==================== block 1
block_1/layer_met3.png
Scale: 3 px per um. Cells faint in the background.
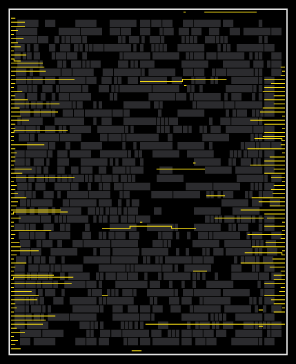

===== config.mk =====
export PLATFORM = sky130hd
export DESIGN_NAME = fetch_port_arbiter_flat
export DESIGN_NICKNAME = d
export VERILOG_FILES = /design/src/rtl/fetch_port_arbiter_if.sv /design/src/rtl/fetch_port_arbiter.sv /design/src/flat_wrapper.sv
export SDC_FILE = /design/constraint.sdc
export NUM_CORES = 1
export LEC_CHECK = 0
export ABC_AREA = 1
export CAP_MARGIN = 20
export CORE_ASPECT_RATIO = 1.25
export CORE_UTILIZATION = 36
export CTS_CLUSTER_SIZE = 10
export DETAILED_ROUTE_END_ITERATION = 8
export PLACE_DENSITY_LB_ADDON = 0.1
export SYNTH_ARGS = -nofsm -noshare
export SYNTH_HDL_FRONTEND = slang
export SYNTH_SLANG_ARGS = --single-unit
export TNS_END_PERCENT = 10

===== constraint.sdc =====
create_clock -name clk -period 2.5 [get_ports clk]
set_input_delay 0.75 -clock clk [delete_from_list [all_inputs] [get_ports clk]]
set_output_delay 0.75 -clock clk [all_outputs]
set_load 0.05 [all_outputs]

===== src/rtl/fetch_port_arbiter_if.sv =====
// Fetch-side and memory-side handshake bundle for fetch_port_arbiter.
// slave = the arbiter, master = the surrounding fetch/memory environment.
interface fetch_port_arbiter_if #(
  parameter int NUM_CH = 2,
  parameter int ADDR_W = 32,
  parameter int DATA_W = 64
);
  logic [NUM_CH-1:0]        ch_req_valid;
  logic [NUM_CH*ADDR_W-1:0] ch_req_addr;
  logic [NUM_CH-1:0]        ch_req_ready;
  logic [NUM_CH-1:0]        ch_resp_valid;
  logic [DATA_W-1:0]        ch_resp_data;
  logic                     mem_req_valid;
  logic [ADDR_W-1:0]        mem_req_addr;
  logic                     mem_req_ready;
  logic                     mem_resp_valid;
  logic [DATA_W-1:0]        mem_resp_data;

  modport slave (
    input  ch_req_valid, ch_req_addr, mem_req_ready, mem_resp_valid, mem_resp_data,
    output ch_req_ready, ch_resp_valid, ch_resp_data, mem_req_valid, mem_req_addr
  );

  modport master (
    output ch_req_valid, ch_req_addr, mem_req_ready, mem_resp_valid, mem_resp_data,
    input  ch_req_ready, ch_resp_valid, ch_resp_data, mem_req_valid, mem_req_addr
  );
endinterface


===== src/rtl/fetch_port_arbiter.sv =====
// N-channel fetch arbiter onto one in-order memory port, with a tag FIFO routing responses back.
// Define FETCH_ARB_FIXED_PRIO_EN for fixed priority (lowest index wins) instead of round-robin.
module fetch_port_arbiter #(
  parameter int NUM_CH      = 2,
  parameter int ADDR_W      = 32,
  parameter int DATA_W      = 64,
  parameter int OUTSTANDING = 4
) (
  input  logic                          clk,
  input  logic                          rst,
  fetch_port_arbiter_if.slave           bus,
  output logic [$clog2(OUTSTANDING):0]  outstanding,
  output logic                          orphan_err
);
  localparam int CH_W  = $clog2(NUM_CH);
  localparam int PTR_W = $clog2(OUTSTANDING);
  localparam int OCC_W = PTR_W + 1;

  function automatic logic [CH_W-1:0] lowest_set(input logic [NUM_CH-1:0] v);
    lowest_set = '0;
    for (int i = NUM_CH - 1; i >= 0; i--) begin
      if (v[i]) lowest_set = CH_W'(i);
    end
  endfunction

  logic              any_vld_p0;
  logic              full_p0;
  logic              fire_p0;
  logic              pop_p0;
  logic [CH_W-1:0]   sel_p0;
  logic [ADDR_W-1:0] sel_addr_p0;
  logic [CH_W-1:0]   head_tag_p0;

  logic [CH_W-1:0]   tag_mem [OUTSTANDING];
  logic [PTR_W-1:0]  wr_ptr;
  logic [PTR_W-1:0]  rd_ptr;
  logic [OCC_W-1:0]  occ;

  logic [NUM_CH-1:0] resp_vld_p1;
  logic [DATA_W-1:0] resp_data_p1;
  logic              orphan_q;

  // ---- p0: combinational arbitration and request handshake ----
`ifdef FETCH_ARB_FIXED_PRIO_EN
  assign sel_p0 = lowest_set(bus.ch_req_valid);
`else
  logic [CH_W-1:0]   rr_ptr;
  logic [NUM_CH-1:0] at_or_above_rr;

  // Search from rr_ptr upward first, then wrap to the lowest valid channel.
  assign at_or_above_rr = bus.ch_req_valid & ~((NUM_CH'(1) << rr_ptr) - NUM_CH'(1));
  assign sel_p0 = (|at_or_above_rr) ? lowest_set(at_or_above_rr)
                                    : lowest_set(bus.ch_req_valid);

  always_ff @(posedge clk or negedge rst) begin
    if (!rst) begin
      rr_ptr <= '0;
    end else if (fire_p0) begin
      rr_ptr <= (sel_p0 == CH_W'(NUM_CH - 1)) ? '0 : sel_p0 + 1'b1;
    end
  end
`endif

  assign any_vld_p0 = |bus.ch_req_valid;
  assign full_p0    = (occ == OCC_W'(OUTSTANDING));

  // rst gating keeps the request side quiet for the whole reset window.
  assign bus.mem_req_valid = rst & any_vld_p0 & ~full_p0;
  assign fire_p0           = bus.mem_req_valid & bus.mem_req_ready;

  always_comb begin
    sel_addr_p0 = '0;
    for (int i = 0; i < NUM_CH; i++) begin
      if (sel_p0 == CH_W'(i)) sel_addr_p0 = bus.ch_req_addr[i*ADDR_W +: ADDR_W];
    end
  end

  assign bus.mem_req_addr = any_vld_p0 ? sel_addr_p0 : '0;

  always_comb begin
    bus.ch_req_ready = '0;
    for (int i = 0; i < NUM_CH; i++) begin
      bus.ch_req_ready[i] = fire_p0 && (sel_p0 == CH_W'(i));
    end
  end

  // ---- p0: tag FIFO (push on fire, pop on a matched response) ----
  assign pop_p0      = bus.mem_resp_valid && (occ != '0);
  assign head_tag_p0 = tag_mem[rd_ptr];

  always_ff @(posedge clk) begin
    if (fire_p0) tag_mem[wr_ptr] <= sel_p0;
  end

  always_ff @(posedge clk or negedge rst) begin
    if (!rst) begin
      wr_ptr <= '0;
      rd_ptr <= '0;
      occ    <= '0;
    end else begin
      if (fire_p0) wr_ptr <= wr_ptr + 1'b1;
      if (pop_p0)  rd_ptr <= rd_ptr + 1'b1;
      case ({fire_p0, pop_p0})
        2'b10:   occ <= occ + 1'b1;
        2'b01:   occ <= occ - 1'b1;
        default: occ <= occ;
      endcase
    end
  end

  // ---- p1: registered response routing ----
  always_ff @(posedge clk or negedge rst) begin
    if (!rst) begin
      resp_vld_p1  <= '0;
      resp_data_p1 <= '0;
      orphan_q     <= 1'b0;
    end else begin
      resp_vld_p1 <= pop_p0 ? (NUM_CH'(1) << head_tag_p0) : '0;
      if (pop_p0) resp_data_p1 <= bus.mem_resp_data;
      // A response with no tag to match can only come from a desynchronised memory side.
      if (bus.mem_resp_valid && (occ == '0)) orphan_q <= 1'b1;
    end
  end

  assign bus.ch_resp_valid = resp_vld_p1;
  assign bus.ch_resp_data  = resp_data_p1;
  assign outstanding       = occ;
  assign orphan_err        = orphan_q;

endmodule


===== src/flat_wrapper.sv =====
// flat-port wrapper written by rule: the top's interface ports become plain ports
module fetch_port_arbiter_flat 
#(
  parameter int NUM_CH      = 2,
  parameter int ADDR_W      = 32,
  parameter int DATA_W      = 64,
  parameter int OUTSTANDING = 4
)
  (clk, rst, outstanding, orphan_err, bus_ch_req_valid, bus_ch_req_addr, bus_mem_req_ready, bus_mem_resp_valid, bus_mem_resp_data, bus_ch_req_ready, bus_ch_resp_valid, bus_ch_resp_data, bus_mem_req_valid, bus_mem_req_addr);
  fetch_port_arbiter_if #(.NUM_CH(NUM_CH), .ADDR_W(ADDR_W), .DATA_W(DATA_W)) bus_i ();
  input  logic clk;
  input  logic rst;
  output logic [$clog2(OUTSTANDING):0] outstanding;
  output logic orphan_err;
  input wire logic [$bits(bus_i.ch_req_valid)-1:0] bus_ch_req_valid;
  input wire logic [$bits(bus_i.ch_req_addr)-1:0] bus_ch_req_addr;
  input wire logic [$bits(bus_i.mem_req_ready)-1:0] bus_mem_req_ready;
  input wire logic [$bits(bus_i.mem_resp_valid)-1:0] bus_mem_resp_valid;
  input wire logic [$bits(bus_i.mem_resp_data)-1:0] bus_mem_resp_data;
  output wire logic [$bits(bus_i.ch_req_ready)-1:0] bus_ch_req_ready;
  output wire logic [$bits(bus_i.ch_resp_valid)-1:0] bus_ch_resp_valid;
  output wire logic [$bits(bus_i.ch_resp_data)-1:0] bus_ch_resp_data;
  output wire logic [$bits(bus_i.mem_req_valid)-1:0] bus_mem_req_valid;
  output wire logic [$bits(bus_i.mem_req_addr)-1:0] bus_mem_req_addr;
  assign bus_i.ch_req_valid = bus_ch_req_valid;
  assign bus_i.ch_req_addr = bus_ch_req_addr;
  assign bus_i.mem_req_ready = bus_mem_req_ready;
  assign bus_i.mem_resp_valid = bus_mem_resp_valid;
  assign bus_i.mem_resp_data = bus_mem_resp_data;
  assign bus_ch_req_ready = bus_i.ch_req_ready;
  assign bus_ch_resp_valid = bus_i.ch_resp_valid;
  assign bus_ch_resp_data = bus_i.ch_resp_data;
  assign bus_mem_req_valid = bus_i.mem_req_valid;
  assign bus_mem_req_addr = bus_i.mem_req_addr;
  fetch_port_arbiter #(.NUM_CH(NUM_CH), .ADDR_W(ADDR_W), .DATA_W(DATA_W), .OUTSTANDING(OUTSTANDING)) u_core (.clk(clk), .rst(rst), .bus(bus_i), .outstanding(outstanding), .orphan_err(orphan_err));
endmodule

==================== block 2
===== config.mk =====
export PLATFORM = sky130hd
export DESIGN_NAME = unidad_de_control_multiciclo
export DESIGN_NICKNAME = d
export VERILOG_FILES = /design/src/rtl/unidad_de_control_multiciclo.sv
export SDC_FILE = /design/constraint.sdc
export NUM_CORES = 1
export LEC_CHECK = 0
export CAP_MARGIN = 20
export CORE_MARGIN = 2
export CORE_UTILIZATION = 29
export DETAILED_ROUTE_END_ITERATION = 16
export PLACE_DENSITY = 0.83
export SETUP_SLACK_MARGIN = 0.1
export SKIP_LAST_GASP = 1
export SLEW_MARGIN = 20
export SYNTH_ARGS = -nofsm -noshare
export SYNTH_HDL_FRONTEND = slang
export SYNTH_SLANG_ARGS = --single-unit

===== constraint.sdc =====
create_clock -name Reloj -period 4.1 [get_ports Reloj]
set_clock_uncertainty 0.05 [all_clocks]
set_input_delay 0.82 -clock Reloj [delete_from_list [all_inputs] [get_ports Reloj]]
set_output_delay 0.82 -clock Reloj [all_outputs]
set_load 0.02 [all_outputs]

===== src/rtl/unidad_de_control_multiciclo.sv =====
// unidad_de_control_multiciclo: multi-cycle FETCH/DECODE/EXECUTE/MEMORY/WRITEBACK control unit.
// Define UC_INTERRUPCION_EN to add the Interrupcion/Atendiendo interrupt entry state.
module unidad_de_control_multiciclo #(
   parameter int W_OP  = 7,
   parameter int W_REG = 3,
   parameter int W_FUN = 4,
   localparam int W_INSTR = W_OP + 3*W_REG
) (
   input  logic               Reloj,
   input  logic               Reiniciar,
   input  logic [W_INSTR-1:0] Instruccion,
   input  logic               Bandera,
   input  logic               MemListo,
`ifdef UC_INTERRUPCION_EN
   input  logic               Interrupcion,
   output logic               Atendiendo,
`endif
   output logic               MemLeer,
   output logic               MemEscribir,
   output logic               SelectDR,
   output logic               LoadDR,
   output logic               SelectAR,
   output logic               LoadAR,
   output logic [1:0]         SelectPC,
   output logic               LoadPC,
   output logic               LoadIR,
   output logic               LoadCR,
   output logic               WriteSelect,
   output logic               WriteEnable,
   output logic [W_REG-1:0]   WriteAddress,
   output logic [W_REG-1:0]   ReadAddressA,
   output logic [W_REG-1:0]   ReadAddressB,
   output logic [W_FUN-1:0]   Fun,
   output logic [2:0]         Estado,
   output logic               Ilegal,
   output logic               Detenido
);
   typedef enum logic [2:0] {
      INICIO     = 3'd0,
      BUSCA      = 3'd1,
      DECODIFICA = 3'd2,
      EJECUTA    = 3'd3,
      MEMORIA    = 3'd4,
      ESCRIBE    = 3'd5,
      ALTO       = 3'd6,
      INTERRUMPE = 3'd7
   } estado_t;
   estado_t estado_q, estado_d;
   logic ilegal_q, ilegal_d;
   logic [W_OP-1:0] op;
   logic [W_REG-1:0] rd, rf1, rf2;
   logic es_nop, es_alu, es_load, es_store, es_jump, es_branch, es_halt, es_ilegal, es_mem, irq;
   assign {op, rd, rf1, rf2} = Instruccion;
   assign es_nop    = op == '0;
   assign es_alu    = !es_nop && op < W_OP'(16);
   assign es_load   = op == W_OP'(16);
   assign es_store  = op == W_OP'(17);
   assign es_jump   = op == W_OP'(32);
   assign es_branch = op == W_OP'(33);
   assign es_halt   = op == '1;
   assign es_mem    = es_load | es_store;
   assign es_ilegal = !(es_nop | es_alu | es_mem | es_jump | es_branch | es_halt);
`ifdef UC_INTERRUPCION_EN
   assign irq = Interrupcion;
`else
   assign irq = 1'b0;
`endif
   always_ff @(posedge Reloj) begin
      if (!Reiniciar) begin
         estado_q <= INICIO;
         ilegal_q <= 1'b0;
      end else begin
         estado_q <= estado_d;
         ilegal_q <= ilegal_d;
      end
   end
   // Instructions that finish in EJECUTA or ESCRIBE may divert to the interrupt state.
   always_comb begin
      estado_d = estado_q;
      ilegal_d = ilegal_q;
      case (estado_q)
         INICIO:     estado_d = BUSCA;
         BUSCA:      estado_d = MemListo ? DECODIFICA : BUSCA;
         DECODIFICA: estado_d = EJECUTA;
         EJECUTA: begin
            ilegal_d = ilegal_q | es_ilegal;
            estado_d = es_halt ? ALTO : es_alu ? ESCRIBE : es_mem ? MEMORIA : irq ? INTERRUMPE : BUSCA;
         end
         MEMORIA:    estado_d = !MemListo ? MEMORIA : es_load ? ESCRIBE : BUSCA;
         ESCRIBE:    estado_d = irq ? INTERRUMPE : BUSCA;
         ALTO:       estado_d = ALTO;
         default:    estado_d = BUSCA;
      endcase
   end
   always_comb begin
      MemLeer      = 1'b0;
      MemEscribir  = 1'b0;
      SelectDR     = 1'b0;
      LoadDR       = 1'b0;
      SelectAR     = 1'b0;
      LoadAR       = 1'b0;
      SelectPC     = 2'd0;
      LoadPC       = 1'b0;
      LoadIR       = 1'b0;
      LoadCR       = 1'b0;
      WriteSelect  = 1'b0;
      WriteEnable  = 1'b0;
      WriteAddress = '0;
      ReadAddressA = '0;
      ReadAddressB = '0;
      Fun          = '0;
`ifdef UC_INTERRUPCION_EN
      Atendiendo   = 1'b0;
`endif
      case (estado_q)
         BUSCA: begin
            MemLeer = 1'b1;
            LoadIR  = MemListo;
            LoadPC  = MemListo;
         end
         DECODIFICA: begin
            ReadAddressA = rf1;
            ReadAddressB = rf2;
         end
         EJECUTA: begin
            ReadAddressA = rf1;
            ReadAddressB = rf2;
            LoadCR       = es_alu;
            LoadDR       = es_alu | es_store;
            LoadAR       = es_mem;
            SelectAR     = es_mem;
            Fun          = es_alu ? op[W_FUN-1:0] : '0;
            LoadPC       = es_jump | (es_branch & Bandera);
            SelectPC     = es_jump ? 2'd2 : (es_branch & Bandera) ? 2'd1 : 2'd0;
         end
         // DR keeps loading from memory until the read completes, so no MemListo path is needed.
         MEMORIA: begin
            ReadAddressA = rf1;
            ReadAddressB = rf2;
            MemLeer      = es_load;
            MemEscribir  = es_store;
            LoadDR       = es_load;
            SelectDR     = es_load;
         end
         ESCRIBE: begin
            ReadAddressA = rf1;
            ReadAddressB = rf2;
            WriteEnable  = 1'b1;
            WriteAddress = rd;
            WriteSelect  = es_load;
         end
`ifdef UC_INTERRUPCION_EN
         INTERRUMPE: begin
            LoadPC       = 1'b1;
            SelectPC     = 2'd2;
            ReadAddressA = '1;
            Atendiendo   = 1'b1;
         end
`endif
         default: ;
      endcase
   end
   assign Estado   = estado_q;
   assign Ilegal   = ilegal_q;
   assign Detenido = estado_q == ALTO;
endmodule


block_1/placement_by_type.png
Scale: 2 px per um.
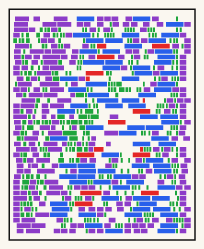
red -> clock drivers and dummy loads  # cells 15, share of their area 4.4%
purple -> remaining buffers and delay cells  # cells 257, share of their area 43%
blue -> sequential cells  # cells 79, share of their area 29%
green -> combinational and other logic  # cells 357, share of their area 23%
Rows: 40
Seq/total area: 28.6%
post-layout util: 71.9%
fin area: 0.00698 mm^2
core box area: 0.00971 mm^2

Notes on block_1/layer_met3.png above:
wire length on this layer = 937 um
share of all routed wire = 8.2%
final WL: 11,500 um
met3 Usage GRT: 6.71%
via count: 3,825

==> reports/metrics.yaml, block 1 <==
layout:
  largest_class: "non-clock buffers"
  comb_area_mm2: 0.00150
synth:
  ys.warnings.count: 0
  edf_count: 4
  fp_nets: 600
  ys_types: 23
power:
  power_frac_comb_pct: 57.0
global_routing:
  antenna_found_initial: 0
  grt_use_met2_pct: 41.2
setup_path:
  crit_chain: "buf_2 -> nand2_1 -> nand2_2 -> buf_6 -> clkbuf_16 -> nand3_1 -> nand2_2 -> buf_12"
  reg2reg_depth: 9
  crit_buf_inv: 4
drt:
  routed-wl-met3_um: 937
  met2_length_um: 6160
place:
  pre_cts_slack_ns: -0.308
cts:
  ctsResizeCount: 24
  cts_tree: "yes"
  clockRootBuffer: "clkbuf_16"
final_timing:
  slew_headroom_pct: 38.7
status:
  status: "completed"
min_path:
  holdCritStartpoint: "u_core.bus.ch_resp_data[8]"
block 1: cell families (layout without fill, tap and decap cells):
| kind of cell | Yosys count | after routing | synth area share (%) |
|---|---|---|---|
| adders and majority gates | 6 | 6 | 2.26 |
| AOI/OAI and AO/OA | 5 | 5 | 0.788 |
| and+or+nand+nor | 324 | 324 | 35.1 |
| buffers and inverters | 42 | 290 | 6.17 |
| xor gates and xnor gates | 4 | 4 | 0.960 |
| DFF | 79 | 79 | 54.7 |
block_2/io_fan.png
Scale: 12 px per um.
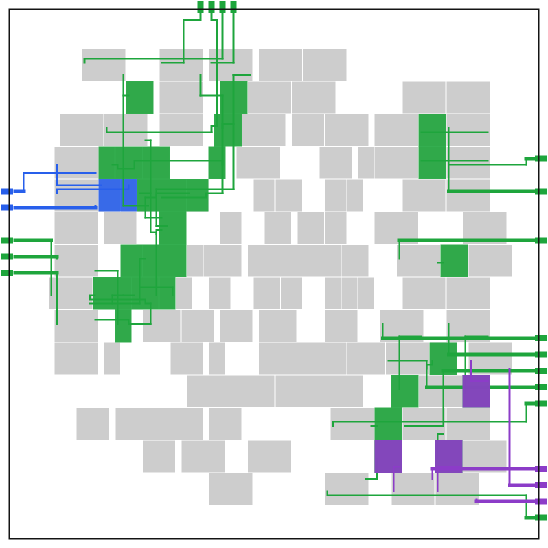
blue -> SelectPC  # bits 2, direction output, end cells 2, buffers 2, wire 27.1 um
green -> Instruccion  # bits 16, direction input, end cells 25, buffers 16, wire 343 um
purple -> ReadAddressB  # bits 3, direction output, end cells 3, buffers 3, wire 35.6 um
PortBufs: 50
io pins: 51

==> reports/metrics.yaml, block 2 <==
drt:
  first_pass_iters: 3
  antenna_left: 0
  routed-wl-met3_um: 208
  vias_per_cell: 5.04
power:
  internal_power_mw: 0.107
  totalPowerFinal_mw: 0.149
  p_clk_mw: 0.0475
cts:
  cts_made_buffers: 3
  cts_sinks: 4
  ctsResizeCount: 0
  cts_setup_buffers: 0
synth:
  async_flop_share_pct: 0
  yosys-top-cells-count: "13 x and2_1, 7 x nor2_1, 5 x nand2_1, 4 x dfxtp_1, 4 x nand3_1"
  ys_cells: 66
layout:
  clockNetworkAreaShare_pct: 2.27
  n_all_buffers: 50
  comb_area_um2: 360
  comb_cells: 57
final_timing:
  slew_violations: 0
  setup_tns_ns: 0
  timing.hold.ws_ns: 0.414
  layout_min_cycle_time_ns: 3.89
  slew_headroom_pct: 72.6
global_routing:
  grt_pass1_vias: 573
  grt_pass1_wl_um: 2260
setup_path:
  crit_path_end_kind: "output pin"
status:
  status: "completed"
place:
  dp_cells: 129
[block 2: final timing paths]
path                                startpoint  slack, ns  depth (start not counted)         to
worst max-delay path            Instruccion[9]       0.21                          6     LoadDR
worst min-delay path                    Ilegal       0.41                          1     Ilegal
worst max register to register       Estado[1]       2.61                          4  Estado[2]
worst min register to register          Ilegal       0.41                          1     Ilegal
[block 2: worst max-delay path: stages]
cell	delay [ns]
clkdlybuf4s50_1	0.49
or4_4	0.61
nor4_4	0.34
nor2_2	0.06
o21ai_0	0.08
clkdlybuf4s50_1	0.63

## Gallery

Clock network drawn from the DEF.
image #1
Scale: 12 px per um.
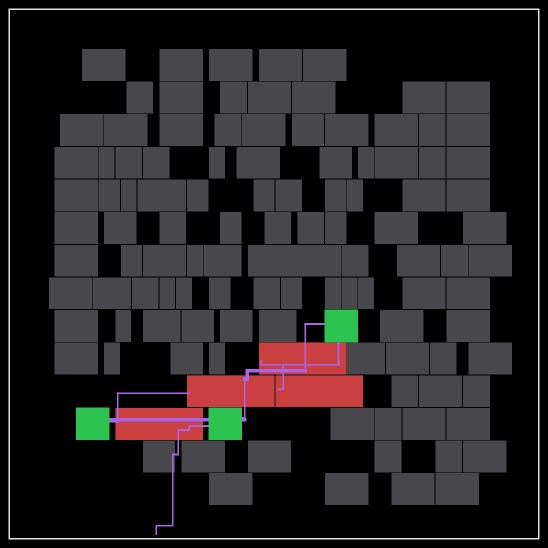
image #2
Scale: 4 px per um.
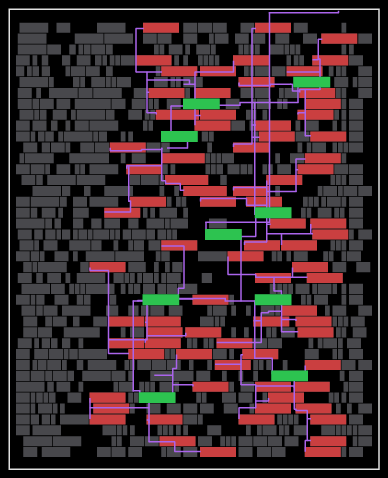
| picture | from |
|---|---|
| image #1 | block 2 |
| image #2 | block 1 |


==================== block 3
block_3/placement_by_type.png
Scale: 3 px per um.
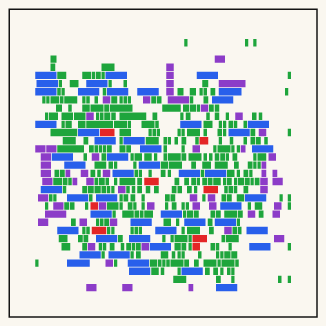

--- src/rtl/tt_um_andrewdamasta_pkg.sv ---
// Shared constants for the tt_um_andrewdamasta PWM block.
//   reg_addr_e    : register addresses on uio_in[1:0]
//   RST_*         : register values after reset
//   UIO_OE_VAL    : fixed output-enable pattern for the bidirectional pins
package tt_um_andrewdamasta_pkg;

   typedef enum logic [1:0] {
      ADDR_DUTY     = 2'd0,
      ADDR_PERIOD   = 2'd1,
      ADDR_PRESCALE = 2'd2,
      ADDR_CTRL     = 2'd3
   } reg_addr_e;

   localparam logic [7:0] RST_DUTY     = 8'h00;
   localparam logic [7:0] RST_PERIOD   = 8'hFF;
   localparam logic [7:0] RST_PRESCALE = 8'h00;
   localparam logic [7:0] RST_CTRL     = 8'h00;

   localparam logic [7:0] UIO_OE_VAL   = 8'hF0;

   // CTRL bit positions
   localparam int unsigned CTRL_EN  = 0;
   localparam int unsigned CTRL_INV = 1;

endpackage

--- src/rtl/tt_um_andrewdamasta_if.sv ---


interface tt_um_andrewdamasta_core_if;
   logic [7:0] duty;
   logic [7:0] period;
   logic [7:0] prescale;
   logic       en;
   logic       inv;
   logic [7:0] cnt;
   logic       pwm;
   logic       wrap;

   modport ctrl (output duty, period, prescale, en, inv, input  cnt, pwm, wrap);
   modport core (input  duty, period, prescale, en, inv, output cnt, pwm, wrap);
endinterface

--- src/rtl/tt_um_andrewdamasta_pwm_core.sv ---
// PWM engine: prescaler, period counter, duty compare and wrap pulse.
//   i_clk  : clock, rising edge
//   i_rst  : synchronous active-high reset
//   bus    : core modport; configuration in, cnt/pwm/wrap out
module pwm_core (
   input  logic                       i_clk,
   input  logic                       i_rst,
   tt_um_andrewdamasta_core_if.core   bus
);

   logic [7:0] r_pcnt;
   logic [7:0] r_cnt;
   logic       r_pwm;
   logic       r_wrap;

   logic       w_tick;
   logic       w_at_top;

   // >= rather than == so a PERIOD/PRESCALE lowered below the running count
   // still wraps on the next tick instead of running to 255.
   assign w_tick   = (r_pcnt >= bus.prescale);
   assign w_at_top = (r_cnt  >= bus.period);

   always_ff @(posedge i_clk) begin
      if (i_rst) begin
         r_pcnt <= '0;
         r_cnt  <= '0;
         r_pwm  <= 1'b0;
         r_wrap <= 1'b0;
      end else if (!bus.en) begin
         r_pcnt <= '0;
         r_cnt  <= '0;
         r_wrap <= 1'b0;
         r_pwm  <= bus.inv;
      end else begin
         r_pcnt <= w_tick ? '0 : r_pcnt + 8'd1;
         if (w_tick) begin
            r_cnt <= w_at_top ? '0 : r_cnt + 8'd1;
         end
         r_wrap <= w_tick & w_at_top;
         r_pwm  <= (r_cnt < bus.duty) ^ bus.inv;
      end
   end

   assign bus.cnt  = r_cnt;
   assign bus.pwm  = r_pwm;
   assign bus.wrap = r_wrap;

endmodule

--- src/rtl/tt_um_andrewdamasta.sv ---
// Tiny Tapeout wrapper: register file, write-enable edge detect and output muxes
// around the PWM engine.
//   clk     : clock, rising edge
//   rst_n   : synchronous reset, ACTIVE-HIGH despite the legacy name
//   ena     : design select, unused
//   ui_in   : write data
//   uio_in  : [1:0] addr, [2] we, [3] rdsel, [7:4] unused
//   uo_out  : rdsel=0 period counter, rdsel=1 register at addr
//   uio_out : [4] pwm, [5] wrap pulse, [6] CTRL.en, others 0
//   uio_oe  : constant F0
module tt_um_andrewdamasta
   import tt_um_andrewdamasta_pkg::*;
(
   input  logic       clk,
   input  logic       rst_n,
   input  logic       ena,
   input  logic [7:0] ui_in,
   input  logic [7:0] uio_in,
   output logic [7:0] uo_out,
   output logic [7:0] uio_out,
   output logic [7:0] uio_oe
);

   logic [7:0] r_duty;
   logic [7:0] r_period;
   logic [7:0] r_prescale;
   logic [7:0] r_ctrl;
   logic       r_we_q;

   reg_addr_e  w_addr;
   logic       w_we;
   logic       w_rdsel;
   logic       w_wr_stb;
   logic [7:0] w_rd_data;
   logic       w_unused;

   assign w_addr   = reg_addr_e'(uio_in[1:0]);
   assign w_we     = uio_in[2];
   assign w_rdsel  = uio_in[3];
   assign w_wr_stb = w_we & ~r_we_q;
   assign w_unused = &{1'b0, ena, uio_in[7:4]};

   always_ff @(posedge clk) begin
      if (rst_n) begin
         r_duty     <= RST_DUTY;
         r_period   <= RST_PERIOD;
         r_prescale <= RST_PRESCALE;
         r_ctrl     <= RST_CTRL;
         r_we_q     <= 1'b0;
      end else begin
         r_we_q <= w_we;
         if (w_wr_stb) begin
            unique case (w_addr)
               ADDR_DUTY:     r_duty     <= ui_in;
               ADDR_PERIOD:   r_period   <= ui_in;
               ADDR_PRESCALE: r_prescale <= ui_in;
               ADDR_CTRL:     r_ctrl     <= ui_in;
            endcase
         end
      end
   end

   tt_um_andrewdamasta_core_if cbus ();

   assign cbus.duty     = r_duty;
   assign cbus.period   = r_period;
   assign cbus.prescale = r_prescale;
   assign cbus.en       = r_ctrl[CTRL_EN];
   assign cbus.inv      = r_ctrl[CTRL_INV];

   pwm_core u_core (
      .i_clk (clk),
      .i_rst (rst_n),
      .bus   (cbus)
   );

   always_comb begin
      w_rd_data = '0;
      unique case (w_addr)
         ADDR_DUTY:     w_rd_data = r_duty;
         ADDR_PERIOD:   w_rd_data = r_period;
         ADDR_PRESCALE: w_rd_data = r_prescale;
         ADDR_CTRL:     w_rd_data = r_ctrl;
      endcase
   end

   assign uo_out  = w_rdsel ? w_rd_data : cbus.cnt;
   assign uio_out = {1'b0, r_ctrl[CTRL_EN], cbus.wrap, cbus.pwm, 4'b0000};
   assign uio_oe  = UIO_OE_VAL;

endmodule

--- config.mk ---
export PLATFORM = sky130hd
export DESIGN_NAME = tt_um_andrewdamasta
export DESIGN_NICKNAME = d
export VERILOG_FILES = /design/src/rtl/tt_um_andrewdamasta_pkg.sv /design/src/rtl/tt_um_andrewdamasta_if.sv /design/src/rtl/tt_um_andrewdamasta_pwm_core.sv /design/src/rtl/tt_um_andrewdamasta.sv
export SDC_FILE = /design/constraint.sdc
export NUM_CORES = 1
export LEC_CHECK = 0
export ABC_AREA = 1
export CORE_MARGIN = 8
export CORE_UTILIZATION = 40
export DETAILED_ROUTE_END_ITERATION = 7
export PLACE_DENSITY = 0.68
export SLEW_MARGIN = 20
export SYNTH_ARGS = -nofsm -noshare
export SYNTH_HDL_FRONTEND = slang
export SYNTH_SLANG_ARGS = --single-unit
--- constraint.sdc ---
create_clock -name clk -period 1.9 [get_ports clk]
set_clock_uncertainty 0.1 [all_clocks]
set_input_delay 0.285 -clock clk [delete_from_list [all_inputs] [get_ports clk]]
set_output_delay 0.285 -clock clk [all_outputs]
set_load 0.02 [all_outputs]
==================== block 4
$ cat src/rtl/zapper_sense.sv
// rtl/zapper_sense.sv - light-gun receiver front end: trigger debounce and frame-locked hit detection
//
// Tracks the pattern generator's flash sequence (trigger -> black frame ->
// white-box frame) and reports a hit when the photodiode saw darkness in the
// black frame and enough light in the white frame.
//
// Optional feature macro: ZAPPER_DARK_CHECK_EN
//   defined   : black frame must stay dark (lit cycles <= DARK_MAX) for a hit
//   undefined : dark counter removed, black_ok fixed at 1
//
// Ports:
//   clk          in   pixel clock, shared with the display path
//   rst_n        in   asynchronous active-low reset
//   frame_start  in   one-cycle pulse when the pattern generator advances
//   trigger_raw  in   zapper switch, asynchronous, active-high
//   light_raw    in   photodiode comparator, asynchronous, active-high on light
//   trigger      out  debounced trigger level
//   detect       out  hit indication, valid during the white frame
//   shots        out  saturating shot count
//   hits         out  saturating hit count
module zapper_sense #(
  parameter int DEBOUNCE_CYC = 250000,
  parameter int LIT_MIN      = 64,
  parameter int DARK_MAX     = 16,
  parameter int CNT_W        = 20
) (
  input  logic       clk,
  input  logic       rst_n,
  input  logic       frame_start,
  input  logic       trigger_raw,
  input  logic       light_raw,
  output logic       trigger,
  output logic       detect,
  output logic [7:0] shots,
  output logic [7:0] hits
);

  localparam int DB_W = (DEBOUNCE_CYC > 1) ? $clog2(DEBOUNCE_CYC) : 1;
  localparam logic [DB_W-1:0]  DB_LAST   = DB_W'(DEBOUNCE_CYC - 1);
  localparam logic [CNT_W-1:0] CNT_MAX   = {CNT_W{1'b1}};
  localparam logic [CNT_W-1:0] LIT_MIN_C = CNT_W'(LIT_MIN);

  typedef enum logic [1:0] {
    S_IDLE  = 2'd0,
    S_BLACK = 2'd1,
    S_WHITE = 2'd2,
    S_HOLD  = 2'd3
  } state_t;

  state_t state_q, state_d;

  logic            trig_s1, trig_s2;
  logic            light_s1, light_s2;
  logic [DB_W-1:0] db_cnt;
  logic [CNT_W-1:0] lit_cnt;
  logic            black_ok;
  logic            enter_black;
  logic            black_to_white;
  logic            white_to_hold;

  // Two-flop synchronisers for the asynchronous inputs.
  always_ff @(posedge clk or negedge rst_n) begin
    if (!rst_n) begin
      trig_s1  <= 1'b0;
      trig_s2  <= 1'b0;
      light_s1 <= 1'b0;
      light_s2 <= 1'b0;
    end else begin
      trig_s1  <= trigger_raw;
      trig_s2  <= trig_s1;
      light_s1 <= light_raw;
      light_s2 <= light_s1;
    end
  end

  // Debounce: count consecutive cycles the synchronised input disagrees with
  // the output; any agreement restarts the count.
  always_ff @(posedge clk or negedge rst_n) begin
    if (!rst_n) begin
      db_cnt  <= '0;
      trigger <= 1'b0;
    end else if (trig_s2 == trigger) begin
      db_cnt <= '0;
    end else if (db_cnt == DB_LAST) begin
      db_cnt  <= '0;
      trigger <= ~trigger;
    end else begin
      db_cnt <= db_cnt + DB_W'(1);
    end
  end

  // Flash sequence FSM. The FSM sees the pre-toggle trigger on a cycle where
  // the debouncer flips it, matching what the consumer samples.
  always_ff @(posedge clk or negedge rst_n) begin
    if (!rst_n) state_q <= S_IDLE;
    else        state_q <= state_d;
  end

  always_comb begin
    state_d = state_q;
    if (frame_start) begin
      case (state_q)
        S_IDLE:  if (trigger) state_d = S_BLACK;
        S_BLACK: state_d = S_WHITE;
        S_WHITE: state_d = S_HOLD;
        S_HOLD:  if (!trigger) state_d = S_IDLE;
        default: state_d = S_IDLE;
      endcase
    end
  end

  assign enter_black    = frame_start && (state_q == S_IDLE) && trigger;
  assign black_to_white = frame_start && (state_q == S_BLACK);
  assign white_to_hold  = frame_start && (state_q == S_WHITE);

`ifdef ZAPPER_DARK_CHECK_EN
  localparam logic [CNT_W-1:0] DARK_MAX_C = CNT_W'(DARK_MAX);

  logic [CNT_W-1:0] dark_cnt, dark_cnt_nx;

  always_comb begin
    dark_cnt_nx = dark_cnt;
    if ((state_q == S_BLACK) && light_s2 && (dark_cnt != CNT_MAX))
      dark_cnt_nx = dark_cnt + CNT_W'(1);
  end

  always_ff @(posedge clk or negedge rst_n) begin
    if (!rst_n)           dark_cnt <= '0;
    else if (enter_black) dark_cnt <= '0;
    else                  dark_cnt <= dark_cnt_nx;
  end

  // Judged on the count including the boundary cycle, since light on the
  // frame_start cycle still belongs to the black frame.
  always_ff @(posedge clk or negedge rst_n) begin
    if (!rst_n)              black_ok <= 1'b0;
    else if (black_to_white) black_ok <= (dark_cnt_nx <= DARK_MAX_C);
  end
`else
  assign black_ok = 1'b1;
`endif

  always_ff @(posedge clk or negedge rst_n) begin
    if (!rst_n) begin
      lit_cnt <= '0;
    end else if (enter_black) begin
      lit_cnt <= '0;
    end else if ((state_q == S_WHITE) && light_s2 && (lit_cnt != CNT_MAX)) begin
      lit_cnt <= lit_cnt + CNT_W'(1);
    end
  end

  // detect stays high through the WHITE-ending frame_start cycle so the
  // consumer samples it there, then clears.
  always_ff @(posedge clk or negedge rst_n) begin
    if (!rst_n) begin
      detect <= 1'b0;
    end else if (white_to_hold) begin
      detect <= 1'b0;
    end else if ((state_q == S_WHITE) && black_ok && (lit_cnt >= LIT_MIN_C)) begin
      detect <= 1'b1;
    end
  end

  always_ff @(posedge clk or negedge rst_n) begin
    if (!rst_n) begin
      shots <= 8'd0;
      hits  <= 8'd0;
    end else begin
      if (enter_black && (shots != 8'hFF))
        shots <= shots + 8'd1;
      if (white_to_hold && detect && (hits != 8'hFF))
        hits <= hits + 8'd1;
    end
  end

endmodule

$ cat config.mk
export PLATFORM = sky130hd
export DESIGN_NAME = zapper_sense
export DESIGN_NICKNAME = d
export VERILOG_FILES = /design/src/rtl/zapper_sense.sv
export SDC_FILE = /design/constraint.sdc
export NUM_CORES = 1
export LEC_CHECK = 0
export ABC_AREA = 0
export CAP_MARGIN = 20
export CORE_ASPECT_RATIO = 0.6
export CORE_UTILIZATION = 40
export DETAILED_ROUTE_END_ITERATION = 10
export PLACE_DENSITY = 0.59
export SLEW_MARGIN = 20
export SYNTH_ARGS = -nofsm -noshare
export SYNTH_HDL_FRONTEND = slang
export SYNTH_SLANG_ARGS = --single-unit
$ cat constraint.sdc
create_clock -name clk -period 3.4 [get_ports clk]
set_input_delay 0.85 -clock clk [delete_from_list [all_inputs] [get_ports clk]]
set_output_delay 0.85 -clock clk [all_outputs]
set_load 0.01 [all_outputs]

## Gallery

Signal wires on met3.
Scale: 4 px per um. Cells faint in the background.
panel A
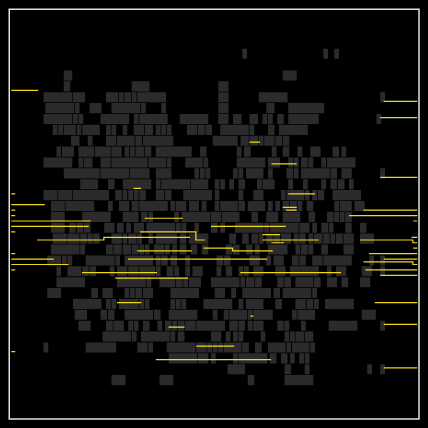
panel B
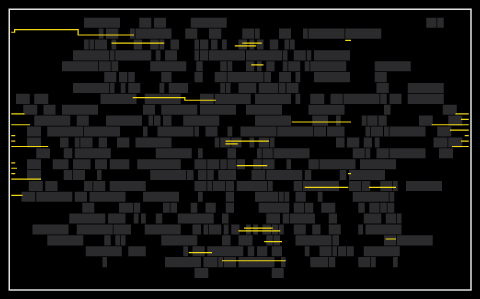
panel A: block 3
panel B: block 4
The one with the largest die is panel A.

block_4/clocks.png
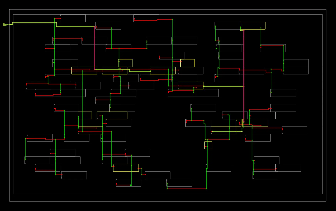
clock net sink count: 62
CTS Buf Count: 9
Clock Power: 0.926 mW

==> reports/metrics.yaml, block 4 <==
status:
  status: "completed"
drt:
  drc_errors: 0
  avgRoutedWirePerCell_um: 14.1
die:
  rows: 24
  fp_util_pct: 41.9
power:
  internal_power_mw: 1.52
  pg_comb_mw: 0.246
  powerSeq_mw: 0.833
layout:
  largest_class: "registers"
  lay_top_cells: "62 x dfrtp_1, 40 x nor2_1, 26 x xnor2_1, 23 x nand2_1, 21 x clkdlybuf4s50_1"
  flops: 62
  flop_area_mm2: 0.00155
  comb_cells: 219
  seq_share_pct: 41.6
place:
  dp_cells: 421
synth:
  logic_family: "simple AND/OR/NAND/NOR gates"
  yosysMostFrequentCell: "dfrtp_1"
  mux_share_pct: 1.06
global_routing:
  grt_pass1_wl_um: 10600
  grt_use_met1_pct: 27.6
final_timing:
  timing.hold.ws_ns: 0.351
  finalCritPeriodShare_pct: 67.9
  fin_ws_ns: 1.09
  rsz0062_at_grt: "false"
cts:
  cts_hold_buf: 0
  ctsResizeCount: 0
  cts_setup_buffers: 0
min_path:
  min_path_cells: 0
  holdCritStartpoint: "light_s1"
setup_path:
  slowest_stage: "clkdlybuf4s50_1"
-- block 4: registers in the layout (all words and copies together) (netlist names), 2 cells and up --
| name | cells |
|---|---|
| hits | 8 |
| lit_cnt | 20 |
| state_q | 2 |
| shots | 8 |
| db_cnt | 18 |
-- block 4: worst max-delay path by stage --
| stage | start | cells after the start | end |
|---|---|---|---|
| CTS | frame_start | 6 | hits[5] |
| global route | frame_start | 6 | hits[5] |
| finish | frame_start | 6 | hits[5] |
| detailed placement | frame_start | 6 | hits[5] |
| global placement | frame_start | 6 | hits[5] |
| floorplan | frame_start | 5 | hits[5] |
block_3/clocks.png
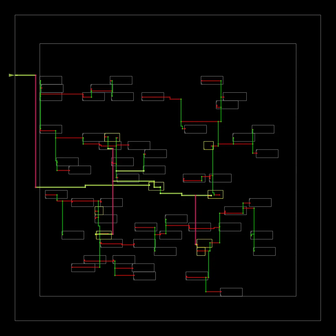
clock net sink count: 51
CTS Buf Count: 5

## Picture notes: block_3/placement_by_type.png
green -> combinational and other logic  # cells 343, share of their area 54%
red -> clock drivers and dummy loads  # cells 8, share of their area 2.6%
purple -> remaining buffers and delay cells  # cells 58, share of their area 14%
blue -> sequential cells  # cells 51, share of their area 29%
fin area: 0.00365 mm^2
Seq/total area: 28.0%

==> reports/metrics.yaml, block 3 <==
synth:
  top_area_cell: "dfxtp_1"
  syn_area_mm2: 0.00296
cts:
  clockRootBuffer: "clkbuf_8"
  htree_num_levels: 2
  cts_setup_buffers: 2
global_routing:
  grt.total_usage_pct: 15.2
place:
  gp_congestion: 0.937
  pre_cts_slack_ns: -0.653
status:
  status: "completed"
min_path:
  min_path_cells: 1
power:
  switching_share_pct: 30.8
  internal_power_mw: 1.57
layout:
  antenna_cells: 0
drt:
  avgRoutedWirePerCell_um: 14.1
  vias: 2809
setup_path:
  worstSetupPathType: "reg2reg"
  cp.depth: 10
final_timing:
  rsz0062_at_grt: "true"
-- block 3: final cells by class --
| cell class | count | area [um^2] |
|---|---|---|
| timing repair buffer | 58 | 495 |
| sequential | 51 | 1020 |
| clock buffer | 5 | 68.8 |
| inverter | 60 | 226 |
| tap | 99 | 124 |
| clock inverter | 3 | 23.8 |
| fill | 733 | 3560 |
| multi-input combinational | 283 | 1690 |
-- block 3: per-layer routing --
metal / share of wire, % / track usage (%) / up-vias
li1: - / - / 1407
met1: 46 / 19.2 / 1320
met2: 46 / 24.4 / 75
met3: 6.8 / 3.88 / 7
met4: 1.0 / 5.30 / 0
met5: 0 / 0 / -

==================== block 5
### src/rtl/rx_frame_ctrl_pkg.sv
// Shared types and constants for the MAC RX frame sequencer.
package rx_frame_ctrl_pkg;

  localparam int HDR_BYTES = 14;
  localparam int MAC_W     = 48;
  localparam int MAC_BYTES = MAC_W / 8;
  localparam int HDR_CNT_W = 4;
  localparam int PLD_CNT_W = 11;

  typedef enum logic [2:0] {
    SYNC,
    IDLE,
    HEADER,
    PAYLOAD,
    DROP
  } rx_state_t;

  typedef struct packed {
    logic [MAC_W-1:0] dst_mac;
    logic [MAC_W-1:0] src_mac;
    logic [15:0]      eth_type;
  } rx_hdr_t;

endpackage

### src/rtl/rx_frame_ctrl_if.sv
// 8-bit AXI-Stream byte channel from the MAC receive path.
interface rx_frame_ctrl_if;

  logic [7:0] tdata;
  logic       tvalid;
  logic       tlast;
  logic       tuser;

  modport master (output tdata, tvalid, tlast, tuser);
  modport slave  (input  tdata, tvalid, tlast, tuser);

endinterface

### src/rtl/rx_stat_cnt.sv
// Saturating event counter for frame statistics.
module rx_stat_cnt #(
  parameter int CNT_W = 16
) (
  input  logic             clk,
  input  logic             rst_n,
  input  logic             inc,
  output logic [CNT_W-1:0] cnt
);

  logic [CNT_W-1:0] cnt_reg;

  always_ff @(posedge clk) begin
    if (!rst_n) begin
      cnt_reg <= '0;
    end else if (inc && (cnt_reg != '1)) begin
      cnt_reg <= cnt_reg + 1'b1;
    end
  end

  assign cnt = cnt_reg;

endmodule

### src/rtl/rx_frame_ctrl.sv
// Splits MAC RX frames into a 14-byte header shift stream and a payload stream.
// Optional destination address filtering is enabled by defining RX_ADDR_FILTER_EN.
module rx_frame_ctrl
  import rx_frame_ctrl_pkg::*;
#(
  parameter int MAX_PLD = 1500,
  parameter int CNT_W   = 16
`ifdef RX_ADDR_FILTER_EN
  ,
  parameter logic [MAC_W-1:0] LOCAL_MAC = 48'h00_0A_35_01_02_03
`endif
) (
  input  logic               clk,
  input  logic               rst_n,
  rx_frame_ctrl_if.slave     rx_axis,
  output logic [7:0]         r_data,
  output logic               header_en,
  output logic               hdr_done,
  output logic [7:0]         pld_data,
  output logic               pld_valid,
  output logic               pld_last,
  output logic               frame_good,
  output logic               frame_bad,
  output logic [CNT_W-1:0]   good_cnt,
  output logic [CNT_W-1:0]   bad_cnt
);

  rx_state_t              state_reg, state_next;
  logic [HDR_CNT_W-1:0]   hdr_cnt_reg, hdr_cnt_next;
  logic [PLD_CNT_W-1:0]   pld_cnt_reg, pld_cnt_next;
  logic [7:0]             r_data_reg, r_data_next;
  logic [7:0]             pld_data_reg, pld_data_next;
  logic                   header_en_reg, header_en_next;
  logic                   hdr_done_reg, hdr_done_next;
  logic                   pld_valid_reg, pld_valid_next;
  logic                   pld_last_reg, pld_last_next;
  logic                   frame_good_reg, frame_good_next;
  logic                   frame_bad_reg, frame_bad_next;

  logic                   addr_miss;
  logic                   drop_bad;

`ifdef RX_ADDR_FILTER_EN
  logic [7:0] mac_hit;
  logic [2:0] mac_idx;
  logic       in_dst;
  logic       loc_ok_reg, bc_ok_reg, drop_bad_reg;

  for (genvar gi = 0; gi < 8; gi++) begin : g_mac_cmp
    if (gi < MAC_BYTES) begin : g_byte
      assign mac_hit[gi] = (rx_axis.tdata == LOCAL_MAC[MAC_W-1-8*gi -: 8]);
    end else begin : g_pad
      assign mac_hit[gi] = 1'b0;
    end
  end

  assign in_dst  = (state_reg == IDLE) ||
                   ((state_reg == HEADER) && (hdr_cnt_reg < HDR_CNT_W'(MAC_BYTES)));
  assign mac_idx = (state_reg == IDLE) ? 3'd0 : hdr_cnt_reg[2:0];

  // Both match flags restart on byte 0; a frame survives if either stays set.
  always_ff @(posedge clk) begin
    if (!rst_n) begin
      loc_ok_reg   <= 1'b0;
      bc_ok_reg    <= 1'b0;
      drop_bad_reg <= 1'b0;
    end else begin
      if (rx_axis.tvalid && in_dst) begin
        loc_ok_reg <= mac_hit[mac_idx] && ((state_reg == IDLE) || loc_ok_reg);
        bc_ok_reg  <= (rx_axis.tdata == 8'hFF) && ((state_reg == IDLE) || bc_ok_reg);
      end
      if ((state_reg == HEADER) && (state_next == DROP)) begin
        drop_bad_reg <= 1'b1;
      end else if (state_next == IDLE) begin
        drop_bad_reg <= 1'b0;
      end
    end
  end

  assign addr_miss = !(loc_ok_reg || bc_ok_reg);
  assign drop_bad  = drop_bad_reg;
`else
  assign addr_miss = 1'b0;
  assign drop_bad  = 1'b0;
`endif

  always_comb begin
    state_next      = state_reg;
    hdr_cnt_next    = hdr_cnt_reg;
    pld_cnt_next    = pld_cnt_reg;
    r_data_next     = r_data_reg;
    pld_data_next   = pld_data_reg;
    header_en_next  = 1'b0;
    hdr_done_next   = 1'b0;
    pld_valid_next  = 1'b0;
    pld_last_next   = 1'b0;
    frame_good_next = 1'b0;
    frame_bad_next  = 1'b0;

    if (rx_axis.tvalid) begin
      unique case (state_reg)
        SYNC: begin
        end
        IDLE: begin
          header_en_next = 1'b1;
          r_data_next    = rx_axis.tdata;
          hdr_cnt_next   = HDR_CNT_W'(1);
          if (rx_axis.tlast) begin
            frame_bad_next = 1'b1;
          end else begin
            state_next = HEADER;
          end
        end
        HEADER: begin
          header_en_next = 1'b1;
          r_data_next    = rx_axis.tdata;
          hdr_cnt_next   = hdr_cnt_reg + 1'b1;
          if (hdr_cnt_reg == HDR_CNT_W'(HDR_BYTES - 1)) begin
            hdr_done_next = 1'b1;
            pld_cnt_next  = '0;
            if (rx_axis.tlast) begin
              frame_good_next = !(rx_axis.tuser || addr_miss);
              frame_bad_next  = rx_axis.tuser || addr_miss;
              state_next      = IDLE;
            end else begin
              state_next = addr_miss ? DROP : PAYLOAD;
            end
          end else if (rx_axis.tlast) begin
            frame_bad_next = 1'b1;
            state_next     = IDLE;
          end
        end
        PAYLOAD: begin
          // An oversize frame is rejected even if its excess byte carries tlast.
          if (pld_cnt_reg == PLD_CNT_W'(MAX_PLD)) begin
            frame_bad_next = 1'b1;
            state_next     = rx_axis.tlast ? IDLE : DROP;
          end else begin
            pld_valid_next = 1'b1;
            pld_data_next  = rx_axis.tdata;
            pld_last_next  = rx_axis.tlast;
            pld_cnt_next   = pld_cnt_reg + 1'b1;
            if (rx_axis.tlast) begin
              frame_good_next = !rx_axis.tuser;
              frame_bad_next  = rx_axis.tuser;
              state_next      = IDLE;
            end
          end
        end
        DROP: begin
          if (rx_axis.tlast) begin
            frame_bad_next = drop_bad;
            state_next     = IDLE;
          end
        end
        default: state_next = SYNC;
      endcase
    end else if (state_reg == SYNC) begin
      state_next = IDLE;
    end
  end

  always_ff @(posedge clk) begin
    if (!rst_n) begin
      state_reg      <= SYNC;
      hdr_cnt_reg    <= '0;
      pld_cnt_reg    <= '0;
      r_data_reg     <= '0;
      pld_data_reg   <= '0;
      header_en_reg  <= 1'b0;
      hdr_done_reg   <= 1'b0;
      pld_valid_reg  <= 1'b0;
      pld_last_reg   <= 1'b0;
      frame_good_reg <= 1'b0;
      frame_bad_reg  <= 1'b0;
    end else begin
      state_reg      <= state_next;
      hdr_cnt_reg    <= hdr_cnt_next;
      pld_cnt_reg    <= pld_cnt_next;
      r_data_reg     <= r_data_next;
      pld_data_reg   <= pld_data_next;
      header_en_reg  <= header_en_next;
      hdr_done_reg   <= hdr_done_next;
      pld_valid_reg  <= pld_valid_next;
      pld_last_reg   <= pld_last_next;
      frame_good_reg <= frame_good_next;
      frame_bad_reg  <= frame_bad_next;
    end
  end

  logic [1:0]       cnt_inc;
  logic [CNT_W-1:0] cnt_val [2];

  assign cnt_inc = {frame_bad_next, frame_good_next};

  for (genvar gi = 0; gi < 2; gi++) begin : g_stat
    rx_stat_cnt #(.CNT_W(CNT_W)) u_cnt (
      .clk   (clk),
      .rst_n (rst_n),
      .inc   (cnt_inc[gi]),
      .cnt   (cnt_val[gi])
    );
  end

  assign good_cnt   = cnt_val[0];
  assign bad_cnt    = cnt_val[1];
  assign r_data     = r_data_reg;
  assign header_en  = header_en_reg;
  assign hdr_done   = hdr_done_reg;
  assign pld_data   = pld_data_reg;
  assign pld_valid  = pld_valid_reg;
  assign pld_last   = pld_last_reg;
  assign frame_good = frame_good_reg;
  assign frame_bad  = frame_bad_reg;

endmodule

### src/flat_wrapper.sv
// flat-port wrapper written by rule: the top's interface ports become plain ports
module rx_frame_ctrl_flat import rx_frame_ctrl_pkg::*;
#(
  parameter int MAX_PLD = 1500,
  parameter int CNT_W   = 16

)
  (clk, rst_n, r_data, header_en, hdr_done, pld_data, pld_valid, pld_last, frame_good, frame_bad, good_cnt, bad_cnt, rx_axis_tdata, rx_axis_tvalid, rx_axis_tlast, rx_axis_tuser);
  rx_frame_ctrl_if rx_axis_i ();
  input  logic clk;
  input  logic rst_n;
  output logic [7:0] r_data;
  output logic header_en;
  output logic hdr_done;
  output logic [7:0] pld_data;
  output logic pld_valid;
  output logic pld_last;
  output logic frame_good;
  output logic frame_bad;
  output logic [CNT_W-1:0] good_cnt;
  output logic [CNT_W-1:0] bad_cnt;
  input wire logic [$bits(rx_axis_i.tdata)-1:0] rx_axis_tdata;
  input wire logic [$bits(rx_axis_i.tvalid)-1:0] rx_axis_tvalid;
  input wire logic [$bits(rx_axis_i.tlast)-1:0] rx_axis_tlast;
  input wire logic [$bits(rx_axis_i.tuser)-1:0] rx_axis_tuser;
  assign rx_axis_i.tdata = rx_axis_tdata;
  assign rx_axis_i.tvalid = rx_axis_tvalid;
  assign rx_axis_i.tlast = rx_axis_tlast;
  assign rx_axis_i.tuser = rx_axis_tuser;
  rx_frame_ctrl #(.MAX_PLD(MAX_PLD), .CNT_W(CNT_W)) u_core (.clk(clk), .rst_n(rst_n), .rx_axis(rx_axis_i), .r_data(r_data), .header_en(header_en), .hdr_done(hdr_done), .pld_data(pld_data), .pld_valid(pld_valid), .pld_last(pld_last), .frame_good(frame_good), .frame_bad(frame_bad), .good_cnt(good_cnt), .bad_cnt(bad_cnt));
endmodule
### config.mk
export PLATFORM = sky130hd
export DESIGN_NAME = rx_frame_ctrl_flat
export DESIGN_NICKNAME = d
export VERILOG_FILES = /design/src/rtl/rx_frame_ctrl_pkg.sv /design/src/rtl/rx_frame_ctrl_if.sv /design/src/rtl/rx_stat_cnt.sv /design/src/rtl/rx_frame_ctrl.sv /design/src/flat_wrapper.sv
export SDC_FILE = /design/constraint.sdc
export NUM_CORES = 1
export LEC_CHECK = 0
export CAP_MARGIN = 20
export CORE_MARGIN = 5
export CORE_UTILIZATION = 25
export CTS_BUF_LIST = sky130_fd_sc_hd__clkbuf_8
export CTS_CLUSTER_SIZE = 14
export DETAILED_ROUTE_END_ITERATION = 8
export SYNTH_ARGS = -nofsm -noshare
export SYNTH_HDL_FRONTEND = slang
export SYNTH_HIERARCHICAL = 1
export SYNTH_SLANG_ARGS = --single-unit
### constraint.sdc
create_clock -name clk -period 2.61 [get_ports clk]
set_input_delay 0.522 -clock clk [delete_from_list [all_inputs] [get_ports clk]]
set_output_delay 0.522 -clock clk [all_outputs]
set_load 0.005 [all_outputs]
==================== block 6
**config.mk**
```make
export PLATFORM = sky130hd
export DESIGN_NAME = move_scheduler
export DESIGN_NICKNAME = d
export VERILOG_FILES = /design/src/rtl/move_scheduler_pkg.sv /design/src/rtl/move_scheduler_ack_timer.sv /design/src/rtl/move_scheduler.sv
export SDC_FILE = /design/constraint.sdc
export NUM_CORES = 1
export LEC_CHECK = 0
export CAP_MARGIN = 20
export CORE_MARGIN = 8
export CORE_UTILIZATION = 40
export DETAILED_ROUTE_END_ITERATION = 6
export PLACE_DENSITY = 0.77
export SLEW_MARGIN = 15
export SYNTH_ARGS = -nofsm -noshare
export SYNTH_HDL_FRONTEND = slang
export SYNTH_SLANG_ARGS = --single-unit
```
**constraint.sdc**
```tcl
create_clock -name clk -period 6 [get_ports clk]
set_input_delay 1.5 -clock clk [delete_from_list [all_inputs] [get_ports clk]]
set_output_delay 1.5 -clock clk [all_outputs]
set_load 0.05 [all_outputs]
```
**src/rtl/move_scheduler_pkg.sv**
```systemverilog
// Shared definitions for the per-frame move scheduler.
//   - coordinate widths of the playfield
//   - bit positions inside the 4-bit collision state
//   - result forced on a player whose query was never acknowledged
//   - scheduler FSM encoding
package move_scheduler_pkg;

    localparam int unsigned X_W = 10;
    localparam int unsigned Y_W = 9;

    localparam int unsigned COL_UP    = 0;  // standing on ground
    localparam int unsigned COL_DOWN  = 1;  // touching ceiling
    localparam int unsigned COL_RIGHT = 2;
    localparam int unsigned COL_LEFT  = 3;

    // Blocked on every side: the mover leaves the player where it is.
    localparam logic [3:0] COL_FREEZE = 4'b1111;

    typedef enum logic [2:0] {
        StIdle,
        StQ1,
        StW1,
        StM1,
        StQ2,
        StW2,
        StM2,
        StDone
    } state_e;

endpackage

```
**src/rtl/move_scheduler_ack_timer.sv**
```systemverilog
// Wait counter for one outstanding collision query.
//   clk, rst_n : clock, synchronous active-low reset
//   clear      : restart the count (held while the query is being issued)
//   en         : one wait cycle elapses
//   expired    : high during the LIMIT-th wait cycle without an ack
// LIMIT must lie in 1..32; the 5-bit count saturates at 31.
module move_scheduler_ack_timer #(
    parameter int unsigned LIMIT = 16
) (
    input  logic clk,
    input  logic rst_n,
    input  logic clear,
    input  logic en,
    output logic expired
);

    localparam logic [4:0] LastCnt = 5'(LIMIT - 1);

    logic [4:0] cnt_q;

    always_ff @(posedge clk) begin
        if (!rst_n || clear) begin
            cnt_q <= 5'd0;
        end else if (en && cnt_q != 5'h1f) begin
            cnt_q <= cnt_q + 5'd1;
        end
    end

    // cnt_q counts completed wait cycles, so this flags the last allowed one.
    assign expired = en && (cnt_q >= LastCnt);

endmodule

```
**src/rtl/move_scheduler.sv**
```systemverilog
// Per-frame scheduler sharing one collision-query unit between two players.
// Each accepted frame_tick runs one query per player, latches the result and
// strobes that player's move enable, then pulses frame_done.
//   clk, rst_n          : clock, synchronous active-low reset
//   frame_tick, pause   : frame start pulse, level that suppresses new frames
//   blue_x/y, red_x/y   : current player coordinates
//   col_req/x/y         : query to the collision unit, held until answered
//   col_ack, col_state  : single-cycle answer from the collision unit
//   blue/red_col_state  : latched per-player collision result
//   blue/red_move_en    : one-cycle mover update strobes
//   busy, frame_done    : sequence in progress, end-of-frame pulse
//   overrun, timeout_err: sticky error flags
module move_scheduler
    import move_scheduler_pkg::*;
#(
    parameter int unsigned ACK_TIMEOUT = 16,
    parameter bit          ALTERNATE   = 1'b1
) (
    input  logic           clk,
    input  logic           rst_n,
    input  logic           frame_tick,
    input  logic           pause,
    input  logic [X_W-1:0] blue_x,
    input  logic [Y_W-1:0] blue_y,
    input  logic [X_W-1:0] red_x,
    input  logic [Y_W-1:0] red_y,
    output logic           col_req,
    output logic [X_W-1:0] col_x,
    output logic [Y_W-1:0] col_y,
    input  logic           col_ack,
    input  logic [3:0]     col_state,
    output logic [3:0]     blue_col_state,
    output logic [3:0]     red_col_state,
    output logic           blue_move_en,
    output logic           red_move_en,
    output logic           busy,
    output logic           frame_done,
    output logic           overrun,
    output logic           timeout_err
);

    state_e     state_q;
    logic       first_red_q;  // player served first this frame (0 = blue)
    logic       cur_red_q;    // player owning the outstanding query
    logic       serve_red;
    logic [3:0] result;
    logic       tmr_clear;
    logic       tmr_en;
    logic       tmr_expired;

    assign serve_red = (state_q == StQ1) ? first_red_q : ~first_red_q;
    assign result    = col_ack ? col_state : COL_FREEZE;
    assign tmr_clear = (state_q == StQ1) || (state_q == StQ2);
    assign tmr_en    = (state_q == StW1) || (state_q == StW2);
    assign busy      = (state_q != StIdle);

    move_scheduler_ack_timer #(
        .LIMIT(ACK_TIMEOUT)
    ) u_ack_timer (
        .clk    (clk),
        .rst_n  (rst_n),
        .clear  (tmr_clear),
        .en     (tmr_en),
        .expired(tmr_expired)
    );

    always_ff @(posedge clk) begin
        if (!rst_n) begin
            state_q        <= StIdle;
            first_red_q    <= 1'b0;
            cur_red_q      <= 1'b0;
            col_req        <= 1'b0;
            col_x          <= '0;
            col_y          <= '0;
            blue_col_state <= 4'd0;
            red_col_state  <= 4'd0;
            blue_move_en   <= 1'b0;
            red_move_en    <= 1'b0;
            frame_done     <= 1'b0;
            overrun        <= 1'b0;
            timeout_err    <= 1'b0;
        end else begin
            blue_move_en <= 1'b0;
            red_move_en  <= 1'b0;
            frame_done   <= 1'b0;

            // Includes the DONE cycle, so a tick racing DONE->IDLE is dropped.
            if (frame_tick && busy) begin
                overrun <= 1'b1;
            end

            unique case (state_q)
                StIdle: begin
                    if (frame_tick && !pause) begin
                        state_q <= StQ1;
                    end
                end
                StQ1, StQ2: begin
                    // Coordinates are captured once and held for the whole query.
                    cur_red_q <= serve_red;
                    col_x     <= serve_red ? red_x : blue_x;
                    col_y     <= serve_red ? red_y : blue_y;
                    col_req   <= 1'b1;
                    state_q   <= (state_q == StQ1) ? StW1 : StW2;
                end
                StW1, StW2: begin
                    if (col_ack || tmr_expired) begin
                        if (cur_red_q) begin
                            red_col_state <= result;
                        end else begin
                            blue_col_state <= result;
                        end
                        if (!col_ack) begin
                            timeout_err <= 1'b1;
                        end
                        col_req <= 1'b0;
                        state_q <= (state_q == StW1) ? StM1 : StM2;
                    end
                end
                StM1, StM2: begin
                    blue_move_en <= ~cur_red_q;
                    red_move_en  <= cur_red_q;
                    state_q      <= (state_q == StM1) ? StQ2 : StDone;
                end
                StDone: begin
                    frame_done <= 1'b1;
                    if (ALTERNATE) begin
                        first_red_q <= ~first_red_q;
                    end
                    state_q <= StIdle;
                end
                default: state_q <= StIdle;
            endcase
        end
    end

endmodule

```
==================== block 7
`src/rtl/immediate_extend_stage.sv`:
```
// ============================================================================
// immediate_extend_stage
// ----------------------------------------------------------------------------
// Registered immediate generator for the decode stage. Each accepted 32-bit
// instruction is classified by opcode (NONE/I/S/B/U/J) and its immediate is
// sign-extended to XLEN bits. A two-entry output buffer (main + skid) makes
// sure downstream backpressure never drops or duplicates an instruction.
// o_ready comes straight from a flop, so it never depends on i_ready in the
// same cycle.
//
// Parameters:
//   XLEN           output immediate width (32 or 64)
//
// Ports:
//   i_clk          clock, all state updates on the rising edge
//   i_arst         asynchronous active-high reset
//   i_valid        upstream instruction valid
//   o_ready        stage can accept an instruction this cycle
//   i_instruction  raw RV32/RV64 base instruction
//   o_valid        output bundle valid
//   i_ready        downstream accepts the output bundle this cycle
//   o_instruction  instruction passed through, aligned with the immediate
//   o_immediate    sign-extended immediate (zero for NONE)
//   o_immType      0 NONE, 1 I, 2 S, 3 B, 4 U, 5 J
//
// Build option:
//   IMMEDIATE_EXTEND_UJ_EN  when defined, U and J formats are decoded.
//                           Otherwise their opcodes are classified NONE and
//                           the U/J immediate logic is not built.
// ============================================================================
module immediate_extend_stage #(
    parameter int XLEN = 32
) (
    input  logic            i_clk,
    input  logic            i_arst,
    input  logic            i_valid,
    output logic            o_ready,
    input  logic [31:0]     i_instruction,
    output logic            o_valid,
    input  logic            i_ready,
    output logic [31:0]     o_instruction,
    output logic [XLEN-1:0] o_immediate,
    output logic [2:0]      o_immType
);

    localparam logic [2:0] TYPE_NONE = 3'd0;
    localparam logic [2:0] TYPE_I    = 3'd1;
    localparam logic [2:0] TYPE_S    = 3'd2;
    localparam logic [2:0] TYPE_B    = 3'd3;
`ifdef IMMEDIATE_EXTEND_UJ_EN
    localparam logic [2:0] TYPE_U    = 3'd4;
    localparam logic [2:0] TYPE_J    = 3'd5;
`endif

    // The buffer occupancy is the state: main only, or main plus skid.
    typedef enum logic [1:0] {
        ST_EMPTY = 2'd0,
        ST_ONE   = 2'd1,
        ST_TWO   = 2'd2
    } state_t;

    state_t            state_q, state_d;

    logic [31:0]       main_inst_q, main_inst_d;
    logic [XLEN-1:0]   main_imm_q,  main_imm_d;
    logic [2:0]        main_type_q, main_type_d;

    logic [31:0]       skid_inst_q, skid_inst_d;
    logic [XLEN-1:0]   skid_imm_q,  skid_imm_d;
    logic [2:0]        skid_type_q, skid_type_d;

    logic [2:0]        dec_type;
    logic [31:0]       dec_imm32;
    logic [XLEN-1:0]   dec_imm;

    logic              in_fire;
    logic              out_fire;

    // Opcode classification and immediate assembly. Every format is built
    // as a 32-bit value whose bit 31 is inst[31]; the signed width cast
    // then replicates that bit up to XLEN-1. NONE yields a clean zero.
    always_comb begin
        dec_type  = TYPE_NONE;
        dec_imm32 = 32'd0;
        unique case (i_instruction[6:0])
            7'b0000011, 7'b0010011, 7'b1100111: begin
                dec_type  = TYPE_I;
                dec_imm32 = {{20{i_instruction[31]}}, i_instruction[31:20]};
            end
            7'b0100011: begin
                dec_type  = TYPE_S;
                dec_imm32 = {{20{i_instruction[31]}}, i_instruction[31:25],
                             i_instruction[11:7]};
            end
            7'b1100011: begin
                dec_type  = TYPE_B;
                dec_imm32 = {{19{i_instruction[31]}}, i_instruction[31],
                             i_instruction[7], i_instruction[30:25],
                             i_instruction[11:8], 1'b0};
            end
`ifdef IMMEDIATE_EXTEND_UJ_EN
            7'b0110111, 7'b0010111: begin
                dec_type  = TYPE_U;
                dec_imm32 = {i_instruction[31:12], 12'd0};
            end
            7'b1101111: begin
                dec_type  = TYPE_J;
                dec_imm32 = {{11{i_instruction[31]}}, i_instruction[31],
                             i_instruction[19:12], i_instruction[20],
                             i_instruction[30:21], 1'b0};
            end
`endif
            default: begin
                dec_type  = TYPE_NONE;
                dec_imm32 = 32'd0;
            end
        endcase
        dec_imm = XLEN'($signed(dec_imm32));
    end

    // Accepting is allowed whenever the skid slot is free; that is a pure
    // function of the registered state, which keeps o_ready registered.
    assign o_ready  = (state_q != ST_TWO);
    assign o_valid  = (state_q != ST_EMPTY);
    assign in_fire  = i_valid && o_ready;
    assign out_fire = o_valid && i_ready;

    // Next-state and buffer update. Main always holds the oldest entry; a
    // new entry goes to main only when main is free or being emptied this
    // cycle, otherwise it parks in skid. Draining from TWO promotes skid.
    always_comb begin
        state_d     = state_q;
        main_inst_d = main_inst_q;
        main_imm_d  = main_imm_q;
        main_type_d = main_type_q;
        skid_inst_d = skid_inst_q;
        skid_imm_d  = skid_imm_q;
        skid_type_d = skid_type_q;

        case (state_q)
            ST_EMPTY: begin
                if (in_fire) begin
                    main_inst_d = i_instruction;
                    main_imm_d  = dec_imm;
                    main_type_d = dec_type;
                    state_d     = ST_ONE;
                end
            end
            ST_ONE: begin
                if (in_fire && out_fire) begin
                    main_inst_d = i_instruction;
                    main_imm_d  = dec_imm;
                    main_type_d = dec_type;
                end else if (in_fire) begin
                    skid_inst_d = i_instruction;
                    skid_imm_d  = dec_imm;
                    skid_type_d = dec_type;
                    state_d     = ST_TWO;
                end else if (out_fire) begin
                    state_d     = ST_EMPTY;
                end
            end
            ST_TWO: begin
                if (out_fire) begin
                    main_inst_d = skid_inst_q;
                    main_imm_d  = skid_imm_q;
                    main_type_d = skid_type_q;
                    state_d     = ST_ONE;
                end
            end
            default: begin
                state_d = ST_EMPTY;
            end
        endcase
    end

    // State and buffer registers; reset discards everything at once.
    always_ff @(posedge i_clk or posedge i_arst) begin
        if (i_arst) begin
            state_q     <= ST_EMPTY;
            main_inst_q <= '0;
            main_imm_q  <= '0;
            main_type_q <= TYPE_NONE;
            skid_inst_q <= '0;
            skid_imm_q  <= '0;
            skid_type_q <= TYPE_NONE;
        end else begin
            state_q     <= state_d;
            main_inst_q <= main_inst_d;
            main_imm_q  <= main_imm_d;
            main_type_q <= main_type_d;
            skid_inst_q <= skid_inst_d;
            skid_imm_q  <= skid_imm_d;
            skid_type_q <= skid_type_d;
        end
    end

    assign o_instruction = main_inst_q;
    assign o_immediate   = main_imm_q;
    assign o_immType     = main_type_q;

endmodule
```
`config.mk`:
```
export PLATFORM = sky130hd
export DESIGN_NAME = immediate_extend_stage
export DESIGN_NICKNAME = d
export VERILOG_FILES = /design/src/rtl/immediate_extend_stage.sv
export SDC_FILE = /design/constraint.sdc
export NUM_CORES = 1
export LEC_CHECK = 0
export CAP_MARGIN = 20
export CORE_MARGIN = 1.5
export CORE_UTILIZATION = 45
export CTS_CLUSTER_SIZE = 16
export DETAILED_ROUTE_END_ITERATION = 10
export GPL_TIMING_DRIVEN = 0
export PLACE_DENSITY = 0.76
export SLEW_MARGIN = 25
export SYNTH_ARGS = -nofsm -noshare
export SYNTH_HDL_FRONTEND = slang
export SYNTH_SLANG_ARGS = --single-unit
```
`constraint.sdc`:
```
create_clock -name i_clk -period 3.15 [get_ports i_clk]
set_input_delay 0.63 -clock i_clk [delete_from_list [all_inputs] [get_ports i_clk]]
set_output_delay 0.63 -clock i_clk [all_outputs]
set_load 0.01 [all_outputs]
```
==================== block 8
<file path="config.mk">
export PLATFORM = sky130hd
export DESIGN_NAME = byte_display_latch
export DESIGN_NICKNAME = d
export VERILOG_FILES = /design/src/rtl/display_pkg.sv /design/src/rtl/display_timer.sv /design/src/rtl/byte_display_latch.sv
export SDC_FILE = /design/constraint.sdc
export NUM_CORES = 1
export LEC_CHECK = 0
export CORE_MARGIN = 8
export CORE_UTILIZATION = 62
export CTS_BUF_LIST = sky130_fd_sc_hd__clkbuf_8
export DETAILED_ROUTE_END_ITERATION = 7
export GPL_ROUTABILITY_DRIVEN = 0
export GPL_TIMING_DRIVEN = 0
export PLACE_DENSITY = 0.94
export REMOVE_ABC_BUFFERS = 1
export SYNTH_ARGS = -nofsm -noshare
export SYNTH_HDL_FRONTEND = slang
export SYNTH_SLANG_ARGS = --single-unit
</file>
<file path="constraint.sdc">
create_clock -name i_Clk -period 3.7 [get_ports i_Clk]
set_clock_uncertainty 0.05 [all_clocks]
set_input_delay 0.37 -clock i_Clk [delete_from_list [all_inputs] [get_ports i_Clk]]
set_output_delay 0.37 -clock i_Clk [all_outputs]
set_load 0.02 [all_outputs]
</file>
<file path="src/rtl/display_pkg.sv">
// Shared types and defaults for the byte display latch.
package display_pkg;

   typedef enum logic [1:0] {
      IDLE  = 2'd0,
      SHOW  = 2'd1,
      FLASH = 2'd2
   } disp_state_t;

   localparam int DEF_HOLD_CLKS  = 25_000_000;
   localparam int DEF_FLASH_CLKS = 2_500_000;

   function automatic int max_int(input int a, input int b);
      return (a > b) ? a : b;
   endfunction

endpackage

</file>
<file path="src/rtl/display_timer.sv">
// Clearable saturating up-counter; done is high while count sits at term.
module display_timer #(
   parameter int W = 4
) (
   input  logic         clk,
   input  logic         clr,
   input  logic         en,
   input  logic [W-1:0] term,
   output logic         done
);

   logic [W-1:0] count;

   assign done = (count == term);

   always_ff @(posedge clk) begin
      if (clr)
         count <= '0;
      else if (en && !done)
         count <= count + 1'b1;
   end

endmodule

</file>
<file path="src/rtl/byte_display_latch.sv">
// Latches received bytes onto two hex digits, holds them lit for a while,
// and blanks briefly when the same byte arrives twice in a row.
module byte_display_latch
   import display_pkg::*;
#(
   parameter int HOLD_CLKS  = DEF_HOLD_CLKS,
   parameter int FLASH_CLKS = DEF_FLASH_CLKS
) (
   input  logic       i_Clk,
   input  logic       i_Rst,
   input  logic       i_RX_DV,
   input  logic [7:0] i_RX_Byte,
   output logic [3:0] o_Upper_Nibble,
   output logic [3:0] o_Lower_Nibble,
   output logic       o_Blank,
   output logic       o_Update
);

   localparam int MAX_CLKS = max_int(HOLD_CLKS, FLASH_CLKS);
   localparam int TW       = (MAX_CLKS > 1) ? $clog2(MAX_CLKS) : 1;
   localparam logic [TW-1:0] HOLD_TERM  = TW'(HOLD_CLKS - 1);
   localparam logic [TW-1:0] FLASH_TERM = TW'(FLASH_CLKS - 1);

   disp_state_t   state, next_state;
   logic          tmr_clr, tmr_done;
   logic [TW-1:0] tmr_term;
   logic [7:0]    latched;

   assign latched  = {o_Upper_Nibble, o_Lower_Nibble};
   assign tmr_term = (state == FLASH) ? FLASH_TERM : HOLD_TERM;

   // A new byte always wins over an expiring timer.
   always_comb begin
      next_state = state;
      tmr_clr    = 1'b0;
      if (i_RX_DV) begin
         tmr_clr = 1'b1;
         if (state != IDLE && i_RX_Byte == latched)
            next_state = FLASH;
         else
            next_state = SHOW;
      end else begin
         case (state)
            IDLE:    tmr_clr = 1'b1;
            SHOW:    if (tmr_done) next_state = IDLE;
            FLASH:   if (tmr_done) begin
                        next_state = SHOW;
                        tmr_clr    = 1'b1;
                     end
            default: next_state = IDLE;
         endcase
      end
   end

   display_timer #(.W(TW)) u_timer (
      .clk  (i_Clk),
      .clr  (i_Rst | tmr_clr),
      .en   (state != IDLE),
      .term (tmr_term),
      .done (tmr_done)
   );

   always_ff @(posedge i_Clk) begin
      if (i_Rst) begin
         state          <= IDLE;
         o_Upper_Nibble <= 4'h0;
         o_Lower_Nibble <= 4'h0;
         o_Blank        <= 1'b1;
         o_Update       <= 1'b0;
      end else begin
         state    <= next_state;
         o_Update <= i_RX_DV;
         o_Blank  <= (next_state != SHOW);
         if (i_RX_DV) begin
            o_Upper_Nibble <= i_RX_Byte[7:4];
            o_Lower_Nibble <= i_RX_Byte[3:0];
         end
      end
   end

endmodule
</file>

==> screenshots <==
Clock network drawn from the DEF.
(a)
Scale: 4 px per um.
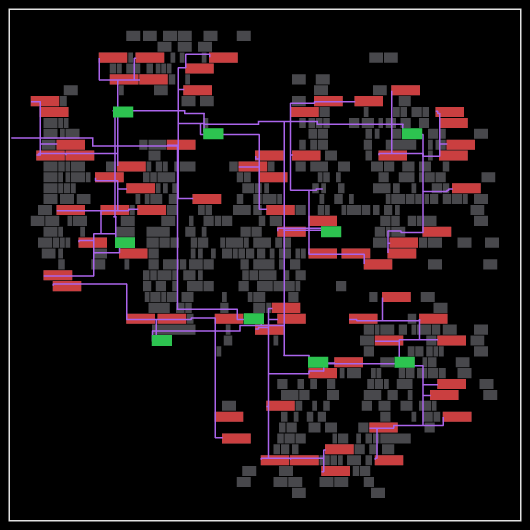
(b)
Scale: 6 px per um.
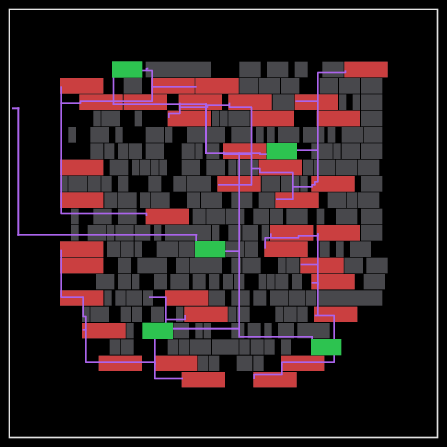
(c)
Scale: 4 px per um.
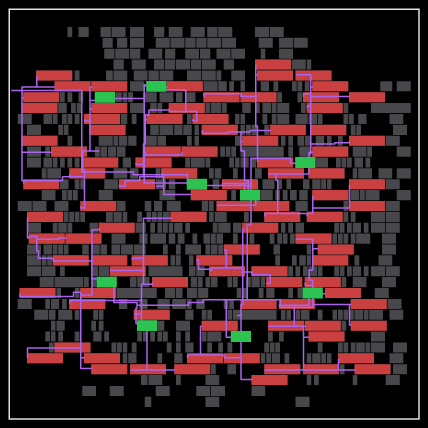
(d)
Scale: 6 px per um.
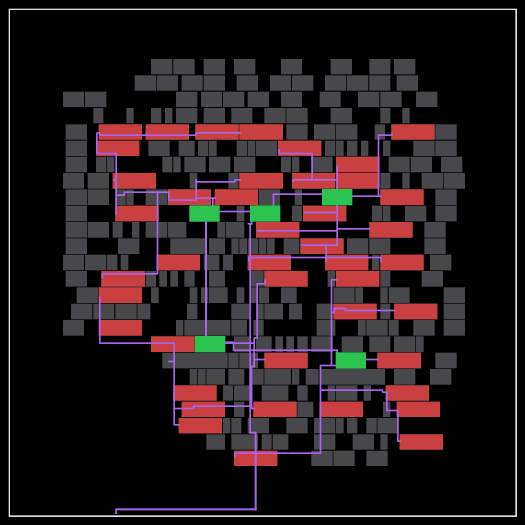
block 6 -> (d)
block 5 -> (a)
block 7 -> (c)
block 8 -> (b)
The one with the most sequential cells is (c).

block_8/placement_by_type.png
Scale: 4 px per um.
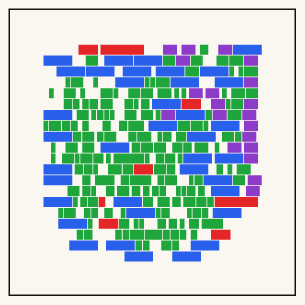
blue -> sequential cells  # cells 37, share of their area 34%
purple -> remaining buffers and delay cells  # cells 20, share of their area 9.2%
green -> combinational and other logic  # cells 167, share of their area 51%
red -> clock drivers and dummy loads  # cells 8, share of their area 6.2%
Seq/total area: 33.4%
post-layout util: 74.4%
fin area: 0.00222 mm^2
core box area: 0.00298 mm^2
Rows: 20

block_8/layer_met3.png
Scale: 6 px per um. Cells faint in the background.
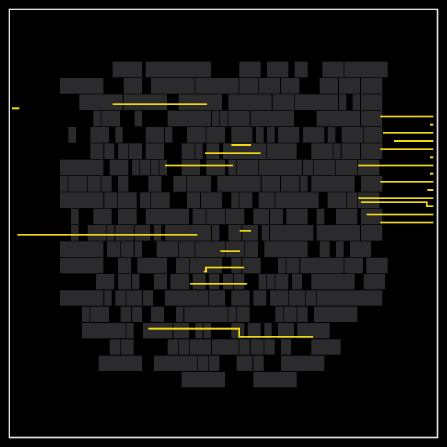
main direction = horizontal
share of all routed wire = 5.6%
via count: 1,584
met3 Usage GRT: 6.21%
final WL: 3860 um

==> reports/metrics.yaml, block 8 <==
drt:
  drt_iter0_drc: 86
  top_layer: "met4"
  routedLengthMet1_um: 1710
global_routing:
  antenna_found_initial: 0
  grt-ovfl-total: 0
power:
  clock_power_share_pct: 46.0
synth:
  ys_types: 51
  ys_sh_adder_pct: 0.664
  ys_sh_simple_pct: 33.5
  netlist.area_leader.share_pct: 39.3
  mux_share_pct: 4.78
setup_path:
  cp.arrival_ns: 2.69
layout:
  nClkBuffers: 5
  antenna_cells: 0
status:
  status: "completed"
==> block 8: state kept, by name, summed over array words and instances (netlist names) <==
name	flops
u_timer.count	25
o_Lower_Nibble	4
o_Upper_Nibble	4
state	2
o_Blank	1
o_Update	1
==> block 8: layer usage <==
| layer | global-route usage (%) | up-vias |
|---|---|---|
| li1 | - | 796 |
| met1 | 17.4 | 750 |
| met2 | 27.1 | 29 |
| met3 | 6.21 | 9 |
| met4 | 7.16 | 0 |
| met5 | 0 | - |
block_6/placement_by_type.png
Scale: 3 px per um.
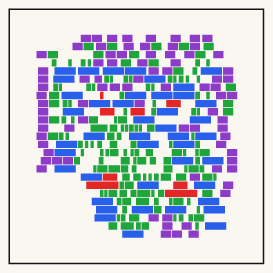
red -> clock drivers and dummy loads  # cells 8, share of their area 4.8%
purple -> remaining buffers and delay cells  # cells 81, share of their area 29%
green -> combinational and other logic  # cells 148, share of their area 34%
blue -> sequential cells  # cells 43, share of their area 31%
post-layout util: 61.2%
Rows: 25
Seq/total area: 30.6%
core box area: 0.00460 mm^2
fin area: 0.00281 mm^2

block_6/io_fan.png
Scale: 6 px per um.
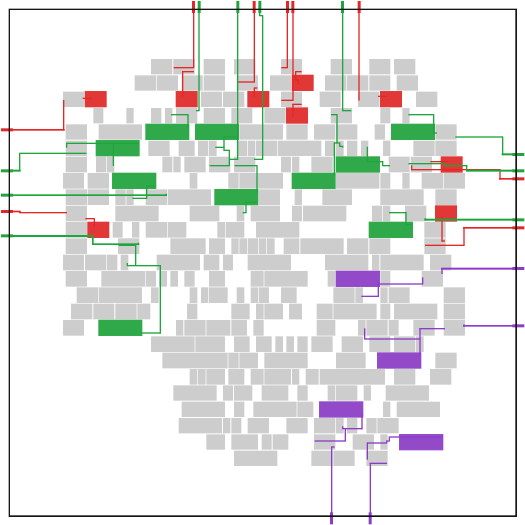
red -> red_y  # bits 9, direction input, end cells 9, buffers 9, wire 155 um
purple -> blue_col_state  # bits 4, direction output, end cells 4, buffers 4, wire 106 um
green -> col_x  # bits 10, direction output, end cells 10, buffers 10, wire 308 um
io pins: 81
PortBufs: 80

==> reports/metrics.yaml, block 6 <==
final_timing:
  fin_ws_ns: 2.55
  fmaxAchievable_mhz: 290
  rsz0062_at_grt: "false"
setup_path:
  worstSetupStartpointType: "flop"
  crit_path_end_kind: "output pin"
  worstSetupPathType: "reg2out"
  r2r_end: "red_col_state[1]"
  crit_path_start: "state_q[1]"
synth:
  yosys-top-cells-count: "43 x dfxtp_1, 33 x nand2_1, 28 x mux2i_1, 24 x o21ai_0, 11 x nor2_1"
  yosysMostFrequentCell: "dfxtp_1"
  logic_family: "simple AND/OR/NAND/NOR gates"
  ys_ff: 43
  ys_sh_simple_pct: 16.2
power:
  powerDensity_mw_per_mm2: 272
  pg_comb_mw: 0.186
layout:
  antenna_cells: 0
  comb_area_um2: 925
  n_all_buffers: 81
  layout.nets: 329
global_routing:
  grt-ovfl-total: 0
  grt_use_met1_pct: 15.3
  antenna_found_initial: 0
cts:
  path_clk_slew_ns: 0.08
min_path:
  hp-class: "reg2reg"
status:
  status: "completed"
## block 6: worst min-delay path by stage
stage,startpoint,to,slack (ns),cells after the start
floorplan,u_ack_timer.cnt_q[1],u_ack_timer.cnt_q[1],0.48,2
global placement,col_x[3],col_x[3],0.43,2
detailed placement,col_y[0],col_y[0],0.44,2
CTS,col_y[2],col_y[2],0.45,2
global route,col_x[4],col_x[4],0.49,2
finish,col_y[2],col_y[2],0.45,2
## block 6: worst max-delay path, stage by stage (launching register included)
cell and delay (ns):
dfxtp_1 0.58, nor2_1 0.13, nand2_1 0.13, clkdlybuf4s50_1 0.82
block_5/layer_met3.png
Scale: 3 px per um. Cells faint in the background.
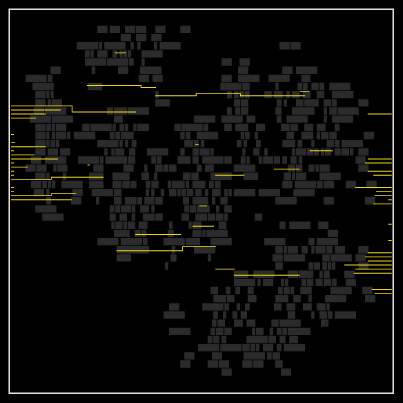
main direction = horizontal
wire length on this layer = 535 um
share of all routed wire = 6.0%
nets with wire on the layer = 47
via count: 3,201
final WL: 8890 um
met3 Usage GRT: 4.52%

==> reports/metrics.yaml, block 5 <==
layout:
  layout.nets: 508
  antenna_cells: 0
power:
  clock_power_share_pct: 39.6
  leakage_nw: 1.68
  ir_drop_v: 0.000246
  switching_share_pct: 22.7
  p_seq_share_pct: 53.4
synth:
  ys_sh_adder_pct: 2.17
  logic_family: "simple AND/OR/NAND/NOR gates"
  ys_types: 53
  ff_type: "dfxtp_1"
  edf_count: 0
  netlist.area_leader.share_pct: 41.8
cts:
  cts_setup_buffers: 0
global_routing:
  antenna_found_initial: 0
  grt_max_degree: 24
  grt.total_usage_pct: 11.1
status:
  status: "completed"
die:
  ioPinCount: 67
  fp_util_pct: 25.2
final_timing:
  fmaxAchievable_mhz: 402
drt:
  routed-wl-met3_um: 534
job:
  maxCapViolations: 0
setup_path:
  r2r_end: "u_core/g_stat[0].u_cnt/cnt[13]"
  slowest_stage: "clkdlybuf4s50_1"
[block 5: per-stage QoR]
stage                     power, mW  hold slack, ns  instances
after floorplan                1.23           0.453        397
after global placement         1.30           0.446        658
after detailed placement       1.30           0.452        658
after CTS                      2.17           0.462        671
after global routing           2.23           0.475        671
final                          2.11           0.456        671
[block 5: area by class of cell]
cell class,instances,area [um^2]
Inverter,14,52.6
Clock inverter,3,37.5
Fill cell,1438,9050
Multi-Input combinational cell,296,1890
Timing Repair Buffer,96,886
Clock buffer,10,138
Tap cell,180,225
Sequential cell,72,1440
block_7/clocks.png
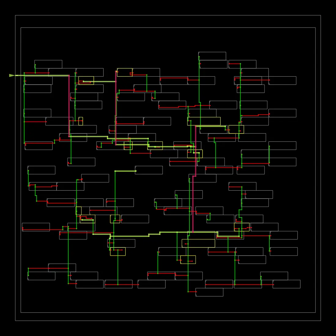
Final Skew: 0.00579 ns
num sequential: 96

==> reports/metrics.yaml, block 7 <==
drt:
  routedLengthMet1_um: 5430
layout:
  sh_comb_area_pct: 28.8
  n_all_buffers: 155
  final_cells: 742
  comb_area_mm2: 0.00167
  nFillCells: 817
final_timing:
  setup_tns_ns: 0
  finalCritPeriodShare_pct: 88.2
global_routing:
  grt_max_degree: 65
  grt_use_met2_pct: 37.6
  antenna_found_initial: 0
  grt_pass1_vias: 3795
  grt_use_met1_pct: 33.4
synth:
  synthAoiAreaFrac_pct: 13.3
  ff_type: "dfrtp_1"
status:
  status: "completed"
die:
  die_x_um: 102
  die-height_um: 102
  die_area_mm2: 0.0104
power:
  powerDensity_mw_per_mm2: 689
cts:
  cts_made_buffers: 9
setup_path:
  cp.depth: 4
place:
  place_hpwl_um: 8380
min_path:
  hp-class: "reg2reg"
job:
  maxCapViolations: 0
## block 7: worst min path at each step
stage              startpoint        endpoint  slack (ns)  cells after the start
6_report       skid_imm_q[30]  skid_imm_q[30]        0.48                      2
5_1_grt        skid_type_q[1]  skid_type_q[1]        0.50                      2
4_1_cts        skid_imm_q[30]  skid_imm_q[30]        0.48                      2
3_5_place_dp   skid_imm_q[30]  skid_imm_q[30]        0.46                      2
3_3_place_gp   skid_imm_q[30]  skid_imm_q[30]        0.45                      2
2_1_floorplan  skid_imm_q[30]  skid_imm_q[30]        0.44                      2

==================== block 9
block_9/layer_met3.png
Scale: 8 px per um. Cells faint in the background.
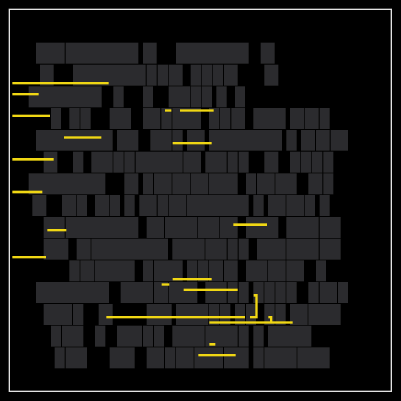

[src/rtl/rr_arbiter_4_if.sv]
// rtl/rr_arbiter_4_if.sv - request/grant bundle between four clients and the round-robin arbiter
interface rr_arbiter_4_if;
  logic [3:0] req;
  logic       done;
  logic [3:0] grant;
  logic [1:0] grant_idx;
  logic       grant_valid;
  logic       timeout;

  // Client side: raises requests and the release pulse, observes the grant.
  modport master (
    output req,
    output done,
    input  grant,
    input  grant_idx,
    input  grant_valid,
    input  timeout
  );

  // Arbiter side.
  modport slave (
    input  req,
    input  done,
    output grant,
    output grant_idx,
    output grant_valid,
    output timeout
  );
endinterface

[src/rtl/rr_arbiter_4.sv]
// rtl/rr_arbiter_4.sv - four-way round-robin arbiter with hold-until-release grant; optional forced release under RR_ARB_TIMEOUT_EN
module rr_arbiter_4 #(
  parameter int HOLD_MAX = 15,
  parameter int CNT_W    = 4
) (
  input  logic          clk,
  input  logic          rst_n,
  rr_arbiter_4_if.slave bus
);

  typedef enum logic {IDLE, BUSY} state_t;

  state_t     state_q;
  logic [1:0] ptr_q;
  logic [3:0] grant_q;
  logic [1:0] grant_idx_q;
  logic       grant_valid_q;

  logic       found_d;
  logic [1:0] win_d;
  logic [1:0] cand;
  logic       rel_normal;
  logic       rel_timeout;

  // Winner search: first requesting line starting at ptr and walking upward mod 4.
  always_comb begin
    found_d = 1'b0;
    win_d   = ptr_q;
    cand    = ptr_q;
    for (int k = 0; k < 4; k++) begin
      cand = ptr_q + 2'(k);
      if (!found_d && bus.req[cand]) begin
        found_d = 1'b1;
        win_d   = cand;
      end
    end
  end

  // A done pulse or the owner dropping its request both end the tenure.
  assign rel_normal = bus.done || !bus.req[grant_idx_q];

`ifdef RR_ARB_TIMEOUT_EN
  logic [CNT_W-1:0] hold_cnt_q;
  logic             timeout_q;

  // Forced release only fires when nothing else is releasing, so done always wins.
  assign rel_timeout = !rel_normal && (hold_cnt_q == CNT_W'(HOLD_MAX - 1));
  assign bus.timeout = timeout_q;
`else
  logic [CNT_W-1:0] unused_hold_cfg;

  assign unused_hold_cfg = CNT_W'(HOLD_MAX);
  assign rel_timeout     = 1'b0;
  assign bus.timeout     = 1'b0;
`endif

  // Arbitration FSM with registered grant outputs and pointer bookkeeping.
  always_ff @(posedge clk or negedge rst_n) begin
    if (!rst_n) begin
      state_q       <= IDLE;
      ptr_q         <= 2'b00;
      grant_q       <= 4'b0000;
      grant_idx_q   <= 2'b00;
      grant_valid_q <= 1'b0;
`ifdef RR_ARB_TIMEOUT_EN
      hold_cnt_q    <= '0;
      timeout_q     <= 1'b0;
`endif
    end else begin
`ifdef RR_ARB_TIMEOUT_EN
      timeout_q <= 1'b0;
`endif
      case (state_q)
        IDLE: begin
          if (found_d) begin
            state_q       <= BUSY;
            grant_q       <= 4'b0001 << win_d;
            grant_idx_q   <= win_d;
            grant_valid_q <= 1'b1;
`ifdef RR_ARB_TIMEOUT_EN
            hold_cnt_q    <= '0;
`endif
          end
        end
        BUSY: begin
          if (rel_normal || rel_timeout) begin
            state_q       <= IDLE;
            grant_q       <= 4'b0000;
            grant_valid_q <= 1'b0;
            ptr_q         <= grant_idx_q + 2'd1;
`ifdef RR_ARB_TIMEOUT_EN
            timeout_q     <= rel_timeout;
`endif
          end else begin
`ifdef RR_ARB_TIMEOUT_EN
            hold_cnt_q    <= hold_cnt_q + 1'b1;
`endif
          end
        end
        default: state_q <= IDLE;
      endcase
    end
  end

  assign bus.grant       = grant_q;
  assign bus.grant_idx   = grant_idx_q;
  assign bus.grant_valid = grant_valid_q;

endmodule

[src/flat_wrapper.sv]
// flat-port wrapper written by rule: the top's interface ports become plain ports
module rr_arbiter_4_flat 
#(
  parameter int HOLD_MAX = 15,
  parameter int CNT_W    = 4
)
  (clk, rst_n, bus_req, bus_done, bus_grant, bus_grant_idx, bus_grant_valid, bus_timeout);
  rr_arbiter_4_if bus_i ();
  input  logic clk;
  input  logic rst_n;
  input wire logic [$bits(bus_i.req)-1:0] bus_req;
  input wire logic [$bits(bus_i.done)-1:0] bus_done;
  output wire logic [$bits(bus_i.grant)-1:0] bus_grant;
  output wire logic [$bits(bus_i.grant_idx)-1:0] bus_grant_idx;
  output wire logic [$bits(bus_i.grant_valid)-1:0] bus_grant_valid;
  output wire logic [$bits(bus_i.timeout)-1:0] bus_timeout;
  assign bus_i.req = bus_req;
  assign bus_i.done = bus_done;
  assign bus_grant = bus_i.grant;
  assign bus_grant_idx = bus_i.grant_idx;
  assign bus_grant_valid = bus_i.grant_valid;
  assign bus_timeout = bus_i.timeout;
  rr_arbiter_4 #(.HOLD_MAX(HOLD_MAX), .CNT_W(CNT_W)) u_core (.clk(clk), .rst_n(rst_n), .bus(bus_i));
endmodule
[config.mk]
export PLATFORM = sky130hd
export DESIGN_NAME = rr_arbiter_4_flat
export DESIGN_NICKNAME = d
export VERILOG_FILES = /design/src/rtl/rr_arbiter_4_if.sv /design/src/rtl/rr_arbiter_4.sv /design/src/flat_wrapper.sv
export SDC_FILE = /design/constraint.sdc
export NUM_CORES = 1
export LEC_CHECK = 0
export ABC_AREA = 1
export CORE_MARGIN = 2
export CORE_UTILIZATION = 46
export CTS_BUF_LIST = sky130_fd_sc_hd__clkbuf_4 sky130_fd_sc_hd__clkbuf_8 sky130_fd_sc_hd__clkbuf_16
export CTS_CLUSTER_DIAMETER = 80
export CTS_CLUSTER_SIZE = 30
export DETAILED_ROUTE_END_ITERATION = 10
export GPL_ROUTABILITY_DRIVEN = 0
export GPL_TIMING_DRIVEN = 0
export PLACE_DENSITY = 0.74
export SYNTH_ARGS = -nofsm -noshare
export SYNTH_HDL_FRONTEND = slang
export SYNTH_SLANG_ARGS = --single-unit
[constraint.sdc]
create_clock -name clk -period 1.44 [get_ports clk]
set_input_delay 0.432 -clock clk [delete_from_list [all_inputs] [get_ports clk]]
set_output_delay 0.432 -clock clk [all_outputs]
set_load 0.05 [all_outputs]
==================== block 10
===== src/rtl/uart_pkg.sv =====
// uart_pkg: shared types and helpers for the UART receive slice.
// Parity modes, FIFO entry layout, divider math and FSM states.
package uart_pkg;

  localparam int unsigned PAR_NONE = 0;
  localparam int unsigned PAR_EVEN = 1;
  localparam int unsigned PAR_ODD  = 2;

  localparam int unsigned E_DATA = 0;

  function automatic int unsigned e_perr(
    input int unsigned fw
  );
    return fw;
  endfunction

  function automatic int unsigned e_ferr(
    input int unsigned fw
  );
    return fw + 1;
  endfunction

  function automatic int unsigned e_brk(
    input int unsigned fw
  );
    return fw + 2;
  endfunction

  function automatic int unsigned calc_div(
    input int unsigned clk_hz,
    input int unsigned baud,
    input int unsigned os
  );
    int unsigned d;
    d = clk_hz / (baud * os);
    return (d < 1) ? 1 : d;
  endfunction

  function automatic int unsigned par_mode(
    input string p
  );
    if (p == "EVEN") return PAR_EVEN;
    if (p == "ODD")  return PAR_ODD;
    return PAR_NONE;
  endfunction

  typedef enum logic [2:0] {
    S_IDLE,
    S_START,
    S_DATA,
    S_PARITY,
    S_STOP,
    S_BRK_WAIT
  } rx_state_e;

endpackage


===== src/rtl/uart_rx_if.sv =====
// uart_rx_if: received-frame stream with valid/ready handshake.
// master = receiver core, slave = consumer.
interface uart_rx_if
  import uart_pkg::*;
#(
  parameter int unsigned FRAME_WD = 8
);
  logic [FRAME_WD-1:0] rx_data;
  logic rx_perr;
  logic rx_ferr;
  logic rx_break;
  logic rx_valid;
  logic rx_ready;
  logic rx_overrun;

  modport master (
    output rx_data, rx_perr, rx_ferr,
    output rx_break, rx_valid, rx_overrun,
    input  rx_ready
  );

  modport slave (
    input  rx_data, rx_perr, rx_ferr,
    input  rx_break, rx_valid, rx_overrun,
    output rx_ready
  );
endinterface


===== src/rtl/uart_rx_fifo.sv =====
// uart_rx_fifo: small synchronous show-ahead FIFO.
// Head is read straight from storage; a full push is ignored.
module uart_rx_fifo
  import uart_pkg::*;
#(
  parameter int unsigned WIDTH = 11,
  parameter int unsigned DEPTH = 4
) (
  input  logic             clk,
  input  logic             rst_n,
  input  logic             push,
  input  logic [WIDTH-1:0] din,
  input  logic             pop,
  output logic [WIDTH-1:0] dout,
  output logic             full,
  output logic             empty
);
  localparam int AW = $clog2(DEPTH);
  localparam logic [AW:0] FULL_CNT = (AW+1)'(DEPTH);

  logic [WIDTH-1:0] mem [DEPTH];
  logic [AW-1:0]    wp;
  logic [AW-1:0]    rp;
  logic [AW:0]      cnt;
  logic             do_push;
  logic             do_pop;

  assign full    = (cnt == FULL_CNT);
  assign empty   = (cnt == '0);
  assign do_pop  = pop & ~empty;
  assign do_push = push & (~full | do_pop);
  assign dout    = mem[rp];

  // storage, pointers and occupancy
  always_ff @(posedge clk or negedge rst_n) begin
    if (!rst_n) begin
      for (int i = 0; i < DEPTH; i++) mem[i] <= '0;
      wp  <= '0;
      rp  <= '0;
      cnt <= '0;
    end else begin
      if (do_push) begin
        mem[wp] <= din;
        wp      <= wp + 1'b1;
      end
      if (do_pop) rp <= rp + 1'b1;
      if (do_push && !do_pop) cnt <= cnt + 1'b1;
      else if (!do_push && do_pop) cnt <= cnt - 1'b1;
    end
  end
endmodule


===== src/rtl/uart_rx_core.sv =====
// uart_rx_core: oversampling UART receiver with majority vote,
// parity/stop/break status and a buffered valid/ready output.
module uart_rx_core
  import uart_pkg::*;
#(
  parameter int unsigned CLK_FREQUENCE = 50_000_000,
  parameter int unsigned BAUD_RATE     = 115200,
  parameter int unsigned OVERSAMPLE    = 16,
  parameter int unsigned FRAME_WD      = 8,
  parameter string       PARITY        = "NONE",
  parameter int unsigned STOP_BITS     = 1,
  parameter int unsigned FIFO_DEPTH    = 4
) (
  input  logic      clk,
  input  logic      rst_n,
  input  logic      uart_rx,
  uart_rx_if.master rx,
  output logic      busy
);
  localparam int unsigned DIV =
    calc_div(CLK_FREQUENCE, BAUD_RATE, OVERSAMPLE);
  localparam int unsigned PMODE = par_mode(PARITY);
  localparam bit PAR_EN  = (PMODE != PAR_NONE);
  localparam bit PAR_INV = (PMODE == PAR_ODD);
  localparam int unsigned EW = FRAME_WD + 3;
  localparam int unsigned M  = OVERSAMPLE / 2;
  localparam int DW = (DIV > 1) ? $clog2(DIV) : 1;
  localparam int SW = $clog2(OVERSAMPLE);
  localparam logic [DW-1:0] DLAST = DW'(DIV - 1);
  localparam logic [SW-1:0] SM0   = SW'(M - 1);
  localparam logic [SW-1:0] SM1   = SW'(M);
  localparam logic [SW-1:0] SM2   = SW'(M + 1);
  localparam logic [SW-1:0] SLAST = SW'(OVERSAMPLE - 1);
  localparam logic [3:0] BLAST = 4'(FRAME_WD);
  localparam logic SCLAST = 1'(STOP_BITS - 1);

  rx_state_e state_q, state_d;
  logic s1, s2, s3;
  logic start_det, tick, dec, bit_end, maj;
  logic [DW-1:0] div_q;
  logic [SW-1:0] s_cnt_q;
  logic v0, v1;
  logic [FRAME_WD-1:0] data_q, data_d;
  logic [3:0] bcnt_q, bcnt_d;
  logic par_q, par_d;
  logic ferr_q, ferr_d;
  logic scnt_q, scnt_d;
  logic push, brk, perr, is_brk;
  logic pop, full, empty, ovr_q;
  logic [EW-1:0] entry, head;

  // two-flop synchroniser plus edge register, idle high
  always_ff @(posedge clk or negedge rst_n) begin
    if (!rst_n) begin
      s1 <= 1'b1;
      s2 <= 1'b1;
      s3 <= 1'b1;
    end else begin
      s1 <= uart_rx;
      s2 <= s1;
      s3 <= s2;
    end
  end

  assign start_det = s3 & ~s2 & (state_q == S_IDLE);
  assign tick      = (div_q == DLAST);

  // oversample tick divider, realigned on start edge
  always_ff @(posedge clk or negedge rst_n) begin
    if (!rst_n) div_q <= '0;
    else if (start_det || tick) div_q <= '0;
    else div_q <= div_q + 1'b1;
  end

  // sample position within a bit and the two early votes
  always_ff @(posedge clk or negedge rst_n) begin
    if (!rst_n) begin
      s_cnt_q <= '0;
      v0      <= 1'b1;
      v1      <= 1'b1;
    end else if (start_det) begin
      s_cnt_q <= '0;
    end else if (tick) begin
      s_cnt_q <= (s_cnt_q == SLAST) ? '0 : s_cnt_q + 1'b1;
      if (s_cnt_q == SM0) v0 <= s2;
      if (s_cnt_q == SM1) v1 <= s2;
    end
  end

  assign dec     = tick & (s_cnt_q == SM2);
  assign bit_end = tick & (s_cnt_q == SLAST);
  assign maj     = (v0 & v1) | (v0 & s2) | (v1 & s2);

  assign perr   = PAR_EN & (^data_q ^ par_q ^ PAR_INV);
  assign is_brk = ~scnt_q & (data_q == '0) & ~maj
                & (~PAR_EN | ~par_q);

  // frame state and datapath registers
  always_ff @(posedge clk or negedge rst_n) begin
    if (!rst_n) begin
      state_q <= S_IDLE;
      data_q  <= '0;
      bcnt_q  <= '0;
      par_q   <= 1'b0;
      ferr_q  <= 1'b0;
      scnt_q  <= 1'b0;
    end else begin
      state_q <= state_d;
      data_q  <= data_d;
      bcnt_q  <= bcnt_d;
      par_q   <= par_d;
      ferr_q  <= ferr_d;
      scnt_q  <= scnt_d;
    end
  end

  // frame sequencing; entry pushed at last stop-bit decision
  always_comb begin
    state_d = state_q;
    data_d  = data_q;
    bcnt_d  = bcnt_q;
    par_d   = par_q;
    ferr_d  = ferr_q;
    scnt_d  = scnt_q;
    push    = 1'b0;
    brk     = 1'b0;
    unique case (state_q)
      S_IDLE: begin
        if (start_det) begin
          state_d = S_START;
          bcnt_d  = '0;
          par_d   = 1'b0;
          ferr_d  = 1'b0;
          scnt_d  = 1'b0;
        end
      end
      S_START: begin
        if (dec && maj) state_d = S_IDLE;
        else if (bit_end) state_d = S_DATA;
      end
      S_DATA: begin
        if (dec) begin
          data_d = {maj, data_q[FRAME_WD-1:1]};
          bcnt_d = bcnt_q + 1'b1;
        end
        if (bit_end && bcnt_q == BLAST)
          state_d = PAR_EN ? S_PARITY : S_STOP;
      end
      S_PARITY: begin
        if (dec) par_d = maj;
        if (bit_end) state_d = S_STOP;
      end
      S_STOP: begin
        if (dec) begin
          ferr_d = ferr_q | ~maj;
          if (is_brk) begin
            push    = 1'b1;
            brk     = 1'b1;
            state_d = S_BRK_WAIT;
          end else if (scnt_q == SCLAST) begin
            push    = 1'b1;
            state_d = S_IDLE;
          end else begin
            scnt_d = 1'b1;
          end
        end
      end
      S_BRK_WAIT: begin
        if (s2) state_d = S_IDLE;
      end
      default: state_d = S_IDLE;
    endcase
  end

  assign entry = {brk, ferr_d, perr, data_q};
  assign pop   = rx.rx_valid & rx.rx_ready;

  uart_rx_fifo #(
    .WIDTH (EW),
    .DEPTH (FIFO_DEPTH)
  ) u_fifo (
    .clk   (clk),
    .rst_n (rst_n),
    .push  (push),
    .din   (entry),
    .pop   (pop),
    .dout  (head),
    .full  (full),
    .empty (empty)
  );

  // flag a frame dropped into a full, non-draining FIFO
  always_ff @(posedge clk or negedge rst_n) begin
    if (!rst_n) ovr_q <= 1'b0;
    else ovr_q <= push & full & ~pop;
  end

  assign rx.rx_data    = head[E_DATA +: FRAME_WD];
  assign rx.rx_perr    = head[e_perr(FRAME_WD)];
  assign rx.rx_ferr    = head[e_ferr(FRAME_WD)];
  assign rx.rx_break   = head[e_brk(FRAME_WD)];
  assign rx.rx_valid   = ~empty;
  assign rx.rx_overrun = ovr_q;
  assign busy          = (state_q != S_IDLE);
endmodule


===== src/flat_wrapper.sv =====
// flat-port wrapper written by rule: the top's interface ports become plain ports
module uart_rx_core_flat import uart_pkg::*;
#(
  parameter int unsigned CLK_FREQUENCE = 50_000_000,
  parameter int unsigned BAUD_RATE     = 115200,
  parameter int unsigned OVERSAMPLE    = 16,
  parameter int unsigned FRAME_WD      = 8,
  parameter string       PARITY        = "    ",
  parameter int unsigned STOP_BITS     = 1,
  parameter int unsigned FIFO_DEPTH    = 4
)
  (clk, rst_n, uart_rx, busy, rx_rx_data, rx_rx_perr, rx_rx_ferr, rx_rx_break, rx_rx_valid, rx_rx_overrun, rx_rx_ready);
  uart_rx_if #(.FRAME_WD(FRAME_WD)) rx_i ();
  input  logic clk;
  input  logic rst_n;
  input  logic uart_rx;
  output logic busy;
  output wire logic [$bits(rx_i.rx_data)-1:0] rx_rx_data;
  output wire logic [$bits(rx_i.rx_perr)-1:0] rx_rx_perr;
  output wire logic [$bits(rx_i.rx_ferr)-1:0] rx_rx_ferr;
  output wire logic [$bits(rx_i.rx_break)-1:0] rx_rx_break;
  output wire logic [$bits(rx_i.rx_valid)-1:0] rx_rx_valid;
  output wire logic [$bits(rx_i.rx_overrun)-1:0] rx_rx_overrun;
  input wire logic [$bits(rx_i.rx_ready)-1:0] rx_rx_ready;
  assign rx_rx_data = rx_i.rx_data;
  assign rx_rx_perr = rx_i.rx_perr;
  assign rx_rx_ferr = rx_i.rx_ferr;
  assign rx_rx_break = rx_i.rx_break;
  assign rx_rx_valid = rx_i.rx_valid;
  assign rx_rx_overrun = rx_i.rx_overrun;
  assign rx_i.rx_ready = rx_rx_ready;
  uart_rx_core #(.CLK_FREQUENCE(CLK_FREQUENCE), .BAUD_RATE(BAUD_RATE), .OVERSAMPLE(OVERSAMPLE), .FRAME_WD(FRAME_WD), .PARITY(PARITY), .STOP_BITS(STOP_BITS), .FIFO_DEPTH(FIFO_DEPTH)) u_core (.clk(clk), .rst_n(rst_n), .uart_rx(uart_rx), .rx(rx_i), .busy(busy));
endmodule

===== config.mk =====
export PLATFORM = sky130hd
export DESIGN_NAME = uart_rx_core_flat
export DESIGN_NICKNAME = d
export VERILOG_FILES = /design/src/rtl/uart_pkg.sv /design/src/rtl/uart_rx_if.sv /design/src/rtl/uart_rx_fifo.sv /design/src/rtl/uart_rx_core.sv /design/src/flat_wrapper.sv
export SDC_FILE = /design/constraint.sdc
export NUM_CORES = 1
export LEC_CHECK = 0
export CAP_MARGIN = 20
export CORE_MARGIN = 2
export CORE_UTILIZATION = 60
export CTS_CLUSTER_SIZE = 16
export DETAILED_ROUTE_END_ITERATION = 10
export PLACE_DENSITY = 0.79
export SYNTH_ARGS = -nofsm -noshare
export SYNTH_HDL_FRONTEND = slang
export SYNTH_SLANG_ARGS = --single-unit

===== constraint.sdc =====
create_clock -name clk -period 5.6 [get_ports clk]
set_input_delay 1.12 -clock clk [delete_from_list [all_inputs] [get_ports clk]]
set_output_delay 1.12 -clock clk [all_outputs]
set_load 0.005 [all_outputs]


==> notes/layouts.md <==
Pictures saved along the way, in no particular order.

I/O nets highlighted.
Plate I
Scale: 6 px per um.
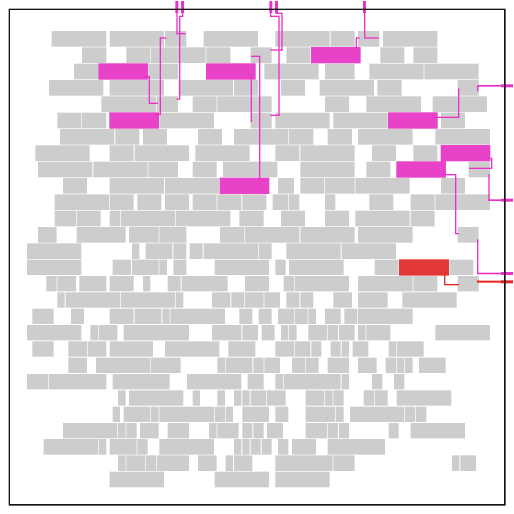
Plate II
Scale: 10 px per um.
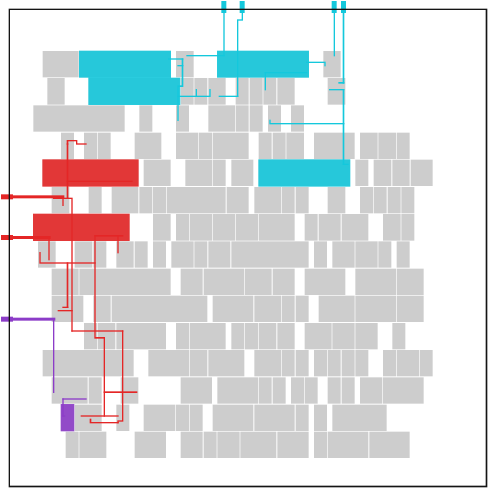
The one with the most cells is Plate I.
The one with the largest die is Plate I.
Plate I: block 10
Plate II: block 9

block_9/clk_routes.png
Scale: 10 px per um.
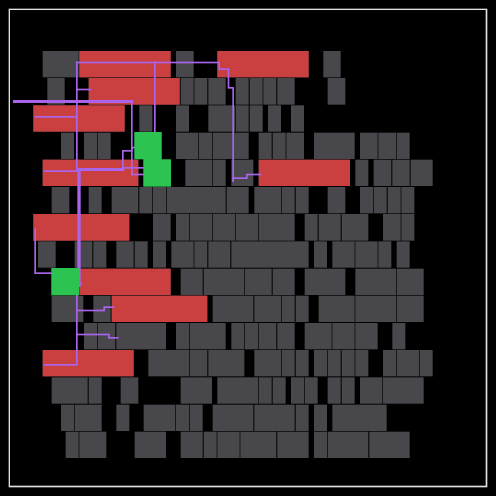
red -> flip-flops  # count 10
purple -> clock wires  # length 133 um
green -> clock drivers  # count 3
routed clock nets = 4
Final Skew: 0.00688 ns
Latency at later pin: 0.27 ns

Notes on block_9/layer_met3.png above:
longest straight run = 17.0 um
main direction = horizontal
nets with wire on the layer = 16
wire length on this layer = 98.4 um
via count: 1,044
final WL: 2600 um
met3 Usage GRT: 4.91%

==> reports/metrics.yaml, block 9 <==
drt:
  drt_iter0_drc: 22
synth:
  ff_type: "dfrtp_1"
  syn_inst: 142
  ys_chip_area_um2: 873
  ys_seq_share_pct: 28.7
  synthAoiAreaFrac_pct: 6.88
  ys_sh_adder_pct: 0
  fp_nets: 149
  netlist.area_leader.share_pct: 30.5
setup_path:
  slowest_delay_ns: 0.45
  rrSetupSlack_ns: -0.23
  r2r_start: "u_core.ptr_q[0]"
min_path:
  hp-class: "in2async"
cts:
  htree_num_levels: 1
  cts_setup_buffers: 3
  cts_sinks: 10
status:
  violations: "negative setup slack"
  status: "finished with violations"
die:
  fp.coreArea_mm2: 0.00176
final_timing:
  setup_viol: 8
  fin_ws_ns: -0.235
  layout_min_cycle_time_ns: 1.67
place:
  place_hpwl_um: 1600
[block 9: final cells by class]
cell class | instances | area [um^2] | area share, %
buffer | 4 | 45.0 | 3.60
sequential | 10 | 254 | 20.3
timing repair buffer | 24 | 173 | 13.8
clock buffer | 4 | 36.3 | 2.90
inverter | 12 | 55.1 | 4.40
tap | 25 | 31.3 | 2.50
multi-input combinational | 116 | 656 | 52.5
[block 9: per-layer routing]
| layer | global-route usage [%] | share of wire, % |
|---|---|---|
| met5 | 0 | 0 |
| met4 | 5.95 | 3.0 |
| met3 | 4.91 | 3.8 |
| met2 | 38.1 | 51 |
| met1 | 30.9 | 42 |
block_10/clocks.png
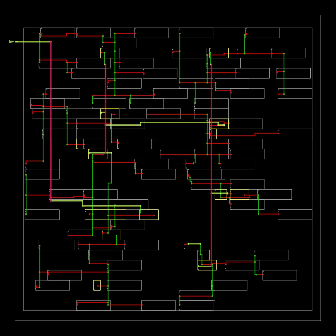
CTS Buf Count: 9
clock net sink count: 78
num sequential: 78
Final Skew: 0.0103 ns

block_10/placement_by_type.png
Scale: 3 px per um.
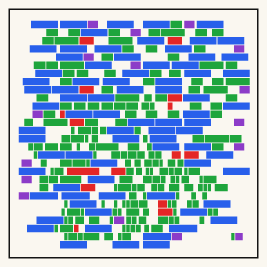
red -> clock drivers and dummy loads  # cells 15, share of their area 4.7%
purple -> remaining buffers and delay cells  # cells 16, share of their area 4.0%
green -> combinational and other logic  # cells 190, share of their area 42%
blue -> sequential cells  # cells 78, share of their area 49%
fin area: 0.00407 mm^2
Rows: 28

==> reports/metrics.yaml, block 10 <==
status:
  status: "completed"
layout:
  largestRegisters: "u_core.u_fifo.mem (40), u_core.data_q (8), u_core.div_q (5)"
  synthToLayoutAreaGrowth_pct: 10.5
  layout.cells.most_common: "dfrtp_1"
  final_core_util_pct: 68.7
  sh_comb_area_pct: 39.8
place:
  dp_cells: 359
  place_hpwl_um: 4250
cts:
  cts_buffer_depth: 2
  cts_tree: "yes"
  path_clk_slew_ns: 0.08
drt:
  drc_errors: 0
synth:
  fp_nets: 294
  ff_type: "dfrtp_1"
final_timing:
  timing.hold.ws_ns: 0.360
block 10: per-layer routing:
| metal | wire [um] | track usage (%) | vias to the layer above | share of wire, % |
|---|---|---|---|---|
| met5 | 0 | 0 | - | 0 |
| met4 | 157 | 12.2 | 0 | 2.4 |
| met3 | 231 | 3.26 | 14 | 3.6 |
| met2 | 3030 | 31.5 | 46 | 47 |
| met1 | 2990 | 30.0 | 1133 | 47 |
| li1 | - | - | 1031 | - |

==================== block 11
### src/rtl/pe_traffic_gen.sv
`timescale 1ns/1ps
// pe_traffic_gen
//   NoC endpoint traffic generator / checker, one per router local port.
//   Transmit side injects PKT_LIMIT single-flit packets after a programmable
//   start delay. Packets can be separated by an inter-packet gap, and the
//   destination follows the selected pattern (LFSR, fixed, neighbour or
//   bit-complement). Receive side counts incoming flits and raises a sticky
//   error flag on malformed or misrouted flits.
//
// Ports
//   clk            clock
//   rst            synchronous reset, active low
//   i_start        one-cycle pulse, starts a run from IDLE or DONE
//   o_data         transmit flit {valid, tail, dest, vc, payload}
//   o_data_valid   transmit flit valid (never depends on i_data_ready)
//   i_data_ready   network accepts the transmit flit
//   i_data         received flit
//   i_data_valid   received flit valid
//   o_data_ready   receive ready (high whenever out of reset)
//   o_tx_count     flits accepted by the network this run
//   o_rx_count     flits received since reset, saturating
//   o_rx_err       sticky receive-error flag
//   o_tx_done      high once the run has completed
module pe_traffic_gen #(
  parameter int unsigned ADDR       = 0,
  parameter int unsigned NUM_PE     = 8,
  parameter int unsigned DEST_W     = 3,
  parameter int unsigned DATA_W     = 32,
  parameter int unsigned SRC_W      = 8,
  parameter int unsigned PKT_LIMIT  = 20,
  parameter int unsigned MODE       = 0,
  parameter int unsigned FIXED_DEST = 0,
  parameter int unsigned START_DLY  = 12,
  parameter int unsigned GAP        = 0,
  parameter int unsigned FLIT_W     = DATA_W + DEST_W + 3
) (
  input  logic              clk,
  input  logic              rst,
  input  logic              i_start,
  output logic [FLIT_W-1:0] o_data,
  output logic              o_data_valid,
  input  logic              i_data_ready,
  input  logic [FLIT_W-1:0] i_data,
  input  logic              i_data_valid,
  output logic              o_data_ready,
  output logic [15:0]       o_tx_count,
  output logic [15:0]       o_rx_count,
  output logic              o_rx_err,
  output logic              o_tx_done
);

  localparam int unsigned SEQ_W   = DATA_W - SRC_W;
  localparam int unsigned CNT_MAX = (START_DLY > GAP) ? START_DLY : GAP;
  localparam int unsigned CNT_W   = (CNT_MAX < 2) ? 1 : $clog2(CNT_MAX);

  localparam logic [CNT_W-1:0] DLY_LAST  = CNT_W'((START_DLY == 0) ? 0 : START_DLY - 1);
  localparam logic [CNT_W-1:0] GAP_LAST  = CNT_W'((GAP == 0) ? 0 : GAP - 1);
  localparam logic [SEQ_W-1:0] SEQ_LAST  = SEQ_W'(PKT_LIMIT - 1);
  localparam logic [15:0]      LFSR_SEED = 16'(ADDR + 1);
  localparam logic [SRC_W-1:0] SRC_ID    = SRC_W'(ADDR);

  typedef enum logic [2:0] {
    S_IDLE,
    S_DELAY,
    S_SEND,
    S_GAP,
    S_DONE
  } state_t;

  // 16-bit Fibonacci LFSR, taps 16,14,13,11.
  function automatic logic [15:0] lfsr_step(input logic [15:0] s);
    return {s[14:0], s[15] ^ s[13] ^ s[12] ^ s[10]};
  endfunction

  function automatic logic [DEST_W-1:0] dest_of(input logic [15:0] s);
    case (MODE)
      0:       return DEST_W'(32'(s) % NUM_PE);
      1:       return DEST_W'(FIXED_DEST);
      2:       return DEST_W'((ADDR + 1) % NUM_PE);
      default: return DEST_W'((~ADDR & ((32'd1 << DEST_W) - 32'd1)) % NUM_PE);
    endcase
  endfunction

  function automatic logic [15:0] sat_inc16(input logic [15:0] v);
    return (v == 16'hFFFF) ? v : v + 16'd1;
  endfunction

  state_t             state;
  state_t             state_nxt;
  logic [CNT_W-1:0]   cnt;
  logic [SEQ_W-1:0]   seq;
  logic [15:0]        lfsr;
  logic [DEST_W-1:0]  dest;
  logic               start_run;
  logic               xfer;
  logic               last_pkt;

  // Transmit control
  always_ff @(posedge clk) begin
    if (!rst) state <= S_IDLE;
    else      state <= state_nxt;
  end

  always_comb begin
    state_nxt    = state;
    start_run    = 1'b0;
    xfer         = 1'b0;
    last_pkt     = (seq == SEQ_LAST);
    o_data_valid = 1'b0;
    o_tx_done    = 1'b0;
    o_data       = '0;
    case (state)
      S_IDLE, S_DONE: begin
        o_tx_done = (state == S_DONE);
        if (i_start) begin
          start_run = 1'b1;
          state_nxt = (START_DLY == 0) ? S_SEND : S_DELAY;
        end
      end
      S_DELAY: begin
        if (cnt == DLY_LAST) state_nxt = S_SEND;
      end
      S_SEND: begin
        // Valid and flit content come only from registers, so they hold
        // steady for as long as the network withholds ready.
        o_data_valid = 1'b1;
        o_data       = {1'b1, 1'b1, dest, 1'b0, SRC_ID, seq};
        if (i_data_ready) begin
          xfer = 1'b1;
          if (last_pkt)     state_nxt = S_DONE;
          else if (GAP != 0) state_nxt = S_GAP;
          else              state_nxt = S_SEND;
        end
      end
      S_GAP: begin
        if (cnt == GAP_LAST) state_nxt = S_SEND;
      end
      default: state_nxt = S_IDLE;
    endcase
  end

  // Transmit datapath: delay/gap counter, sequence, destination generator
  always_ff @(posedge clk) begin
    if (!rst) begin
      cnt        <= '0;
      seq        <= '0;
      o_tx_count <= '0;
      lfsr       <= LFSR_SEED;
      dest       <= dest_of(LFSR_SEED);
    end else if (start_run) begin
      // The LFSR keeps running across runs; only reset reseeds it.
      cnt        <= '0;
      seq        <= '0;
      o_tx_count <= '0;
    end else if (xfer) begin
      cnt        <= '0;
      seq        <= seq + SEQ_W'(1);
      o_tx_count <= o_tx_count + 16'd1;
      lfsr       <= lfsr_step(lfsr);
      // Next destination is ready before valid rises again.
      dest       <= dest_of(lfsr_step(lfsr));
    end else if (state == S_DELAY || state == S_GAP) begin
      cnt        <= cnt + CNT_W'(1);
    end
  end

  // Receive side
  logic [DEST_W-1:0] rx_dest;
  logic [SRC_W-1:0]  rx_src;
  logic [SEQ_W-1:0]  rx_seq;
  logic              rx_vbit;
  logic              rx_bad;
  logic              unused_rx_bits;

  assign rx_vbit        = i_data[FLIT_W-1];
  assign rx_dest        = i_data[DATA_W+1 +: DEST_W];
  assign rx_src         = i_data[DATA_W-1 -: SRC_W];
  assign rx_seq         = i_data[SEQ_W-1:0];
  assign unused_rx_bits = i_data[FLIT_W-2] ^ i_data[DATA_W];

  assign rx_bad = (rx_dest != DEST_W'(ADDR))
               || (32'(rx_src) >= NUM_PE)
               || (32'(rx_seq) >= PKT_LIMIT)
               || !rx_vbit;

  assign o_data_ready = rst;

  always_ff @(posedge clk) begin
    if (!rst) begin
      o_rx_count <= '0;
      o_rx_err   <= 1'b0;
    end else if (i_data_valid) begin
      o_rx_count <= sat_inc16(o_rx_count);
      if (rx_bad) o_rx_err <= 1'b1;
    end
  end

endmodule

### config.mk
export PLATFORM = sky130hd
export DESIGN_NAME = pe_traffic_gen
export DESIGN_NICKNAME = d
export VERILOG_FILES = /design/src/rtl/pe_traffic_gen.sv
export SDC_FILE = /design/constraint.sdc
export NUM_CORES = 1
export LEC_CHECK = 0
export ABC_CLOCK_PERIOD_IN_PS = 2200
export CAP_MARGIN = 5
export CORE_UTILIZATION = 45
export DETAILED_ROUTE_END_ITERATION = 8
export MAX_ROUTING_LAYER = met4
export PLACE_DENSITY_LB_ADDON = 0.08
export SETUP_SLACK_MARGIN = 0.05
export SYNTH_ARGS = -nofsm -noshare
export SYNTH_HDL_FRONTEND = slang
export SYNTH_SLANG_ARGS = --single-unit
### constraint.sdc
create_clock -name clk -period 2.2 [get_ports clk]
set_input_delay 0.22 -clock clk [delete_from_list [all_inputs] [get_ports clk]]
set_output_delay 0.22 -clock clk [all_outputs]
set_load 0.05 [all_outputs]
block_11/io_fan.png
Scale: 4 px per um.
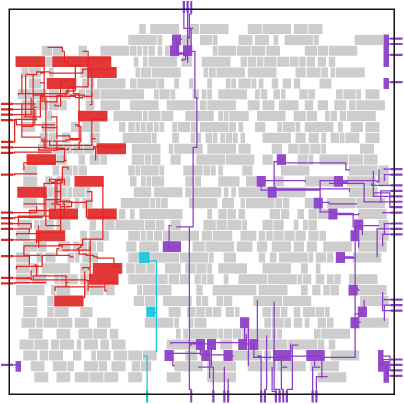
red -> o_rx_count  # bits 16, direction output, end cells 16, buffers 16, wire 783 um
purple -> o_data  # bits 38, direction output, end cells 37, buffers 30, wire 681 um
cyan -> i_start  # bits 1, direction input, end cells 2, buffers 1, wire 37.1 um
io pins: 117
PortBufs: 100

block_11/placement_by_type.png
Scale: 3 px per um.
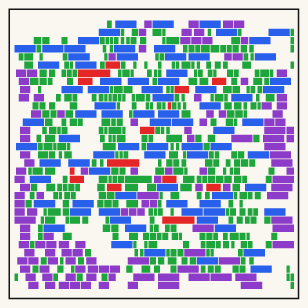
red -> clock drivers and dummy loads  # cells 14, share of their area 4.0%
purple -> remaining buffers and delay cells  # cells 126, share of their area 26%
blue -> sequential cells  # cells 80, share of their area 29%
green -> combinational and other logic  # cells 383, share of their area 41%
post-layout util: 67.2%
core box area: 0.00838 mm^2
Seq/total area: 28.4%

## placed cells by master, fill, tap and decap left out, types with 3 or more instances in the layout
cell type and count:
a21oi_1 44, and2_1 29, and3_1 3, and4_1 4
buf_12 26, buf_4 32, bufinv_16 3, clkbuf_8 9
clkdlybuf4s50_1 68, conb_1 9, dfxtp_1 80, ha_1 4
inv_1 11, mux2i_1 3, nand2_1 63, nand2b_1 3
nand3_1 19, nand4_1 18, nor2_1 27, nor2b_1 3
nor3_1 15, nor4_1 15, o211ai_1 4, o21ai_0 17
o31ai_1 9, or3_1 12, or4_1 15, xnor2_1 18
xor2_1 8
==> reports/metrics.yaml <==
die:
  fp_util_pct: 47.3
final_timing:
  setup_viol: 0
  setup_tns_ns: 0
  fmaxAchievable_mhz: 488
  finClkSkew_ns: 0.0105
synth:
  ff_type: "dfxtp_1"
  edf_count: 0
  top_cells_by_area: "dfxtp_1 40%, nand2_1 6.0%, a21oi_1 5.6%, and2_1 4.6%, xnor2_1 4.0%"
layout:
  synthToLayoutAreaGrowth_pct: 42.1
  final_cells: 708
  flop_area_mm2: 0.00160
cts:
  clk_latency_ns: 0.34
drt:
  routed-wl-met3_um: 377
  vias: 3869
setup_path:
  rrSetupSlack_ns: 0.15
  worstSetupPathType: "reg2reg"
status:
  status: "completed"


==> screenshots <==
I/O nets highlighted.
shot_01.png
Scale: 4 px per um.
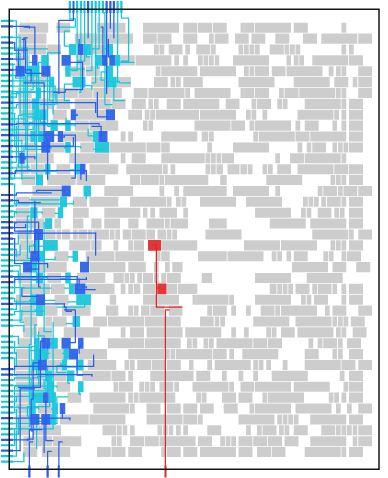
shot_02.png
Scale: 4 px per um.
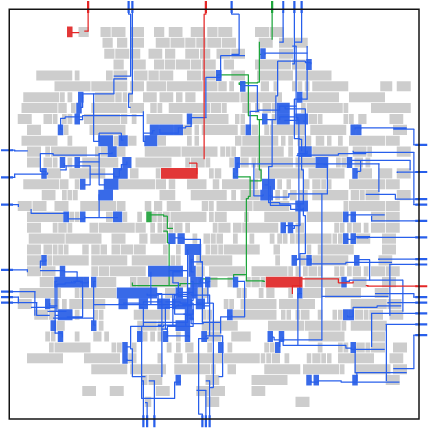
shot_03.png
Scale: 6 px per um.
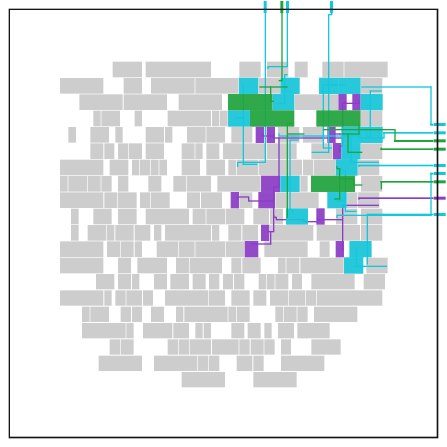
shot_04.png
Scale: 4 px per um.
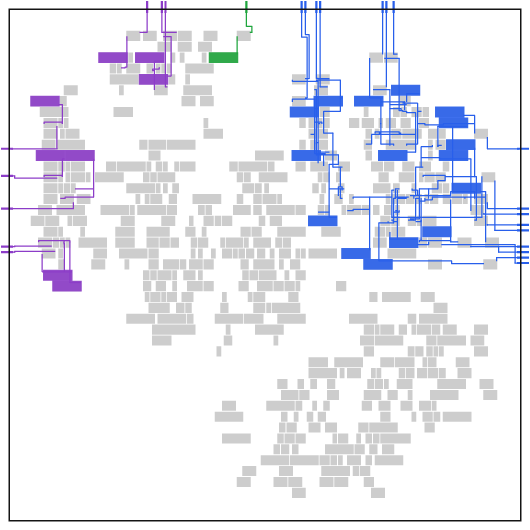
shot_05.png
Scale: 4 px per um.
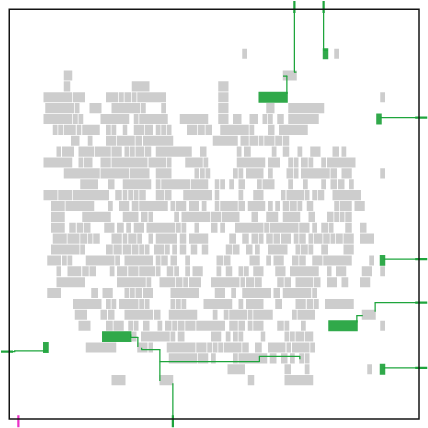
shot_06.png
Scale: 6 px per um.
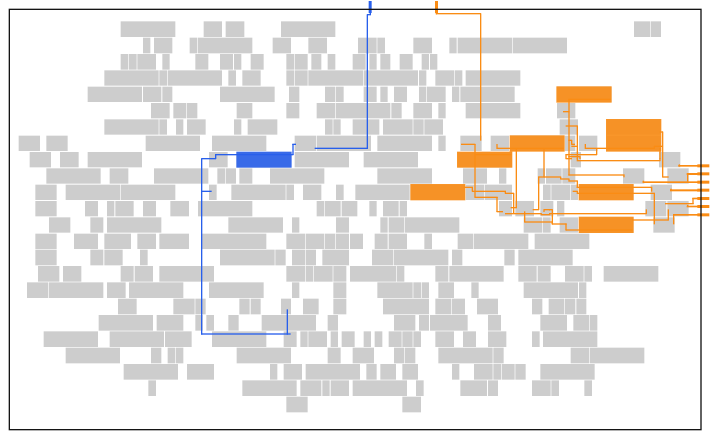
Of these, fewest cells: shot_03.png
block 1 -> shot_01.png
block 4 -> shot_06.png
block 7 -> shot_02.png
block 3 -> shot_05.png
block 8 -> shot_03.png
block 5 -> shot_04.png


==> notes/layouts.md <==
Pictures saved along the way, in no particular order.

Placement by cell class.
picture 1
Scale: 6 px per um.
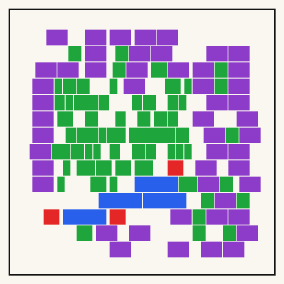
picture 2
Scale: 6 px per um.
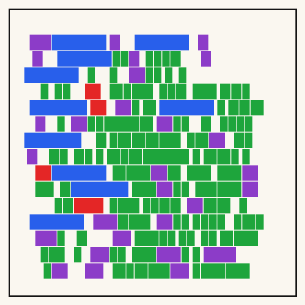
picture 3
Scale: 3 px per um.
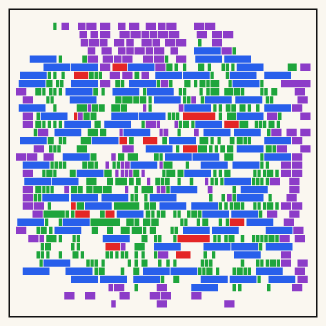
picture 4
Scale: 2 px per um.
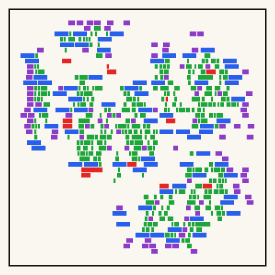
picture 5
Scale: 3 px per um.
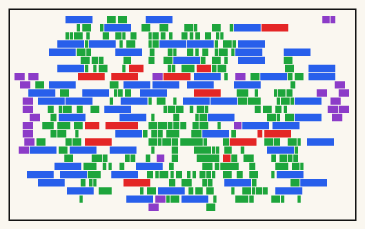
Picture 5 comes from block 4.
Picture 4 comes from block 5.
Picture 3 comes from block 7.
Picture 2 comes from block 9.
Picture 1 comes from block 2.
The one with the most sequential cells is picture 3.
The one with the largest die is picture 4.

Key to picture 5:
green -> combinational and other logic  # cells 230, share of their area 42%
blue -> sequential cells  # cells 62, share of their area 43%
purple -> remaining buffers and delay cells  # cells 25, share of their area 6.6%
red -> clock drivers and dummy loads  # cells 15, share of their area 8.6%

No activity file was given, so power comes from the tool's default toggle rates.
